# addsub_multicycle_flat

addsub_multicycle_flat, the clock network:
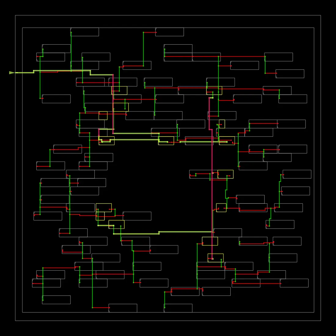

$ cat src/rtl/addsub_multicycle_if.sv
// Start/done handshake and operand/result bundle for the multi-cycle add/sub unit.
interface addsub_multicycle_if #(
   parameter int WIDTH = 20
);
   logic             start;
   logic [WIDTH-1:0] a;
   logic [WIDTH-1:0] b;
   logic             sub;
   logic             cin;
   logic             ready;
   logic             done;
   logic [WIDTH-1:0] out;
   logic             cout;
   logic             ovf;
   logic             zero;

   modport master (
      output start, a, b, sub, cin,
      input  ready, done, out, cout, ovf, zero
   );

   modport slave (
      input  start, a, b, sub, cin,
      output ready, done, out, cout, ovf, zero
   );
endinterface

$ cat src/rtl/addsub_multicycle.sv
// Multi-cycle adder/subtractor: sums CHUNK bits per clock through a registered carry,
// publishing result and flags only when the last chunk completes.
//
// state | meaning
// IDLE  | ready=1, waiting for start; latches operands on accept
// BUSY  | one chunk per edge; last chunk publishes out/flags and pulses done
module addsub_multicycle #(
   parameter int WIDTH = 20,
   parameter int CHUNK = 4
) (
   input logic           clk,
   input logic           rst,
   addsub_multicycle_if.slave bus
);
   localparam int SAFE_CHUNK = (CHUNK < 1) ? 1 : CHUNK;
   localparam int N          = WIDTH / SAFE_CHUNK;
   localparam int CW         = (N > 1) ? $clog2(N) : 1;
   localparam logic [CW-1:0] LAST = CW'(N - 1);

   generate
      if (CHUNK < 1 || (WIDTH % SAFE_CHUNK) != 0) begin : g_bad_params
         $error("addsub_multicycle: WIDTH must be a positive multiple of CHUNK");
      end
   endgenerate

   typedef enum logic {
      IDLE = 1'b0,
      BUSY = 1'b1
   } state_t;

   state_t           state;
   state_t           state_nxt;
   logic [CW-1:0]    cnt;
   logic [WIDTH-1:0] a_r;
   logic [WIDTH-1:0] b_r;
   logic [WIDTH-1:0] res_r;
   logic [WIDTH-1:0] res_nxt;
   logic [WIDTH-1:0] out_r;
   logic             carry_r;
   logic             cout_r;
   logic             ovf_r;
   logic             zero_r;
   logic             done_r;
   logic             last;
   logic [CHUNK:0]   sum;
   int               lsb;

   always_ff @(posedge clk or posedge rst) begin
      if (rst) begin
         state <= IDLE;
      end else begin
         state <= state_nxt;
      end
   end

   always_comb begin
      state_nxt = state;
      last      = (cnt == LAST);
      case (state)
         IDLE: if (bus.start) state_nxt = BUSY;
         BUSY: if (last)      state_nxt = IDLE;
         default:             state_nxt = IDLE;
      endcase
   end

   // Current chunk sum merged into the partial result; intermediate values stay internal.
   always_comb begin
      lsb                 = int'(cnt) * CHUNK;
      sum                 = {1'b0, a_r[lsb +: CHUNK]} + {1'b0, b_r[lsb +: CHUNK]}
                            + (CHUNK + 1)'(carry_r);
      res_nxt             = res_r;
      res_nxt[lsb +: CHUNK] = sum[CHUNK-1:0];
   end

   always_ff @(posedge clk or posedge rst) begin
      if (rst) begin
         cnt     <= '0;
         a_r     <= '0;
         b_r     <= '0;
         res_r   <= '0;
         carry_r <= 1'b0;
         out_r   <= '0;
         cout_r  <= 1'b0;
         ovf_r   <= 1'b0;
         zero_r  <= 1'b0;
         done_r  <= 1'b0;
      end else begin
         done_r <= 1'b0;
         case (state)
            IDLE: begin
               if (bus.start) begin
                  a_r     <= bus.a;
                  b_r     <= bus.sub ? ~bus.b : bus.b;
                  carry_r <= bus.sub ? 1'b1 : bus.cin;
                  cnt     <= '0;
               end
            end
            BUSY: begin
               res_r   <= res_nxt;
               carry_r <= sum[CHUNK];
               cnt     <= cnt + 1'b1;
               if (last) begin
                  out_r  <= res_nxt;
                  cout_r <= sum[CHUNK];
                  ovf_r  <= (a_r[WIDTH-1] == b_r[WIDTH-1]) && (res_nxt[WIDTH-1] != a_r[WIDTH-1]);
                  zero_r <= (res_nxt == '0);
                  done_r <= 1'b1;
               end
            end
            default: ;
         endcase
      end
   end

   assign bus.ready = (state == IDLE);
   assign bus.done  = done_r;
   assign bus.out   = out_r;
   assign bus.cout  = cout_r;
   assign bus.ovf   = ovf_r;
   assign bus.zero  = zero_r;
endmodule

$ cat src/flat_wrapper.sv
// flat-port wrapper written by rule: the top's interface ports become plain ports
module addsub_multicycle_flat 
#(
   parameter int WIDTH = 20,
   parameter int CHUNK = 4
)
  (clk, rst, bus_start, bus_a, bus_b, bus_sub, bus_cin, bus_ready, bus_done, bus_out, bus_cout, bus_ovf, bus_zero);
  addsub_multicycle_if #(.WIDTH(WIDTH)) bus_i ();
  input logic clk;
  input logic rst;
  input wire logic [$bits(bus_i.start)-1:0] bus_start;
  input wire logic [$bits(bus_i.a)-1:0] bus_a;
  input wire logic [$bits(bus_i.b)-1:0] bus_b;
  input wire logic [$bits(bus_i.sub)-1:0] bus_sub;
  input wire logic [$bits(bus_i.cin)-1:0] bus_cin;
  output wire logic [$bits(bus_i.ready)-1:0] bus_ready;
  output wire logic [$bits(bus_i.done)-1:0] bus_done;
  output wire logic [$bits(bus_i.out)-1:0] bus_out;
  output wire logic [$bits(bus_i.cout)-1:0] bus_cout;
  output wire logic [$bits(bus_i.ovf)-1:0] bus_ovf;
  output wire logic [$bits(bus_i.zero)-1:0] bus_zero;
  assign bus_i.start = bus_start;
  assign bus_i.a = bus_a;
  assign bus_i.b = bus_b;
  assign bus_i.sub = bus_sub;
  assign bus_i.cin = bus_cin;
  assign bus_ready = bus_i.ready;
  assign bus_done = bus_i.done;
  assign bus_out = bus_i.out;
  assign bus_cout = bus_i.cout;
  assign bus_ovf = bus_i.ovf;
  assign bus_zero = bus_i.zero;
  addsub_multicycle #(.WIDTH(WIDTH), .CHUNK(CHUNK)) u_core (.clk(clk), .rst(rst), .bus(bus_i));
endmodule
$ cat config.mk
export PLATFORM = sky130hd
export DESIGN_NAME = addsub_multicycle_flat
export DESIGN_NICKNAME = d
export VERILOG_FILES = /design/src/rtl/addsub_multicycle_if.sv /design/src/rtl/addsub_multicycle.sv /design/src/flat_wrapper.sv
export SDC_FILE = /design/constraint.sdc
export NUM_CORES = 1
export LEC_CHECK = 0
export CORE_MARGIN = 2
export CORE_UTILIZATION = 50
export DETAILED_ROUTE_END_ITERATION = 8
export GPL_ROUTABILITY_DRIVEN = 0
export PLACE_DENSITY = 0.75
export SLEW_MARGIN = 20
export SYNTH_ARGS = -nofsm -noshare
export SYNTH_HDL_FRONTEND = slang
export SYNTH_SLANG_ARGS = --single-unit
$ cat constraint.sdc
create_clock -name clk -period 10.6 [get_ports clk]
set_clock_uncertainty 0.1 [all_clocks]
set_input_delay 1.06 -clock clk [delete_from_list [all_inputs] [get_ports clk]]
set_output_delay 1.06 -clock clk [all_outputs]
set_load 0.01 [all_outputs]
# game_round_ctrl

`src/rtl/game_pkg.sv`:
```
// Shared types and constants for the game round controller.
//   round_state_t : 3-bit round FSM state; the encoding is also reported as state_code
//   MAX_LEVEL     : highest playable level
//   START_LIVES   : lives granted when a new game starts
//   MAX_LIVES     : ceiling for total_life
package game_pkg;

  typedef enum logic [2:0] {
    ST_IDLE    = 3'd0,
    ST_LOAD    = 3'd1,
    ST_SHOW    = 3'd2,
    ST_PLAY    = 3'd3,
    ST_ADVANCE = 3'd4,
    ST_PENALTY = 3'd5,
    ST_OVER    = 3'd6,
    ST_WIN     = 3'd7
  } round_state_t;

  localparam logic [1:0] MAX_LEVEL   = 2'd3;
  localparam logic [2:0] START_LIVES = 3'd7;
  localparam logic [2:0] MAX_LIVES   = 3'd7;

endpackage

```
`src/rtl/round_timer.sv`:
```
// Free-running window timer with synchronous clear, count enable and terminal-count compare.
//   clk        : rising-edge clock
//   clear      : synchronous clear to zero; overrides enable
//   enable     : advance the count by one
//   terminal   : compare value
//   at_limit_c : combinational flag, high while count equals terminal
module round_timer #(
  parameter int unsigned TIMER_W = 28
) (
  input  logic               clk,
  input  logic               clear,
  input  logic               enable,
  input  logic [TIMER_W-1:0] terminal,
  output logic               at_limit_c
);

  logic [TIMER_W-1:0] count;

  // Counter register
  always_ff @(posedge clk) begin
    if (clear) begin
      count <= '0;
    end else if (enable) begin
      count <= count + TIMER_W'(1);
    end
  end

  assign at_limit_c = (count == terminal);

endmodule

```
`src/rtl/game_round_ctrl.sv`:
```
// Round sequencer for the key-memory game: load, show, play, then advance or penalise.
// Optional feature macro: LIFE_BONUS_EN (each cleared level grants one life, capped at 7).
//   clk        : rising-edge clock
//   reset      : synchronous, active-low
//   start      : request a new game (honoured in IDLE, OVER and WIN only)
//   seq_done   : player finished the current key sequence (PLAY only)
//   miss       : wrong key pulse (PLAY only)
//   level      : current level 0..3
//   total_life : remaining lives
//   seq_reset  : one-cycle strobe to load a new sequence
//   show_en    : sequence display window
//   play_en    : key entry window
//   state_code : FSM state encoding
//   game_over  : high in OVER
//   win        : high in WIN
module game_round_ctrl
  import game_pkg::*;
#(
  parameter int unsigned         TIMER_W     = 28,
  parameter logic [TIMER_W-1:0]  ROUND_LIMIT = 28'hFFFFFFF,
  parameter logic [TIMER_W-1:0]  SHOW_LIMIT  = 28'd50000000
) (
  input  logic       clk,
  input  logic       reset,
  input  logic       start,
  input  logic       seq_done,
  input  logic       miss,
  output logic [1:0] level,
  output logic [2:0] total_life,
  output logic       seq_reset,
  output logic       show_en,
  output logic       play_en,
  output logic [2:0] state_code,
  output logic       game_over,
  output logic       win
);

  // Terminal counts: a window of N cycles ends when the timer reads N-1
  localparam logic [TIMER_W-1:0] ROUND_TC = TIMER_W'(ROUND_LIMIT - TIMER_W'(1));
  localparam logic [TIMER_W-1:0] SHOW_TC  = TIMER_W'(SHOW_LIMIT - TIMER_W'(1));

  round_state_t       state;
  round_state_t       state_next;
  logic               timer_clear;
  logic               timer_enable;
  logic               timer_done_c;
  logic [TIMER_W-1:0] timer_terminal;
  logic [2:0]         life_dec;

  // Window timer shared by SHOW and PLAY; cleared in every other state and on SHOW exit
  assign timer_enable   = (state == ST_SHOW) || (state == ST_PLAY);
  assign timer_terminal = (state == ST_SHOW) ? SHOW_TC : ROUND_TC;
  assign timer_clear    = !reset || !timer_enable || ((state == ST_SHOW) && timer_done_c);

  round_timer #(
    .TIMER_W (TIMER_W)
  ) u_round_timer (
    .clk        (clk),
    .clear      (timer_clear),
    .enable     (timer_enable),
    .terminal   (timer_terminal),
    .at_limit_c (timer_done_c)
  );

  // Saturating life decrement
  assign life_dec = (total_life == 3'd0) ? 3'd0 : total_life - 3'(1);

  // State register
  always_ff @(posedge clk) begin
    if (!reset) begin
      state <= ST_IDLE;
    end else begin
      state <= state_next;
    end
  end

  // Next-state logic
  always_comb begin
    state_next = state;
    case (state)
      ST_IDLE, ST_OVER, ST_WIN: if (start) state_next = ST_LOAD;
      ST_LOAD:    state_next = ST_SHOW;
      ST_SHOW:    if (timer_done_c) state_next = ST_PLAY;
      ST_PLAY: begin
        // seq_done outranks miss and timeout
        if (seq_done) begin
          state_next = ST_ADVANCE;
        end else if (miss || timer_done_c) begin
          state_next = ST_PENALTY;
        end
      end
      ST_ADVANCE: state_next = (level == MAX_LEVEL) ? ST_WIN : ST_LOAD;
      ST_PENALTY: state_next = (life_dec == 3'd0) ? ST_OVER : ST_LOAD;
      default:    state_next = ST_IDLE;
    endcase
  end

  // Moore outputs
  always_comb begin
    seq_reset  = 1'b0;
    show_en    = 1'b0;
    play_en    = 1'b0;
    game_over  = 1'b0;
    win        = 1'b0;
    state_code = state;
    case (state)
      ST_LOAD: seq_reset = 1'b1;
      ST_SHOW: show_en   = 1'b1;
      ST_PLAY: play_en   = 1'b1;
      ST_OVER: game_over = 1'b1;
      ST_WIN:  win       = 1'b1;
      default: ;
    endcase
  end

  // Level and life bookkeeping
  always_ff @(posedge clk) begin
    if (!reset) begin
      level      <= 2'd0;
      total_life <= START_LIVES;
    end else begin
      case (state)
        ST_IDLE, ST_OVER, ST_WIN: begin
          if (start) begin
            level      <= 2'd0;
            total_life <= START_LIVES;
          end
        end
        ST_ADVANCE: begin
          if (level != MAX_LEVEL) level <= level + 2'(1);
`ifdef LIFE_BONUS_EN
          if (total_life != MAX_LIVES) total_life <= total_life + 3'(1);
`else
          total_life <= total_life;
`endif
        end
        ST_PENALTY: total_life <= life_dec;
        default: ;
      endcase
    end
  end

endmodule

```
`config.mk`:
```
export PLATFORM = sky130hd
export DESIGN_NAME = game_round_ctrl
export DESIGN_NICKNAME = d
export VERILOG_FILES = /design/src/rtl/game_pkg.sv /design/src/rtl/round_timer.sv /design/src/rtl/game_round_ctrl.sv
export SDC_FILE = /design/constraint.sdc
export NUM_CORES = 1
export LEC_CHECK = 0
export CELL_PAD_IN_SITES_DETAIL_PLACEMENT = 0
export CELL_PAD_IN_SITES_GLOBAL_PLACEMENT = 1
export CORE_AREA = 5 5 86 88
export DETAILED_ROUTE_END_ITERATION = 10
export DIE_AREA = 0 0 91 93
export GPL_ROUTABILITY_DRIVEN = 0
export PLACE_DENSITY_LB_ADDON = 0.1
export SLEW_MARGIN = 20
export SYNTH_ARGS = -nofsm -noshare
export SYNTH_HDL_FRONTEND = slang
export SYNTH_SLANG_ARGS = --single-unit
```
`constraint.sdc`:
```
create_clock -name clk -period 3.9 [get_ports clk]
set_clock_uncertainty 0.05 [all_clocks]
set_input_delay 1.17 -clock clk [delete_from_list [all_inputs] [get_ports clk]]
set_output_delay 1.17 -clock clk [all_outputs]
set_load 0.01 [all_outputs]
```

## Gallery

Routed metal, one colour a layer.
Scale bar: 20 um.
(a)
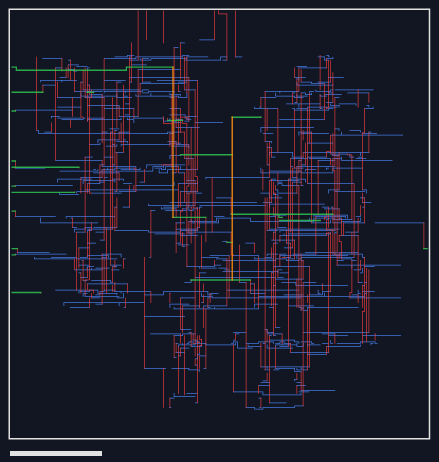
(b)
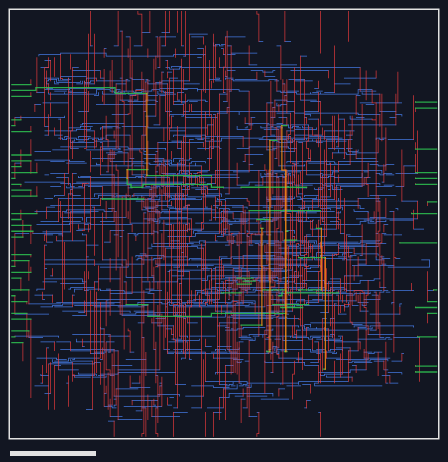
- most wire: (b)
- largest die: (b)
- (b) = addsub_multicycle_flat
- (a) = game_round_ctrl

game_round_ctrl, register map, names as in the netlist:
Scale bar: 20 um. Other sequential cells in the stronger grey, the rest of the logic in the fainter grey.
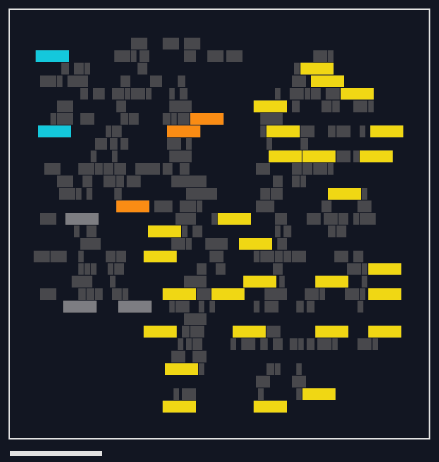
[cyan] level | flops: 2
[yellow] u_round_timer.count | flops: 28
[orange] state_code | flops: 3
not coloured: 3
final core utilization: 0.340
Seq power: 381 uW
total area of sequential cells: 721 um^2

==> results_slide.txt, game_round_ctrl <==
Run Summary

Run status
  • Outcome: finished, final reports clean

Placement
  • Placed Instance Area: 2140 um^2
  • DP Cell Count: 318

Synthesis
  • Syn_area_per_cell: 8.33 um^2

Die
  • Ports: 18
  • Cell row count: 30

Power
  • Logic power comb: 69.4 uW
  • PD cells: 331 nW/um^2
  • Peak VDD IR: 111 uV
  • Power Total: 739 uW

Timing
  • Post-route setup TNS: 0 ns
  • Worst-Margin Slew: 0.756 ns
  • Final Worst Setup Slack: 0.755 ns

Drt
  • Detailed Routing Iterations Pass 1: 4
  • Uppermost layer routed: met4
  • Routed Antenna Nets: 0
  • Wl on met1: 2170 um

CTS
  • H-tree Lvls: 2

Global route
  • Grt met3 use: 0.0322
  • Met2 Track Usage GR: 0.176
  • M1 GR Usage: 0.140
  • Largest net degree at the start of global routing: 28
-- game_round_ctrl: final cells by class --
class,instances,area [um^2],share of cell area
multi-input cells,174,1100,0.490
flip-flops and latches,36,721,0.322
repair buffers,20,193,0.0862
inverters,8,30.0,0.0134
well taps,80,100,0.0448
clock buffers,7,96.3,0.0431
-- game_round_ctrl: worst max-delay path, delay by kind of cell (launching register included) --
family,cells,cell delay [ns]
and+or+nand+nor,2,0.39
DFF,1,0.70
buffers and inverters,1,0.53
-- game_round_ctrl: registers in the layout, summed over array words and instances, names as in the netlist --
signal / cells
total_life: 3
state_code: 3
level: 2
u_round_timer.count: 28
addsub_multicycle_flat, register map, names as in the netlist:
Scale bar: 20 um. Other sequential cells in the stronger grey, the rest of the logic in the fainter grey.
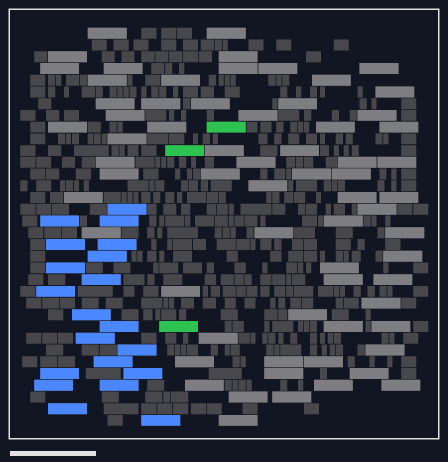
[blue] u_core.a_r | flops: 20
[green] u_core.cnt | flops: 3

Notes on 'the clock network' of addsub_multicycle_flat above:
clock sinks: 89
clock buffer count from CTS: 9
worst skew pair latency: 0.36 ns
sequential cell count: 89

==> results_slide.txt, addsub_multicycle_flat <==
Run Summary

Synthesis
  • Chip Area, Yosys: 4540 um^2
  • Mux frac, synth: 0.106
  • #FFs+latches synth: 89
  • Net count after synthesis: 514
  • Dominant cell area share: 0.491

Final layout
  • Most instantiated logic cells after routing: dfrtp_1 (89), nand2_1 (75), clkdlybuf4s50_1 (68)
  • Fillers: 753
  • Final non-clock buffer share: 0.133

Setup path
  • Kind of cell adding the most delay to the critical path: adder cells
  • Critical Path Start: u_core.cnt[2]
  • Worst path slowest cell: dfrtp_1
  • WP depth: 11
  • CP required: 10.77 ns
  • WS Path Type: register to register

Die
  • Ports: 70

CTS
  • H-tree Lvls: 3
  • CTS tree: yes

Timing
  • Hold Vio Cnt, Final: 0
  • Max Slew Vio Count: 0
  • Final Worst Setup Slack: 6.72 ns

Drt
  • WL final: 9660 um

Global route
  • Grt total ovfl: 0

Run status
  • Outcome: finished, final reports clean
## addsub_multicycle_flat: routing by layer
layer	part of all wire	wire, um	GRT usage
met5	0	0	0
met4	0.019	185	0.0759
met3	0.042	405	0.0330
met2	0.48	4610	0.349
met1	0.46	4460	0.278
## addsub_multicycle_flat: where the power goes
part	switching (mW)	internal [mW]
clock network	0.119	0.0967
registers	0.117	0.493
logic	0.560	0.407

# usr_frame_sequencer

usr_frame_sequencer, routed metal, one colour a layer:
Scale bar: 20 um.
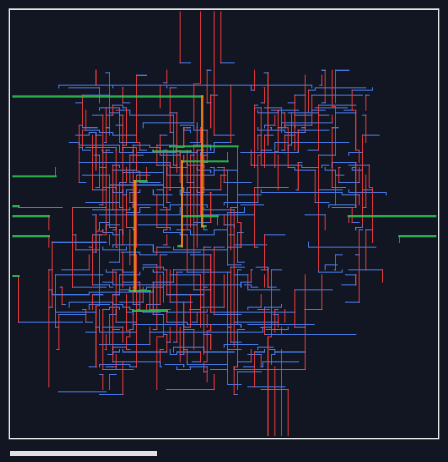

<file path="config.mk">
export PLATFORM = sky130hd
export DESIGN_NAME = usr_frame_sequencer
export DESIGN_NICKNAME = d
export VERILOG_FILES = /design/src/rtl/usr_pkg.sv /design/src/rtl/usr_bit_timer.sv /design/src/rtl/usr_frame_sequencer.sv
export SDC_FILE = /design/constraint.sdc
export NUM_CORES = 1
export LEC_CHECK = 0
export ABC_AREA = 1
export CORE_MARGIN = 5
export CORE_UTILIZATION = 58
export DETAILED_ROUTE_END_ITERATION = 7
export HOLD_SLACK_MARGIN = 0.08
export MAX_ROUTING_LAYER = met4
export PLACE_DENSITY = 0.82
export SLEW_MARGIN = 20
export SYNTH_ARGS = -nofsm -noshare
export SYNTH_HDL_FRONTEND = slang
export SYNTH_SLANG_ARGS = --single-unit
</file>
<file path="constraint.sdc">
create_clock -name Clk_In -period 4.05 [get_ports Clk_In]
set_clock_uncertainty 0.1 [all_clocks]
set_input_delay 0.405 -clock Clk_In [delete_from_list [all_inputs] [get_ports Clk_In]]
set_output_delay 0.405 -clock Clk_In [all_outputs]
set_load 0.005 [all_outputs]
</file>
<file path="src/rtl/usr_pkg.sv">
// rtl/usr_pkg.sv - shared USR opcode constants and frame-length helper
package usr_pkg;

  localparam logic [1:0] USR_OP_HOLD        = 2'd0;
  localparam logic [1:0] USR_OP_SHIFT_LEFT  = 2'd1;
  localparam logic [1:0] USR_OP_SHIFT_RIGHT = 2'd2;
  localparam logic [1:0] USR_OP_LOAD        = 2'd3;

  // Zero and anything above 8 both mean a full 8-bit frame.
  function automatic logic [3:0] norm_bit_count(input logic [3:0] raw);
    return (raw == 4'd0 || raw > 4'd8) ? 4'd8 : raw;
  endfunction

endpackage

</file>
<file path="src/rtl/usr_bit_timer.sv">
// rtl/usr_bit_timer.sv - parameterised bit-period divider with clear and single-cycle tick
module usr_bit_timer #(
  parameter int unsigned PERIOD = 4,
  parameter int unsigned CNT_W  = 8
) (
  input  logic clk,
  input  logic rst,
  input  logic clear,
  output logic tick
);

  localparam logic [CNT_W-1:0] LAST = CNT_W'(PERIOD - 1);

  logic [CNT_W-1:0] cnt_q, cnt_d;

  // Count 0..PERIOD-1 and wrap; clear forces the next count back to zero.
  always_comb begin
    cnt_d = cnt_q;
    if (clear || cnt_q == LAST) begin
      cnt_d = '0;
    end else begin
      cnt_d = cnt_q + CNT_W'(1);
    end
  end

  // Divider register.
  always_ff @(posedge clk) begin
    if (rst) begin
      cnt_q <= '0;
    end else begin
      cnt_q <= cnt_d;
    end
  end

  assign tick = (cnt_q == LAST);

endmodule

</file>
<file path="src/rtl/usr_frame_sequencer.sv">
// rtl/usr_frame_sequencer.sv - sequences USR load/shift ops for one 1..8 bit frame
module usr_frame_sequencer
  import usr_pkg::*;
#(
  parameter int unsigned BIT_PERIOD = 4,
  parameter int unsigned DIV_W      = 8
) (
  input  logic       Clk_In,
  input  logic       Reset_In,
  input  logic       Start_In,
  input  logic       Abort_In,
  input  logic       Mode_In,
  input  logic       Direction_In,
  input  logic [3:0] Bit_Count_In,
  output logic       USR_Enable_Out,
  output logic [1:0] USR_Operation_Select_Out,
  output logic       Busy_Out,
  output logic       Done_Out,
  output logic       Aborted_Out
);

  typedef enum logic [1:0] {ST_IDLE, ST_LOAD, ST_SHIFT, ST_DONE} state_t;

  state_t     state_q, state_d;
  logic       dir_q, dir_d;
  logic [3:0] n_q, n_d;
  logic [3:0] bits_q, bits_d;
  logic       en_q, en_d;
  logic [1:0] op_q, op_d;
  logic       busy_q, busy_d;
  logic       done_q, done_d;
  logic       aborted_q, aborted_d;

  logic       start_ok;
  logic       timer_clear;
  logic       tick;
  logic [1:0] shift_op;

  assign start_ok = Start_In && !Abort_In;
  assign shift_op = dir_q ? USR_OP_SHIFT_RIGHT : USR_OP_SHIFT_LEFT;

  // Outputs are registered, so the divider runs one cycle ahead: its tick in
  // cycle c puts the shift opcode on the bus in cycle c+1. It starts counting
  // in the accepting IDLE cycle for receive and in the LOAD cycle for
  // transmit, and is held at zero whenever the next state is IDLE.
  assign timer_clear = (state_q == ST_IDLE && !(start_ok && Mode_In)) ||
                       (state_q == ST_DONE) ||
                       (Abort_In && (state_q == ST_LOAD || state_q == ST_SHIFT));

  usr_bit_timer #(
    .PERIOD(BIT_PERIOD),
    .CNT_W (DIV_W)
  ) u_bit_timer (
    .clk  (Clk_In),
    .rst  (Reset_In),
    .clear(timer_clear),
    .tick (tick)
  );

  // Next-state and next-output computation for the frame FSM.
  always_comb begin
    state_d   = state_q;
    dir_d     = dir_q;
    n_d       = n_q;
    bits_d    = bits_q;
    en_d      = 1'b1;
    op_d      = USR_OP_HOLD;
    done_d    = 1'b0;
    aborted_d = 1'b0;
    case (state_q)
      ST_IDLE: begin
        bits_d = 4'd0;
        if (start_ok) begin
          dir_d = Direction_In;
          n_d   = norm_bit_count(Bit_Count_In);
          // Mode only picks the first state, so it is not kept.
          if (!Mode_In) begin
            state_d = ST_LOAD;
            op_d    = USR_OP_LOAD;
          end else begin
            state_d = ST_SHIFT;
            if (tick) begin
              op_d   = Direction_In ? USR_OP_SHIFT_RIGHT : USR_OP_SHIFT_LEFT;
              bits_d = 4'd1;
            end
          end
        end
      end
      ST_LOAD: begin
        if (Abort_In) begin
          state_d   = ST_IDLE;
          aborted_d = 1'b1;
          bits_d    = 4'd0;
        end else begin
          state_d = ST_SHIFT;
          if (tick) begin
            op_d   = shift_op;
            bits_d = bits_q + 4'd1;
          end
        end
      end
      ST_SHIFT: begin
        if (Abort_In) begin
          state_d   = ST_IDLE;
          aborted_d = 1'b1;
          bits_d    = 4'd0;
        end else if (bits_q == n_q) begin
          state_d = ST_DONE;
          done_d  = 1'b1;
        end else if (tick) begin
          op_d   = shift_op;
          bits_d = bits_q + 4'd1;
        end
      end
      default: begin
        state_d = ST_IDLE;
        bits_d  = 4'd0;
      end
    endcase
    busy_d = (state_d != ST_IDLE);
  end

  // State and registered outputs.
  always_ff @(posedge Clk_In) begin
    if (Reset_In) begin
      state_q   <= ST_IDLE;
      dir_q     <= 1'b0;
      n_q       <= 4'd0;
      bits_q    <= 4'd0;
      en_q      <= 1'b0;
      op_q      <= USR_OP_HOLD;
      busy_q    <= 1'b0;
      done_q    <= 1'b0;
      aborted_q <= 1'b0;
    end else begin
      state_q   <= state_d;
      dir_q     <= dir_d;
      n_q       <= n_d;
      bits_q    <= bits_d;
      en_q      <= en_d;
      op_q      <= op_d;
      busy_q    <= busy_d;
      done_q    <= done_d;
      aborted_q <= aborted_d;
    end
  end

  assign USR_Enable_Out           = en_q;
  assign USR_Operation_Select_Out = op_q;
  assign Busy_Out                 = busy_q;
  assign Done_Out                 = done_q;
  assign Aborted_Out              = aborted_q;

endmodule

</file>
# ball_engine

===== config.mk =====
export PLATFORM = sky130hd
export DESIGN_NAME = ball_engine
export DESIGN_NICKNAME = d
export VERILOG_FILES = /design/src/rtl/ball_engine.sv
export SDC_FILE = /design/constraint.sdc
export NUM_CORES = 1
export LEC_CHECK = 0
export ABC_AREA = 0
export CAP_MARGIN = 20
export CELL_PAD_IN_SITES_DETAIL_PLACEMENT = 1
export CELL_PAD_IN_SITES_GLOBAL_PLACEMENT = 2
export CORE_ASPECT_RATIO = 0.75
export CORE_MARGIN = 2
export CORE_UTILIZATION = 32
export DETAILED_ROUTE_END_ITERATION = 6
export GPL_ROUTABILITY_DRIVEN = 0
export PLACE_DENSITY_LB_ADDON = 0.1
export SYNTH_ARGS = -nofsm -noshare
export SYNTH_HDL_FRONTEND = slang
export SYNTH_SLANG_ARGS = --single-unit

===== constraint.sdc =====
create_clock -name i_Clk -period 6.31 [get_ports i_Clk]
set_input_delay 1.262 -clock i_Clk [delete_from_list [all_inputs] [get_ports i_Clk]]
set_output_delay 1.262 -clock i_Clk [all_outputs]
set_load 0.005 [all_outputs]

===== src/rtl/ball_engine.sv =====
// Bouncing-ball object generator: serves from centre, steps once per frame tick,
// clamps on the walls, counts bounces and drives a registered ball-pixel bit.
//
// state    | meaning
// ---------+---------------------------------------------------------------
// ST_SERVE | ball parked at centre, frame ticks counted until the serve expires
// ST_MOVE  | ball steps both axes on every enabled frame tick
module ball_engine #(
   parameter int SIZE         = 10,
   parameter int X_STEP       = 1,
   parameter int Y_STEP       = 1,
   parameter int H_VISIBLE    = 640,
   parameter int V_VISIBLE    = 480,
   parameter int UPDATE_LINE  = 491,
   parameter int SERVE_FRAMES = 60,
   parameter int INIT_XDIR    = 1,
   parameter int INIT_YDIR    = 1
) (
   input  logic       i_Clk,
   input  logic       i_Reset,
   input  logic [9:0] i_HSync_Pos,
   input  logic [9:0] i_VSync_Pos,
   input  logic       i_Enable,
   input  logic       i_Serve,
   output logic       o_Video,
   output logic [9:0] o_Xpos,
   output logic [9:0] o_Ypos,
   output logic       o_Hit_X,
   output logic       o_Hit_Y,
   output logic [7:0] o_Bounces,
   output logic       o_Moving
);

   localparam logic [10:0] L_LEFT      = 11'd1;
   localparam logic [10:0] L_RIGHT     = 11'(H_VISIBLE - SIZE + 1);
   localparam logic [10:0] L_TOP       = 11'd1;
   localparam logic [10:0] L_BOTTOM    = 11'(V_VISIBLE - SIZE + 1);
   localparam logic [9:0]  L_LEFT10    = 10'd1;
   localparam logic [9:0]  L_RIGHT10   = 10'(H_VISIBLE - SIZE + 1);
   localparam logic [9:0]  L_TOP10     = 10'd1;
   localparam logic [9:0]  L_BOTTOM10  = 10'(V_VISIBLE - SIZE + 1);
   localparam logic [9:0]  L_XC        = 10'((H_VISIBLE - SIZE) / 2);
   localparam logic [9:0]  L_YC        = 10'((V_VISIBLE - SIZE) / 2);
   localparam logic [10:0] L_XSTEP     = 11'(X_STEP);
   localparam logic [10:0] L_YSTEP     = 11'(Y_STEP);
   localparam logic [9:0]  L_XSTEP10   = 10'(X_STEP);
   localparam logic [9:0]  L_YSTEP10   = 10'(Y_STEP);
   localparam logic [10:0] L_SIZE      = 11'(SIZE);
   localparam logic [9:0]  L_UPD_LINE  = 10'(UPDATE_LINE);
   localparam logic [7:0]  L_SERVE_END = 8'(SERVE_FRAMES - 1);
   localparam logic        L_XDIR0     = (INIT_XDIR != 0);
   localparam logic        L_YDIR0     = (INIT_YDIR != 0);

   typedef enum logic {ST_SERVE, ST_MOVE} state_t;

   state_t      r_state;
   logic        r_xdir;
   logic        r_ydir;
   logic [7:0]  r_frame_cnt;
   logic [9:0]  r_xpos;
   logic [9:0]  r_ypos;
   logic        r_hit_x;
   logic        r_hit_y;
   logic [7:0]  r_bounces;
   logic        r_moving;
   logic        r_video;

   logic        w_tick;
   logic [10:0] w_x_ext;
   logic [10:0] w_y_ext;
   logic [10:0] w_x_fwd;
   logic [10:0] w_y_fwd;
   logic        w_x_hit;
   logic        w_y_hit;
   logic [9:0]  w_x_next;
   logic [9:0]  w_y_next;
   logic [8:0]  w_bounce_sum;
   logic [7:0]  w_bounce_next;
   logic [10:0] w_h_ext;
   logic [10:0] w_v_ext;
   logic        w_in_ball;
   logic        w_serve_done;

   assign w_tick = (i_VSync_Pos == L_UPD_LINE) && (i_HSync_Pos == 10'd1);

   // Wall tests run one bit wider so the forward probe cannot wrap past 1023.
   assign w_x_ext = {1'b0, r_xpos};
   assign w_y_ext = {1'b0, r_ypos};
   assign w_x_fwd = w_x_ext + L_XSTEP;
   assign w_y_fwd = w_y_ext + L_YSTEP;

   assign w_x_hit = r_xdir ? (w_x_fwd >= L_RIGHT) : (w_x_ext <= L_LEFT + L_XSTEP);
   assign w_y_hit = r_ydir ? (w_y_fwd >= L_BOTTOM) : (w_y_ext <= L_TOP + L_YSTEP);

   assign w_x_next = w_x_hit ? (r_xdir ? L_RIGHT10 : L_LEFT10)
                             : (r_xdir ? r_xpos + L_XSTEP10 : r_xpos - L_XSTEP10);
   assign w_y_next = w_y_hit ? (r_ydir ? L_BOTTOM10 : L_TOP10)
                             : (r_ydir ? r_ypos + L_YSTEP10 : r_ypos - L_YSTEP10);

   assign w_bounce_sum  = {1'b0, r_bounces} + {8'd0, w_x_hit} + {8'd0, w_y_hit};
   assign w_bounce_next = w_bounce_sum[8] ? 8'hFF : w_bounce_sum[7:0];

   assign w_h_ext   = {1'b0, i_HSync_Pos};
   assign w_v_ext   = {1'b0, i_VSync_Pos};
   assign w_in_ball = (w_h_ext >= w_x_ext) && (w_h_ext < w_x_ext + L_SIZE) &&
                      (w_v_ext >= w_y_ext) && (w_v_ext < w_y_ext + L_SIZE);

   assign w_serve_done = (r_frame_cnt == L_SERVE_END);

   always_ff @(posedge i_Clk) begin
      if (i_Reset) begin
         r_state     <= ST_SERVE;
         r_xdir      <= L_XDIR0;
         r_ydir      <= L_YDIR0;
         r_frame_cnt <= 8'd0;
         r_xpos      <= L_XC;
         r_ypos      <= L_YC;
         r_hit_x     <= 1'b0;
         r_hit_y     <= 1'b0;
         r_bounces   <= 8'd0;
         r_moving    <= 1'b0;
         r_video     <= 1'b0;
      end else begin
         r_hit_x <= 1'b0;
         r_hit_y <= 1'b0;
         r_video <= w_in_ball;
         if (i_Serve) begin
            // Serve beats a coincident tick; flipping xdir alternates the serve side.
            r_state     <= ST_SERVE;
            r_moving    <= 1'b0;
            r_frame_cnt <= 8'd0;
            r_xpos      <= L_XC;
            r_ypos      <= L_YC;
            r_bounces   <= 8'd0;
            r_xdir      <= ~r_xdir;
         end else if (w_tick) begin
            case (r_state)
               ST_SERVE: begin
                  if (w_serve_done) begin
                     r_state     <= ST_MOVE;
                     r_moving    <= 1'b1;
                     r_frame_cnt <= 8'd0;
                  end else begin
                     r_frame_cnt <= r_frame_cnt + 8'd1;
                  end
               end
               ST_MOVE: begin
                  if (i_Enable) begin
                     r_xpos    <= w_x_next;
                     r_ypos    <= w_y_next;
                     r_hit_x   <= w_x_hit;
                     r_hit_y   <= w_y_hit;
                     r_bounces <= w_bounce_next;
                     if (w_x_hit) r_xdir <= ~r_xdir;
                     if (w_y_hit) r_ydir <= ~r_ydir;
                  end
               end
               default: r_state <= ST_SERVE;
            endcase
         end
      end
   end

   assign o_Video   = r_video;
   assign o_Xpos    = r_xpos;
   assign o_Ypos    = r_ypos;
   assign o_Hit_X   = r_hit_x;
   assign o_Hit_Y   = r_hit_y;
   assign o_Bounces = r_bounces;
   assign o_Moving  = r_moving;

endmodule


usr_frame_sequencer, sizing map:
Scale bar: 20 um.
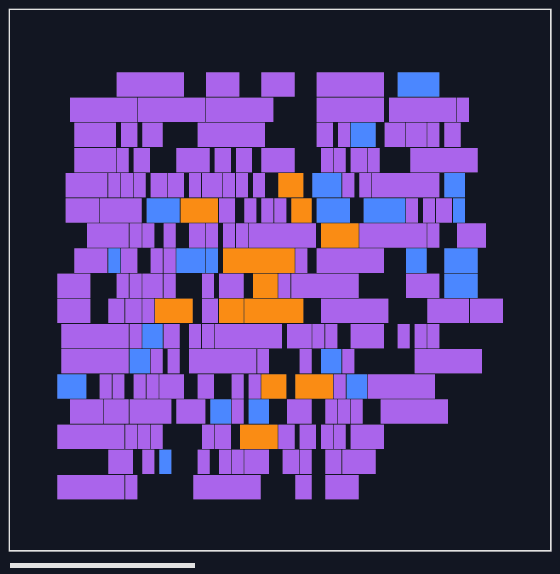
[blue] _2 cells | cells: 22
[purple] _0 and _1 cells | cells: 158
[orange] _3 and _4 cells | cells: 12
post-route cell area: 1560 um^2
Layout area overhead: 15.2%
Final Worst Setup Slack: 2.37 ns

usr_frame_sequencer, register map, names as in the netlist:
Scale bar: 20 um. Other sequential cells in the stronger grey, the rest of the logic in the fainter grey.
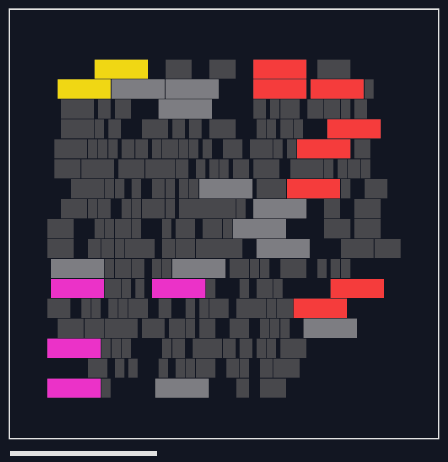
[red] u_bit_timer.cnt_q | flops: 8
[yellow] state_q | flops: 2
[magenta] bits_q | flops: 4 | where: lower left
final core utilization: 0.700
Seq/total area: 0.320
total area of sequential cells: 500 um^2
Seq power: 271 uW

About 'routed metal, one colour a layer' of usr_frame_sequencer:
[blue] metal 1 | wire length: 1,140 um
[orange] metal 4 | wire length: 44.2 um
[red] metal 2 | wire length: 1,230 um
[green] metal 3 | wire length: 93.9 um

==> results_slide.txt, usr_frame_sequencer <==
Run Summary

Timing
  • Fmax achieved: 596 MHz
  • Tcrit/Tclk final: 0.414
  • Worst-Margin Slew: 0.451 ns
  • Hold Vio Cnt, Final: 0

Synthesis
  • Most common flop cell mapped by yosys: dfxtp_1
  • Largest logic family: simple AND/OR/NAND/NOR gates
  • Mux frac, synth: 0
  • Distinct lib cells: 31
  • Chip Area, Yosys: 1360 um^2
  • Net count after synthesis: 192

Placement
  • Port Buf Inserts: 15

Final layout
  • Largest cell class: multi-input combinational cells
  • Biggest regs: u_bit_timer.cnt_q (8), bits_q (4), n_q (4)
  • Non-Filler Instances: 220

CTS
  • Worst skew pair latency: 0.32 ns
  • Clock sinks: 25

Setup path
  • Critical Path Start: state_q[0]
  • Critical Path Fanout Max: 8
  • WS Path Type: register to register
  • CP max stage delay: 0.43 ns

Die
  • CORE AREA: 2230 um^2

Min path
  • Min-Delay Path Class: register to register
  • Hold Crit Depth: 1

Power
  • Seq pwr share: 0.549
  • Power Total: 494 uW

Run
  • Count of tool warnings: 30

Run status
  • Outcome: finished, final reports clean
## usr_frame_sequencer: metal layers
metal  up-vias  GRT usage
met1       513      0.198
met2        22      0.300
met4         0     0.0497
met3         7     0.0285
li1        597          -
met5         -          -
## usr_frame_sequencer: power groups by stage
stage                     combinational (mW)  clock (mW)  sequential, mW
after floorplan                       0.0783           0           0.275
after global placement                 0.106           0           0.276
after detailed placement               0.109           0           0.277
after CTS                              0.110       0.115           0.271
after global routing                   0.123       0.128           0.274
final                                  0.110       0.113           0.271
ball_engine, port wiring:
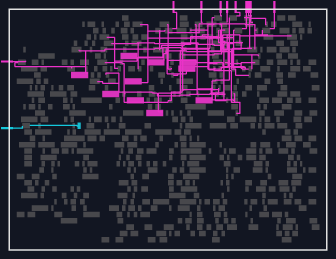
[cyan] i_Enable | bits: 1 | direction: input | edge: left | end cells: 1 | buffers: 1 | wire: 26.7 um
[magenta] o_Ypos | bits: 10 | direction: output | edge: 9 top, 1 left | end cells: 10 | buffers: 10 | wire: 1,320 um
Port Buf Inserts: 55
Ports: 56

ball_engine, routed metal, one colour a layer:
Scale bar: 50 um.
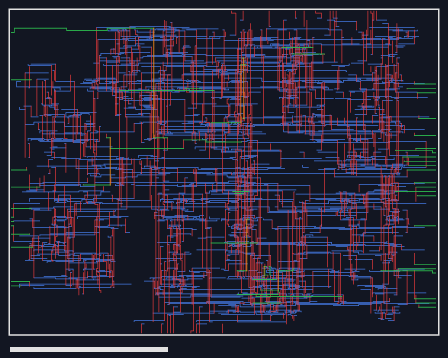
[blue] metal 1 | wire length: 6,830 um
[orange] metal 4 | wire length: 113 um
[red] metal 2 | wire length: 5,490 um
[green] metal 3 | wire length: 505 um
WL per Instance: 17.7 um
via count: 4,003
WL final: 12,900 um

==> results_slide.txt, ball_engine <==
Run Summary

Synthesis
  • Cell with the most instances after synthesis: ha_1
  • #FFs+latches synth: 43
  • Largest logic family: AND-OR/OR-AND gates
  • Top cells by count: ha_1 (64), dfxtp_1 (43), a21oi_1 (40), nor2_1 (40), inv_1 (33)
  • Leading area contributor after synthesis: dfxtp_1
  • Post-Synth AOI/OAI Area: 0.243
  • EDFF count, synth: 0

Global route
  • Total GRT Usage: 0.189

Setup path
  • Critical path endpoint category: register
  • WS Path Type: input port to register
  • Critical Path Fanout Max: 19

Final layout
  • Layout area overhead: 19.9%
  • Largest cell class: multi-input combinational cells
  • Fillers: 1,558
  • Clk_buf instances: 6
  • Nets: 648
  • Post-route cell area: 4980 um^2

Placement
  • Placed Instance Area: 4840 um^2

Timing
  • Max Slew Vio Count: 0
  • Slew margin rel.: 0.491
  • Hold Vio Cnt, Final: 0

Die
  • Die height: 103 um
  • Well Taps: 171
  • Die X: 136 um

Power
  • Seq pwr share: 0.449
  • Net Switching: 150 uW
  • Clk. pwr: 252 uW

Run status
  • Outcome: finished, final reports clean

CTS
  • Cts hold-fix bufs: 0
[ball_engine: critical path: stages]
cell             delay, ns
clkdlybuf4s50_1       0.46
nor4b_1               0.44
nand4_1               0.39
nor3_2                0.67
buf_4                 0.35
nand2_1               0.21
a211oi_1              0.28
a31oi_1               0.06
[ball_engine: cell families (layout without fill, tap and decap cells)]
logic type / Yosys count / after routing
AND-OR/OR-AND: 151 / 151
XOR/XNOR: 36 / 36
adder cells (fa/ha/maj): 67 / 67
buffers and inverters: 52 / 99
flip-flops: 43 / 43
multiplexers: 6 / 6
AND/OR/NAND/NOR: 156 / 156

# axi4lite_cmd_master

axi4lite_cmd_master, register map, names as in the netlist:
Scale bar: 20 um. Other sequential cells in the stronger grey, the rest of the logic in the fainter grey.
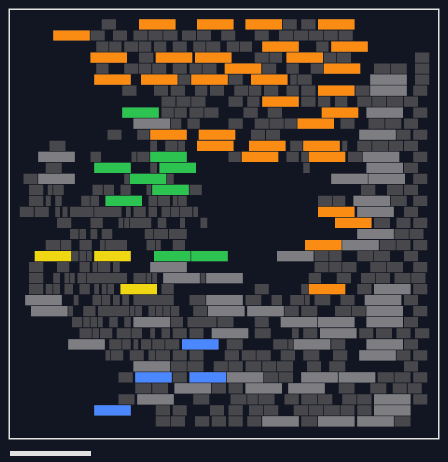

**src/rtl/axi4lite_cmd_master.sv**
```systemverilog
// Single-outstanding AXI4-Lite master: turns a command/response port into one AXI4-Lite
// write or read at a time, with a per-transaction timeout for slaves that never answer.
module axi4lite_cmd_master #(
    parameter int unsigned AW        = 4,
    parameter int unsigned DW        = 32,
    parameter int unsigned TO_CYCLES = 256
) (
    input  logic            ACLK,
    input  logic            ARESET,

    input  logic            cmd_valid,
    output logic            cmd_ready,
    input  logic            cmd_write,
    input  logic [AW-1:0]   cmd_addr,
    input  logic [DW-1:0]   cmd_wdata,
    input  logic [DW/8-1:0] cmd_wstrb,

    output logic            rsp_valid,
    output logic [DW-1:0]   rsp_rdata,
    output logic [1:0]      rsp_resp,
    output logic            rsp_timeout,

    output logic [AW-1:0]   AWADDR,
    output logic            AWVALID,
    input  logic            AWREADY,
    output logic [DW-1:0]   WDATA,
    output logic [DW/8-1:0] WSTRB,
    output logic            WVALID,
    input  logic            WREADY,
    input  logic [1:0]      BRESP,
    input  logic            BVALID,
    output logic            BREADY,
    output logic [AW-1:0]   ARADDR,
    output logic            ARVALID,
    input  logic            ARREADY,
    input  logic [DW-1:0]   RDATA,
    input  logic [1:0]      RRESP,
    input  logic            RVALID,
    output logic            RREADY
);

    localparam int unsigned CntW = (TO_CYCLES > 1) ? $clog2(TO_CYCLES + 1) : 1;
    // Counter value during the last in-flight cycle; the timeout fires on the following edge.
    localparam logic [CntW-1:0] ToLast = (TO_CYCLES == 0) ? '0 : CntW'(TO_CYCLES - 1);

    typedef enum logic [2:0] {
        StIdle,
        StWr,
        StWb,
        StRa,
        StRd,
        StRsp
    } state_e;

    state_e            state_q, state_d;
    logic              cmd_ready_q, cmd_ready_d;
    logic              rsp_valid_q, rsp_valid_d;
    logic [DW-1:0]     rsp_rdata_q, rsp_rdata_d;
    logic [1:0]        rsp_resp_q, rsp_resp_d;
    logic              rsp_timeout_q, rsp_timeout_d;
    logic [AW-1:0]     awaddr_q, awaddr_d;
    logic              awvalid_q, awvalid_d;
    logic [DW-1:0]     wdata_q, wdata_d;
    logic [DW/8-1:0]   wstrb_q, wstrb_d;
    logic              wvalid_q, wvalid_d;
    logic              bready_q, bready_d;
    logic [AW-1:0]     araddr_q, araddr_d;
    logic              arvalid_q, arvalid_d;
    logic              rready_q, rready_d;
    logic [CntW-1:0]   to_cnt_q, to_cnt_d;

    logic busy;
    logic to_hit;
    logic aw_done;
    logic w_done;

    assign busy    = (state_q == StWr) || (state_q == StWb) ||
                     (state_q == StRa) || (state_q == StRd);
    assign to_hit  = (TO_CYCLES != 0) && (to_cnt_q == ToLast);
    // A channel is finished if it already handshook or is handshaking this cycle.
    assign aw_done = !awvalid_q || AWREADY;
    assign w_done  = !wvalid_q || WREADY;

    always_ff @(posedge ACLK or posedge ARESET) begin
        if (ARESET) begin
            state_q       <= StIdle;
            cmd_ready_q   <= 1'b0;
            rsp_valid_q   <= 1'b0;
            rsp_rdata_q   <= '0;
            rsp_resp_q    <= 2'b00;
            rsp_timeout_q <= 1'b0;
            awaddr_q      <= '0;
            awvalid_q     <= 1'b0;
            wdata_q       <= '0;
            wstrb_q       <= '0;
            wvalid_q      <= 1'b0;
            bready_q      <= 1'b0;
            araddr_q      <= '0;
            arvalid_q     <= 1'b0;
            rready_q      <= 1'b0;
            to_cnt_q      <= '0;
        end else begin
            state_q       <= state_d;
            cmd_ready_q   <= cmd_ready_d;
            rsp_valid_q   <= rsp_valid_d;
            rsp_rdata_q   <= rsp_rdata_d;
            rsp_resp_q    <= rsp_resp_d;
            rsp_timeout_q <= rsp_timeout_d;
            awaddr_q      <= awaddr_d;
            awvalid_q     <= awvalid_d;
            wdata_q       <= wdata_d;
            wstrb_q       <= wstrb_d;
            wvalid_q      <= wvalid_d;
            bready_q      <= bready_d;
            araddr_q      <= araddr_d;
            arvalid_q     <= arvalid_d;
            rready_q      <= rready_d;
            to_cnt_q      <= to_cnt_d;
        end
    end

    always_comb begin
        state_d       = state_q;
        cmd_ready_d   = cmd_ready_q;
        rsp_valid_d   = 1'b0;
        rsp_rdata_d   = rsp_rdata_q;
        rsp_resp_d    = rsp_resp_q;
        rsp_timeout_d = rsp_timeout_q;
        awaddr_d      = awaddr_q;
        awvalid_d     = awvalid_q;
        wdata_d       = wdata_q;
        wstrb_d       = wstrb_q;
        wvalid_d      = wvalid_q;
        bready_d      = bready_q;
        araddr_d      = araddr_q;
        arvalid_d     = arvalid_q;
        rready_d      = rready_q;
        to_cnt_d      = busy ? to_cnt_q + CntW'(1) : to_cnt_q;

        unique case (state_q)
            StIdle: begin
                cmd_ready_d = 1'b1;
                if (cmd_valid && cmd_ready_q) begin
                    cmd_ready_d = 1'b0;
                    to_cnt_d    = '0;
                    if (cmd_write) begin
                        awaddr_d  = cmd_addr;
                        wdata_d   = cmd_wdata;
                        wstrb_d   = cmd_wstrb;
                        awvalid_d = 1'b1;
                        wvalid_d  = 1'b1;
                        state_d   = StWr;
                    end else begin
                        araddr_d  = cmd_addr;
                        arvalid_d = 1'b1;
                        state_d   = StRa;
                    end
                end
            end
            StWr: begin
                awvalid_d = awvalid_q && !AWREADY;
                wvalid_d  = wvalid_q && !WREADY;
                if (aw_done && w_done) begin
                    bready_d = 1'b1;
                    state_d  = StWb;
                end
            end
            StWb: begin
                if (BVALID) begin
                    bready_d      = 1'b0;
                    rsp_valid_d   = 1'b1;
                    rsp_rdata_d   = '0;
                    rsp_resp_d    = BRESP;
                    rsp_timeout_d = 1'b0;
                    state_d       = StRsp;
                end
            end
            StRa: begin
                if (ARREADY) begin
                    arvalid_d = 1'b0;
                    rready_d  = 1'b1;
                    state_d   = StRd;
                end
            end
            StRd: begin
                if (RVALID) begin
                    rready_d      = 1'b0;
                    rsp_valid_d   = 1'b1;
                    rsp_rdata_d   = RDATA;
                    rsp_resp_d    = RRESP;
                    rsp_timeout_d = 1'b0;
                    state_d       = StRsp;
                end
            end
            StRsp: begin
                cmd_ready_d = 1'b1;
                state_d     = StIdle;
            end
            default: begin
                state_d = StIdle;
            end
        endcase

        // Timeout overrides whatever the channel logic decided on the same edge.
        if (busy && to_hit) begin
            awvalid_d     = 1'b0;
            wvalid_d      = 1'b0;
            bready_d      = 1'b0;
            arvalid_d     = 1'b0;
            rready_d      = 1'b0;
            rsp_valid_d   = 1'b1;
            rsp_rdata_d   = '0;
            rsp_resp_d    = 2'b10;
            rsp_timeout_d = 1'b1;
            state_d       = StRsp;
        end
    end

    assign cmd_ready   = cmd_ready_q;
    assign rsp_valid   = rsp_valid_q;
    assign rsp_rdata   = rsp_rdata_q;
    assign rsp_resp    = rsp_resp_q;
    assign rsp_timeout = rsp_timeout_q;
    assign AWADDR      = awaddr_q;
    assign AWVALID     = awvalid_q;
    assign WDATA       = wdata_q;
    assign WSTRB       = wstrb_q;
    assign WVALID      = wvalid_q;
    assign BREADY      = bready_q;
    assign ARADDR      = araddr_q;
    assign ARVALID     = arvalid_q;
    assign RREADY      = rready_q;

endmodule

```
**config.mk**
```make
export PLATFORM = sky130hd
export DESIGN_NAME = axi4lite_cmd_master
export DESIGN_NICKNAME = d
export VERILOG_FILES = /design/src/rtl/axi4lite_cmd_master.sv
export SDC_FILE = /design/constraint.sdc
export NUM_CORES = 1
export LEC_CHECK = 0
export CAP_MARGIN = 15
export CORE_MARGIN = 2
export CORE_UTILIZATION = 40
export CTS_BUF_LIST = sky130_fd_sc_hd__clkbuf_2
export CTS_CLUSTER_SIZE = 14
export DETAILED_ROUTE_END_ITERATION = 10
export PLACE_DENSITY = 0.88
export SETUP_SLACK_MARGIN = 0.3
export SLEW_MARGIN = 20
export SYNTH_ARGS = -nofsm -noshare
export SYNTH_HDL_FRONTEND = slang
export SYNTH_SLANG_ARGS = --single-unit
```
**constraint.sdc**
```tcl
create_clock -name ACLK -period 3.19 [get_ports ACLK]
set_clock_uncertainty 0.2 [all_clocks]
set_input_delay 0.638 -clock ACLK [delete_from_list [all_inputs] [get_ports ACLK]]
set_output_delay 0.638 -clock ACLK [all_outputs]
set_load 0.05 [all_outputs]
```
# bound_flasher_sequencer

==> src/rtl/bound_flasher_sequencer.sv <==
// Bound flasher lamp sequencer: drives a 0..16 lamp count up and down through three
// phases, with kickback replays of the UP2/UP3 phases requested by kickback_match.
module bound_flasher_sequencer #(
  parameter int unsigned STEP_DIV = 1
) (
  input  logic        clk,
  input  logic        rst,
  input  logic        flick,
  input  logic        kickback_match,
  output logic [4:0]  counter,
  output logic [15:0] lamps,
  output logic        busy
);

  localparam int unsigned PW = (STEP_DIV > 1) ? $clog2(STEP_DIV) : 1;
  localparam logic [PW-1:0] PRE_LAST = PW'(STEP_DIV - 1);

  typedef enum logic [3:0] {IDLE, UP1, DN1, UP2, DN2, UP3, DN3, KB2, KB3} state_e;

  state_e        state_q, state_d;
  logic [4:0]    cnt_q, cnt_d;
  logic [15:0]   lamps_q, lamps_d;
  logic          busy_q;
  logic [PW-1:0] pre_q, pre_d;
  logic          step;

  assign step  = (pre_q == PRE_LAST);
  assign pre_d = step ? '0 : pre_q + 1'b1;

  // Up phases use >= and down phases use <= so a corrupted count still turns around in range.
  always_comb begin
    state_d = state_q;
    cnt_d   = cnt_q;
    if (step) begin
      case (state_q)
        IDLE: begin
          cnt_d = '0;
          if (flick) begin
            state_d = UP1;
            cnt_d   = 5'd1;
          end
        end
        UP1: begin
          if (cnt_q >= 5'd6) begin state_d = DN1; cnt_d = 5'd5; end
          else cnt_d = cnt_q + 5'd1;
        end
        DN1, KB2: begin
          if (cnt_q == 5'd0) begin state_d = UP2; cnt_d = 5'd1; end
          else cnt_d = cnt_q - 5'd1;
        end
        UP2: begin
          if (kickback_match && (cnt_q == 5'd6 || cnt_q == 5'd11)) begin
            state_d = KB2;
            cnt_d   = cnt_q - 5'd1;
          end else if (cnt_q >= 5'd11) begin
            state_d = DN2;
            cnt_d   = 5'd10;
          end else cnt_d = cnt_q + 5'd1;
        end
        DN2, KB3: begin
          if (cnt_q <= 5'd6) begin state_d = UP3; cnt_d = 5'd7; end
          else cnt_d = cnt_q - 5'd1;
        end
        UP3: begin
          if (kickback_match && cnt_q == 5'd11) begin
            state_d = KB3;
            cnt_d   = 5'd10;
          end else if (cnt_q >= 5'd16) begin
            state_d = DN3;
            cnt_d   = 5'd15;
          end else cnt_d = cnt_q + 5'd1;
        end
        DN3: begin
          if (cnt_q == 5'd0) begin state_d = IDLE; cnt_d = '0; end
          else cnt_d = cnt_q - 5'd1;
        end
        default: begin
          state_d = IDLE;
          cnt_d   = '0;
        end
      endcase
    end
  end

  always_comb begin
    lamps_d = '0;
    for (int unsigned i = 0; i < 16; i++) lamps_d[i] = (5'(i) < cnt_d);
  end

  always_ff @(posedge clk) begin
    if (rst) begin
      state_q <= IDLE;
      cnt_q   <= '0;
      lamps_q <= '0;
      busy_q  <= 1'b0;
      pre_q   <= '0;
    end else begin
      state_q <= state_d;
      cnt_q   <= cnt_d;
      lamps_q <= lamps_d;
      busy_q  <= (state_d != IDLE);
      pre_q   <= pre_d;
    end
  end

  assign counter = cnt_q;
  assign lamps   = lamps_q;
  assign busy    = busy_q;

endmodule

==> config.mk <==
export PLATFORM = sky130hd
export DESIGN_NAME = bound_flasher_sequencer
export DESIGN_NICKNAME = d
export VERILOG_FILES = /design/src/rtl/bound_flasher_sequencer.sv
export SDC_FILE = /design/constraint.sdc
export NUM_CORES = 1
export LEC_CHECK = 0
export CORE_MARGIN = 4
export CORE_UTILIZATION = 54
export DETAILED_ROUTE_END_ITERATION = 6
export PLACE_DENSITY = 0.8
export SLEW_MARGIN = 10
export SYNTH_ARGS = -nofsm -noshare
export SYNTH_HDL_FRONTEND = slang
export SYNTH_SLANG_ARGS = --single-unit
==> constraint.sdc <==
create_clock -name clk -period 2.47 [get_ports clk]
set_input_delay 0.494 -clock clk [delete_from_list [all_inputs] [get_ports clk]]
set_output_delay 0.494 -clock clk [all_outputs]
set_load 0.02 [all_outputs]
# gc_poll_scheduler

--- src/rtl/gc_pkg.sv ---
// rtl/gc_pkg.sv - states, header checks and report layout for the GameCube poll scheduler
package gc_pkg;

  typedef enum logic [2:0] {
    ST_IDLE,
    ST_REQ,
    ST_RESP,
    ST_COMMIT,
    ST_WAIT
  } gc_state_e;

  // Header: bits [63:61] must be 000 and bit 55 must be 1
  localparam int HDR_ZERO_MSB = 63;
  localparam int HDR_ZERO_LSB = 61;
  localparam int HDR_ONE_BIT  = 55;

  localparam int BIT_START = 60;
  localparam int BIT_Y     = 59;
  localparam int BIT_X     = 58;
  localparam int BIT_B     = 57;
  localparam int BIT_A     = 56;
  localparam int BIT_L     = 54;
  localparam int BIT_R     = 53;
  localparam int BIT_Z     = 52;
  localparam int BIT_UP    = 51;
  localparam int BIT_DOWN  = 50;
  localparam int BIT_RIGHT = 49;
  localparam int BIT_LEFT  = 48;

  localparam int NUM_BUTTONS = 12;
  localparam int BTN_A     = 0;
  localparam int BTN_B     = 1;
  localparam int BTN_X     = 2;
  localparam int BTN_Y     = 3;
  localparam int BTN_START = 4;
  localparam int BTN_L     = 5;
  localparam int BTN_R     = 6;
  localparam int BTN_Z     = 7;
  localparam int BTN_UP    = 8;
  localparam int BTN_DOWN  = 9;
  localparam int BTN_RIGHT = 10;
  localparam int BTN_LEFT  = 11;

  function automatic logic header_ok(input logic [63:0] r);
    return (r[HDR_ZERO_MSB:HDR_ZERO_LSB] == 3'b000) && r[HDR_ONE_BIT];
  endfunction

  function automatic logic [NUM_BUTTONS-1:0] report_buttons(input logic [63:0] r);
    logic [NUM_BUTTONS-1:0] b;
    b = '0;
    b[BTN_A]     = r[BIT_A];
    b[BTN_B]     = r[BIT_B];
    b[BTN_X]     = r[BIT_X];
    b[BTN_Y]     = r[BIT_Y];
    b[BTN_START] = r[BIT_START];
    b[BTN_L]     = r[BIT_L];
    b[BTN_R]     = r[BIT_R];
    b[BTN_Z]     = r[BIT_Z];
    b[BTN_UP]    = r[BIT_UP];
    b[BTN_DOWN]  = r[BIT_DOWN];
    b[BTN_RIGHT] = r[BIT_RIGHT];
    b[BTN_LEFT]  = r[BIT_LEFT];
    return b;
  endfunction

endpackage

--- src/rtl/gc_cycle_timer.sv ---
// rtl/gc_cycle_timer.sv - loadable up-counter that saturates at TERMINAL and flags it
module gc_cycle_timer #(
  parameter int WIDTH    = 8,
  parameter int TERMINAL = 255
) (
  input  logic             clk,
  input  logic             reset,
  input  logic             load,
  input  logic [WIDTH-1:0] load_val,
  output logic             tc
);

  logic [WIDTH-1:0] count;

  assign tc = (count == WIDTH'(TERMINAL));

  always_ff @(posedge clk or posedge reset) begin
    if (reset) begin
      count <= '0;
    end else if (load) begin
      count <= load_val;
    end else if (!tc) begin
      count <= count + 1'b1;
    end
  end

endmodule

--- src/rtl/gc_poll_scheduler.sv ---
// rtl/gc_poll_scheduler.sv - periodic poll sequencer with timeout, report latch and button edges
module gc_poll_scheduler #(
  parameter int POLL_PERIOD = 1_666_667,
  parameter int TIMEOUT     = 50_000,
  parameter int MAX_FAIL    = 3
) (
  input  logic        clk,
  input  logic        reset,
  input  logic        enable,
  output logic        poll_start,
  input  logic        rx_done,
  input  logic        rx_error,
  input  logic [63:0] rx_data,
  output logic [63:0] report,
  output logic        report_valid,
  output logic [11:0] buttons_pressed,
  output logic        connected
);
  import gc_pkg::*;

  localparam int PW = $clog2(POLL_PERIOD);
  localparam int TW = $clog2(TIMEOUT + 1);
  localparam int FW = $clog2(MAX_FAIL + 1);

  gc_state_e        state;
  logic             period_tc;
  logic             timeout_tc;
  logic             timers_load;
  logic [11:0]      prev_buttons;
  logic [11:0]      new_buttons;
  logic [FW-1:0]    fail_cnt;
  logic [FW-1:0]    fail_next;
  logic             rx_good;
  logic             rx_fail;

  // Both timers read 1 in the cycle after poll_start, so count k means k cycles since the pulse
  assign timers_load = (state == ST_REQ);

  gc_cycle_timer #(.WIDTH(PW), .TERMINAL(POLL_PERIOD - 1)) u_period (
    .clk      (clk),
    .reset    (reset),
    .load     (timers_load),
    .load_val (PW'(1)),
    .tc       (period_tc)
  );

  gc_cycle_timer #(.WIDTH(TW), .TERMINAL(TIMEOUT)) u_timeout (
    .clk      (clk),
    .reset    (reset),
    .load     (timers_load),
    .load_val (TW'(1)),
    .tc       (timeout_tc)
  );

  assign new_buttons = report_buttons(rx_data);
  // A response in the timeout cycle wins; a simultaneous rx_error still makes it a failure
  assign rx_good   = rx_done && !rx_error && header_ok(rx_data);
  assign rx_fail   = rx_error || (rx_done && !header_ok(rx_data)) || (!rx_done && timeout_tc);
  assign fail_next = (fail_cnt == FW'(MAX_FAIL)) ? fail_cnt : fail_cnt + 1'b1;

  always_ff @(posedge clk or posedge reset) begin
    if (reset) begin
      state           <= ST_IDLE;
      poll_start      <= 1'b0;
      report          <= '0;
      report_valid    <= 1'b0;
      buttons_pressed <= '0;
      connected       <= 1'b0;
      prev_buttons    <= '0;
      fail_cnt        <= '0;
    end else begin
      poll_start      <= 1'b0;
      report_valid    <= 1'b0;
      buttons_pressed <= '0;
      if (!enable) begin
        state <= ST_IDLE;
      end else begin
        case (state)
          ST_IDLE: begin
            state      <= ST_REQ;
            poll_start <= 1'b1;
          end
          ST_REQ: state <= ST_RESP;
          ST_RESP: begin
            if (rx_good) begin
              state           <= ST_COMMIT;
              report          <= rx_data;
              report_valid    <= 1'b1;
              buttons_pressed <= new_buttons & ~prev_buttons;
              prev_buttons    <= new_buttons;
              fail_cnt        <= '0;
              connected       <= 1'b1;
            end else if (rx_fail) begin
              state    <= ST_WAIT;
              fail_cnt <= fail_next;
              if (fail_next == FW'(MAX_FAIL)) begin
                connected    <= 1'b0;
                prev_buttons <= '0;
              end
            end
          end
          ST_COMMIT: state <= ST_WAIT;
          ST_WAIT: begin
            if (period_tc) begin
              state      <= ST_REQ;
              poll_start <= 1'b1;
            end
          end
          default: state <= ST_IDLE;
        endcase
      end
    end
  end

endmodule

--- config.mk ---
export PLATFORM = sky130hd
export DESIGN_NAME = gc_poll_scheduler
export DESIGN_NICKNAME = d
export VERILOG_FILES = /design/src/rtl/gc_pkg.sv /design/src/rtl/gc_cycle_timer.sv /design/src/rtl/gc_poll_scheduler.sv
export SDC_FILE = /design/constraint.sdc
export NUM_CORES = 1
export LEC_CHECK = 0
export CAP_MARGIN = 15
export CORE_MARGIN = 2
export CORE_UTILIZATION = 48
export CTS_CLUSTER_SIZE = 30
export DETAILED_ROUTE_END_ITERATION = 8
export GPL_ROUTABILITY_DRIVEN = 1
export PLACE_DENSITY = 0.8
export SLEW_MARGIN = 20
export SYNTH_ARGS = -nofsm -noshare
export SYNTH_HDL_FRONTEND = slang
export SYNTH_SLANG_ARGS = --single-unit
export TNS_END_PERCENT = 30
--- constraint.sdc ---
create_clock -name clk -period 5.24 [get_ports clk]
set_input_delay 0.524 -clock clk [delete_from_list [all_inputs] [get_ports clk]]
set_output_delay 0.524 -clock clk [all_outputs]
set_load 0.01 [all_outputs]
# hnf_rxreq_arb

## config.mk

```make
export PLATFORM = sky130hd
export DESIGN_NAME = hnf_rxreq_arb
export DESIGN_NICKNAME = d
export VERILOG_FILES = /design/src/rtl/hnf_rxreq_arb.sv
export SDC_FILE = /design/constraint.sdc
export NUM_CORES = 1
export LEC_CHECK = 0
export CORE_UTILIZATION = 35
export DETAILED_ROUTE_END_ITERATION = 10
export PLACE_DENSITY = 0.75
export SLEW_MARGIN = 30
export SYNTH_ARGS = -nofsm -noshare
export SYNTH_HDL_FRONTEND = slang
export SYNTH_SLANG_ARGS = --single-unit
```

## constraint.sdc

```tcl
create_clock -name clock -period 12.7 [get_ports clock]
set_input_delay 3.175 -clock clock [delete_from_list [all_inputs] [get_ports clock]]
set_output_delay 3.175 -clock clock [all_outputs]
set_load 0.05 [all_outputs]
```

## src/rtl/hnf_rxreq_arb.sv

```systemverilog
// HN-F RXREQ arbiter: picks one position-queue head per cycle (starved > high-QoS > normal,
// round-robin within a class), pops it and holds it in a one-entry valid/ready output register.
package hnf_rxreq_pkg;
  typedef struct packed {
    logic [3:0]  qos;
    logic [6:0]  src_id;
    logic [11:0] txn_id;
    logic [6:0]  opcode;
    logic [31:0] addr;
  } reqflit_t;
endpackage

// Per-requester lost-arbitration counter; flags the requester as starved at the limit.
module hnf_rxreq_wait #(
  parameter int STARVE_LIMIT = 15
) (
  input  logic clock,
  input  logic reset,
  input  logic arb,
  input  logic valid,
  input  logic win,
  output logic starved
);
  logic [7:0] cnt;

  always_ff @(posedge clock) begin
    if (reset)
      cnt <= '0;
    else if (arb) begin
      if (win || !valid)
        cnt <= '0;
      else if (cnt != 8'(STARVE_LIMIT))
        cnt <= cnt + 8'd1;
    end
  end

  assign starved = valid && (cnt == 8'(STARVE_LIMIT));
endmodule

module hnf_rxreq_arb
  import hnf_rxreq_pkg::*;
#(
  parameter int NUM_RN       = 4,
  parameter int STARVE_LIMIT = 15,
  parameter int QOS_HI       = 12,
  localparam int SRC_W       = (NUM_RN > 1) ? $clog2(NUM_RN) : 1
) (
  input  logic                    clock,
  input  logic                    reset,
  input  reqflit_t [NUM_RN-1:0]   req_flit,
  input  logic     [NUM_RN-1:0]   req_valid,
  output logic     [NUM_RN-1:0]   req_ready,
  output reqflit_t                arb_flit,
  output logic     [SRC_W-1:0]    arb_src,
  output logic                    arb_valid,
  input  logic                    arb_ready
);
  logic [SRC_W-1:0]  rr_ptr, grant_idx;
  logic              load_en, arb_en, found;
  logic [NUM_RN-1:0] starved, hi_qos, cand, win;

  assign load_en = !arb_valid || arb_ready;
  assign arb_en  = !reset && load_en && (|req_valid);

  for (genvar i = 0; i < NUM_RN; i++) begin : g_lane
    assign hi_qos[i] = req_valid[i] && (int'(req_flit[i].qos) >= QOS_HI);
    hnf_rxreq_wait #(.STARVE_LIMIT(STARVE_LIMIT)) u_wait (
      .clock   (clock),
      .reset   (reset),
      .arb     (arb_en),
      .valid   (req_valid[i]),
      .win     (win[i]),
      .starved (starved[i])
    );
  end

  // Highest non-empty class becomes the candidate set for the round-robin scan.
  assign cand = (|starved) ? starved : (|hi_qos) ? hi_qos : req_valid;

  always_comb begin
    int idx;
    grant_idx = '0;
    found     = 1'b0;
    idx       = 0;
    for (int k = 0; k < NUM_RN; k++) begin
      idx = int'(rr_ptr) + k;
      if (idx >= NUM_RN) idx = idx - NUM_RN;
      if (!found && cand[idx[SRC_W-1:0]]) begin
        found     = 1'b1;
        grant_idx = idx[SRC_W-1:0];
      end
    end
  end

  always_comb begin
    win = '0;
    if (arb_en && found) win[grant_idx] = 1'b1;
  end

  assign req_ready = win;

  always_ff @(posedge clock) begin
    if (reset) begin
      arb_valid <= 1'b0;
      arb_flit  <= '0;
      arb_src   <= '0;
      rr_ptr    <= '0;
    end else if (load_en) begin
      if (arb_en) begin
        arb_valid <= 1'b1;
        arb_flit  <= req_flit[grant_idx];
        arb_src   <= grant_idx;
        rr_ptr    <= (grant_idx == SRC_W'(NUM_RN - 1)) ? '0 : grant_idx + 1'b1;
      end else begin
        arb_valid <= 1'b0;
      end
    end
  end
endmodule
```

hnf_rxreq_arb, register map, names as in the netlist:
Scale bar: 50 um. Other sequential cells in the stronger grey, the rest of the logic in the fainter grey.
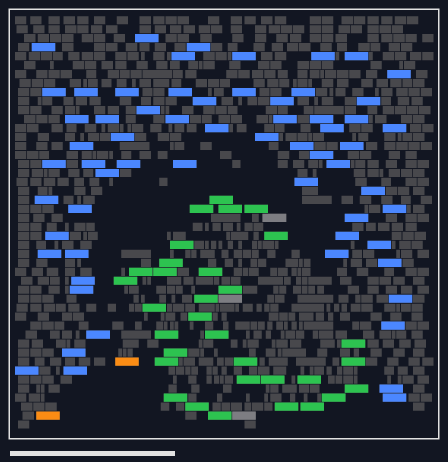
[orange] arb_src | flops: 2
[blue] arb_flit | flops: 62 | where: spread over the die
[green] g_lane.u_wait.cnt | flops: 32
not coloured: 3
Seq power: 385 uW
total area of sequential cells: 1980 um^2

==> results_slide.txt, hnf_rxreq_arb <==
Run Summary

Run status
  • Outcome: finished, final reports clean

Synthesis
  • Chip Area, Yosys: 5700 um^2
  • Fraction of registers with async set/reset: 0
  • EDFF count, synth: 0
  • Leading area contributor after synthesis: dfxtp_1

CTS
  • Clock Pin Slew Worst Setup and Hold Paths: 0.07 ns

Global route
  • M1 GR Usage: 0.305
  • Met2 Track Usage GR: 0.423

Timing
  • Clock Skew: 0.00751 ns

Die
  • Cell row count: 46
  • Die height: 130 um
  • Die ar.: 16,800 um^2
  • Die X: 130 um

Setup path
  • Crit path DAT: 7.22 ns

Drt
  • Vias per std cell: 5.58
  • Initial drt markers: 397

Final layout
  • Final core utilization: 0.590
  • Layout cells sized above 1: 0.0501
[hnf_rxreq_arb: final cells by class]
cell class / count / area (um^2) / area share
Multi-Input combinational cell: 463 / 3480 / 0.371
Timing Repair Buffer: 332 / 3300 / 0.352
Sequential cell: 99 / 1980 / 0.211
Clock buffer: 15 / 278 / 0.0296
Tap cell: 216 / 270 / 0.0288
Inverter: 9 / 33.8 / 0.00360
Clock inverter: 1 / 30.0 / 0.00320
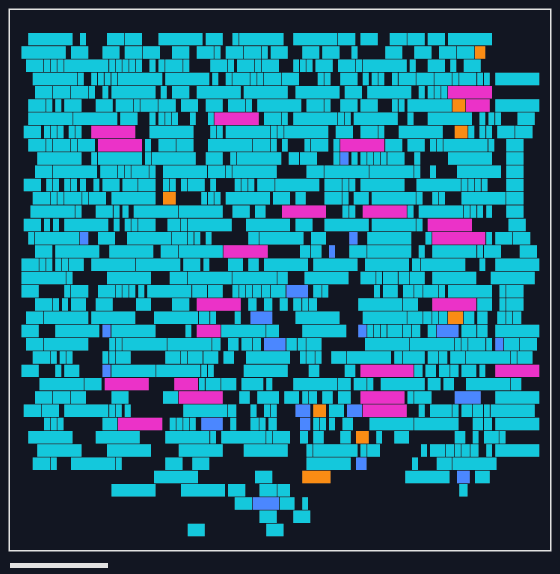
gc_poll_scheduler: sizing map
Scale bar: 20 um.
[orange] _3 and _4 cells | cells: 8
[cyan] _0 and _1 cells | cells: 661
[blue] _2 cells | cells: 20
[magenta] _6 and larger | cells: 22

==> results_slide.txt, gc_poll_scheduler <==
Run Summary

Placement
  • Gpl congestion: 0.800
  • Port Buf Inserts: 147

Timing
  • Worst-Margin Slew: 0.949 ns

Power
  • Seq power: 1.14 mW

CTS
  • Worst skew pair latency: 0.42 ns
  • Post-CTS setup buffer count: 0

Synthesis
  • Mux frac, synth: 0.00366
  • Syn_area_per_cell: 9.97 um^2

Global route
  • Initial antenna violation count: 0
  • Most used routing layer: met2

Drt
  • Via count: 4,332
  • Initial drt markers: 261
  • Detailed Routing Iterations Pass 1: 4
  • Routed Antenna Nets: 0

Final layout
  • Most instantiated logic cells after routing: nand2_1 (194), clkdlybuf4s50_1 (147), dfrtp_1 (133)
  • Comb/total area: 0.260

Die
  • Die X: 111 um

Setup path
  • Cell mode on critical path: buf_4

Run status
  • Outcome: finished, final reports clean
## gc_poll_scheduler: per-stage QoR
stage	hold WS (ns)	instances
6_report	0.316	851
3_5_place_dp	0.416	819
4_1_cts	0.304	851
3_3_place_gp	0.417	819
5_1_grt	0.308	851
2_1_floorplan	0.402	548
## gc_poll_scheduler: cells by family (layout without fill, tap and decap cells)
kind of cell | Yosys count | after routing
DFF | 133 | 133
xor gates and xnor gates | 27 | 27
muxes | 2 | 2
AOI/OAI and AO/OA | 35 | 35
buffers and inverters | 31 | 194
adders and majority gates | 4 | 4
and+or+nand+nor | 316 | 316
bound_flasher_sequencer, routed metal, one colour a layer:
Scale bar: 20 um.
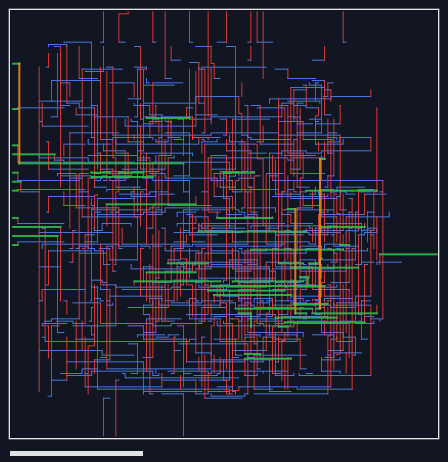
[orange] metal 4 | wire length: 53.0 um
[green] metal 3 | wire length: 317 um
[red] metal 2 | wire length: 2,360 um
[blue] metal 1 | wire length: 2,120 um
via count: 1,825
Total GRT Usage: 0.252
WL final: 4850 um
WL per Instance: 15.8 um

==> results_slide.txt, bound_flasher_sequencer <==
Run Summary

Power
  • PD cells: 328 nW/um^2

Timing
  • Hold Vio Cnt, Final: 0
  • Hold Slack: 0.688 ns
  • Post-layout min period: 2.35 ns

Global route
  • Most used routing layer: met2
  • Grt total ovfl: 0
  • Grt met3 use: 0.0422
  • Initial antenna violation count: 0
  • M1 GR Usage: 0.345
  • Met2 Track Usage GR: 0.415

Run status
  • Outcome: finished with violations
  • Failing checks: DRC

Synthesis
  • Most common flop cell mapped by yosys: dfxtp_1
  • Yosys Instances: 214
  • Top cells by count: dfxtp_1 (26), nor2_1 (21), nand2_1 (16)

Setup path
  • Critical Path Fanout Max: 7
  • Worst path slowest cell: a211o_2

Drt
  • Drt drc: 1
  • Vias per std cell: 5.93

Min path
  • Hold_sp: state_q[1]

Final layout
  • Most instantiated logic cells after routing: buf_4 (38), dfxtp_1 (25), clkdlybuf4s50_1 (25)
  • Layout area overhead: 33.3%
  • Logic area: 1080 um^2
  • Total area of sequential cells: 522 um^2

CTS
  • Root Driver: clkbuf_4
  • CTS tree: yes
-- bound_flasher_sequencer: power by group --
group	switching [mW]	total, mW	internal (mW)
Sequential	0.00697	0.433	0.426
Combinational	0.0719	0.137	0.0654
Clock	0.116	0.173	0.0569
Total	0.195	0.743	0.549
-- bound_flasher_sequencer: worst register-to-register path, cell delays in order, from the launching register on --
cell      delay [ns]
dfxtp_1         0.35
buf_4           0.16
ha_1            0.23
nand3b_1        0.16
a211o_1         0.33
a31oi_1         0.18
o21ai_0         0.09
a211o_2         0.36
buf_4           0.17
inv_2           0.09
buf_4           0.11
nor2_1          0.03
axi4lite_cmd_master, the clock network:
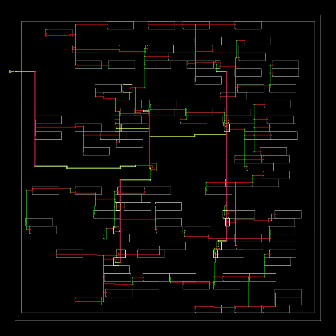
clock sinks: 98
worst skew pair latency: 0.54 ns
sequential cell count: 98

About 'register map, names as in the netlist' of axi4lite_cmd_master:
[orange] rsp_rdata | flops: 32
[green] to_cnt_q | flops: 9
[blue] ARADDR | flops: 4 | where: bottom centre
[yellow] state_q | flops: 3
not coloured: 50
final core utilization: 0.591
total area of sequential cells: 2450 um^2
Seq power: 2.17 mW
Seq/total area: 0.407

==> results_slide.txt, axi4lite_cmd_master <==
Run Summary

Synthesis
  • #FFs+latches synth: 98
  • Top cells by count: dfrtp_1 (98), a22o_1 (35), mux2_1 (32)
  • Largest logic family: multiplexers
  • Post-Synth AOI/OAI Area: 0.131
  • Synth warnings: 0
  • Dominant cell area share: 0.594

Setup path
  • Crit path DAT: 1.85 ns
  • CP Cell Sequence: clkdlybuf4s50_1

Die
  • Die height: 106 um
  • CORE AREA: 10,200 um^2
  • Die X: 106 um

Power
  • Clock share of power: 0.074
  • Clk. pwr: 497 uW
  • Net Switching: 3.32 mW
  • PD cells: 1110 nW/um^2
  • Peak VDD IR: 551 uV
  • Logic power comb: 4.05 mW

Placement
  • Final HPWL from detailed placement: 7700 um
  • DP Cell Count: 598

Drt
  • Wl on met1: 4240 um

Timing
  • Hold Slack: 0.180 ns

Run status
  • Outcome: finished, final reports clean

Final layout
  • Clk_buf instances: 10
  • Post-route cell area: 6020 um^2
  • Non-Filler Instances: 614
  • Comb/total area: 0.252

Min path
  • Min-Delay Path Class: input port to asynchronous set/reset pin

CTS
  • Post-CTS setup buffer count: 0
  • Clock Pin Slew Worst Setup and Hold Paths: 0.25 ns
==> axi4lite_cmd_master: flip-flops by register name, summed over array words and instances (netlist names) <==
register	flops
AWVALID	1
ARVALID	1
WVALID	1
rsp_timeout	1
WSTRB	4
rsp_resp	2
RREADY	1
to_cnt_q	9
ARADDR	4
cmd_ready	1
state_q	3
rsp_valid	1
BREADY	1
WDATA	32
AWADDR	4
rsp_rdata	32
==> axi4lite_cmd_master: metrics by stage <==
stage,util,worst slack [ns]
after global routing,0.591,0.348
after CTS,0.591,0.456
final,0.591,0.503
after global placement,0.583,0.410
after detailed placement,0.583,0.298
after floorplan,-,0.615


## Gallery

Sizing map.
Plate I
Scale bar: 50 um.
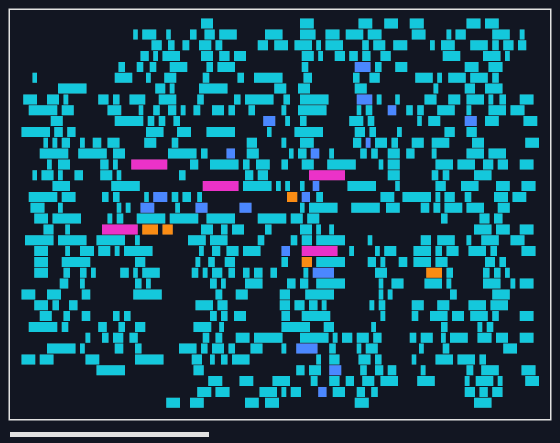
Plate II
Scale bar: 20 um.
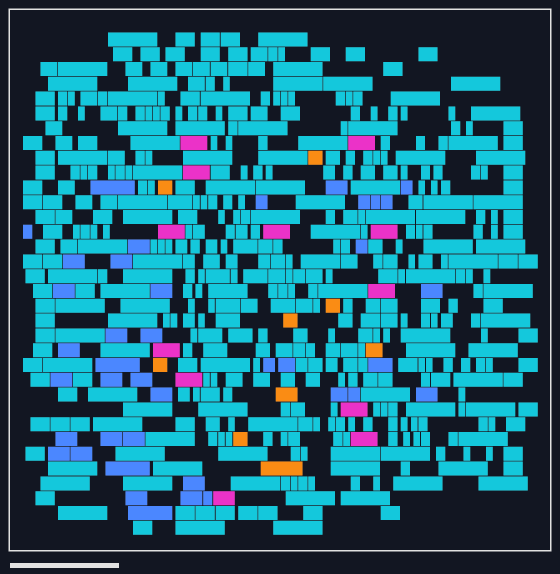
Plate III
Scale bar: 20 um.
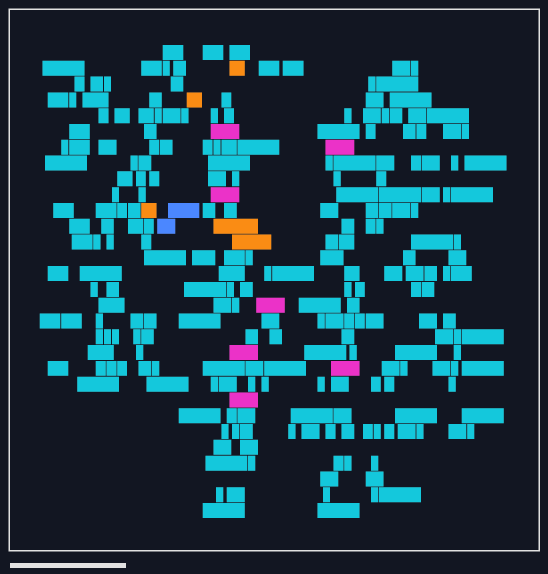
Plate IV
Scale bar: 20 um.
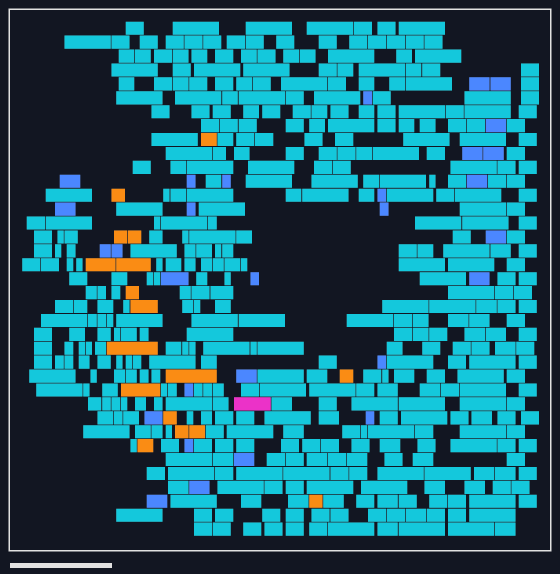
Plate V
Scale bar: 50 um.
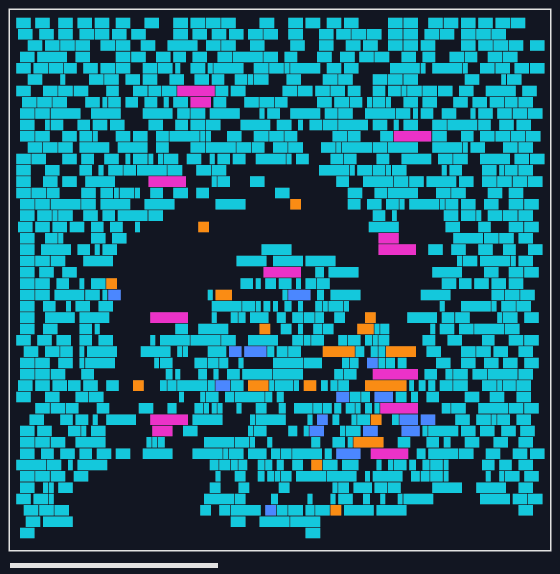
Plate VI
Scale bar: 20 um.
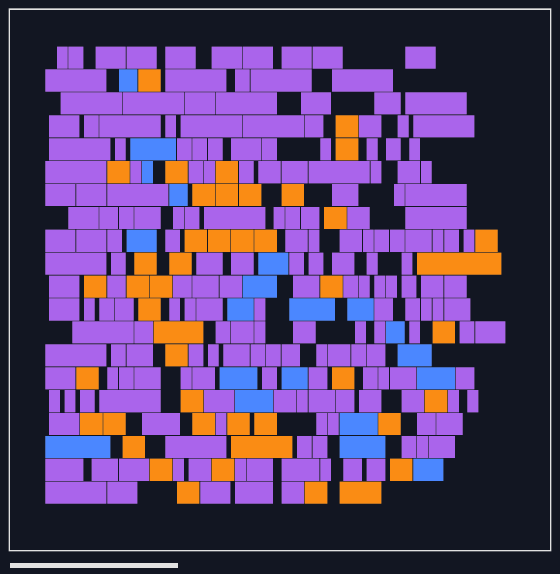
bound_flasher_sequencer is Plate VI.
axi4lite_cmd_master is Plate IV.
ball_engine is Plate I.
addsub_multicycle_flat is Plate II.
hnf_rxreq_arb is Plate V.
game_round_ctrl is Plate III.
Of these, largest die: Plate V
Of these, smallest die: Plate VI

Key to Plate IV:
[orange] _3 and _4 cells | cells: 17
[magenta] _6 and larger | cells: 1
[blue] _2 cells | cells: 29
[cyan] _0 and _1 cells | cells: 431


==> screenshots <==
The clock network.
picture 1
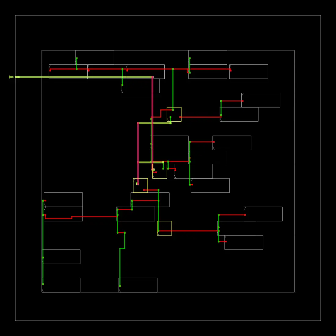
picture 2
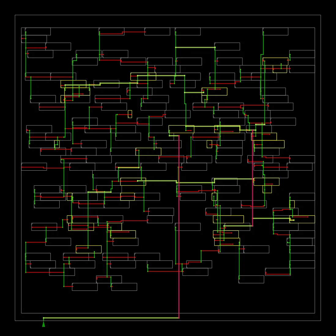
picture 3
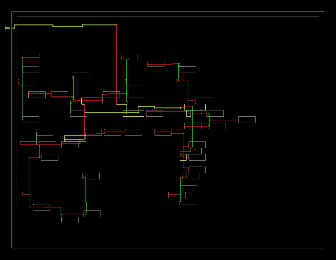
picture 4
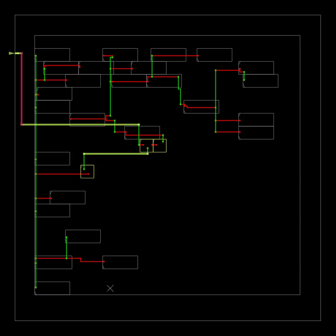
picture 5
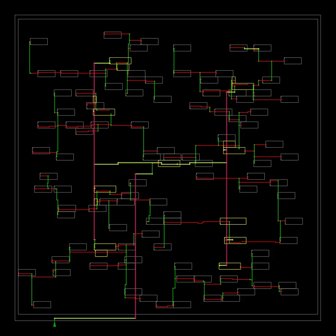
The one with the most sequential cells is picture 2.
The one with the most clock buffers is picture 2.
| picture | from |
|---|---|
| picture 4 | bound_flasher_sequencer |
| picture 5 | hnf_rxreq_arb |
| picture 2 | gc_poll_scheduler |
| picture 1 | usr_frame_sequencer |
| picture 3 | ball_engine |

No activity file was given, so power comes from the tool's default toggle rates.
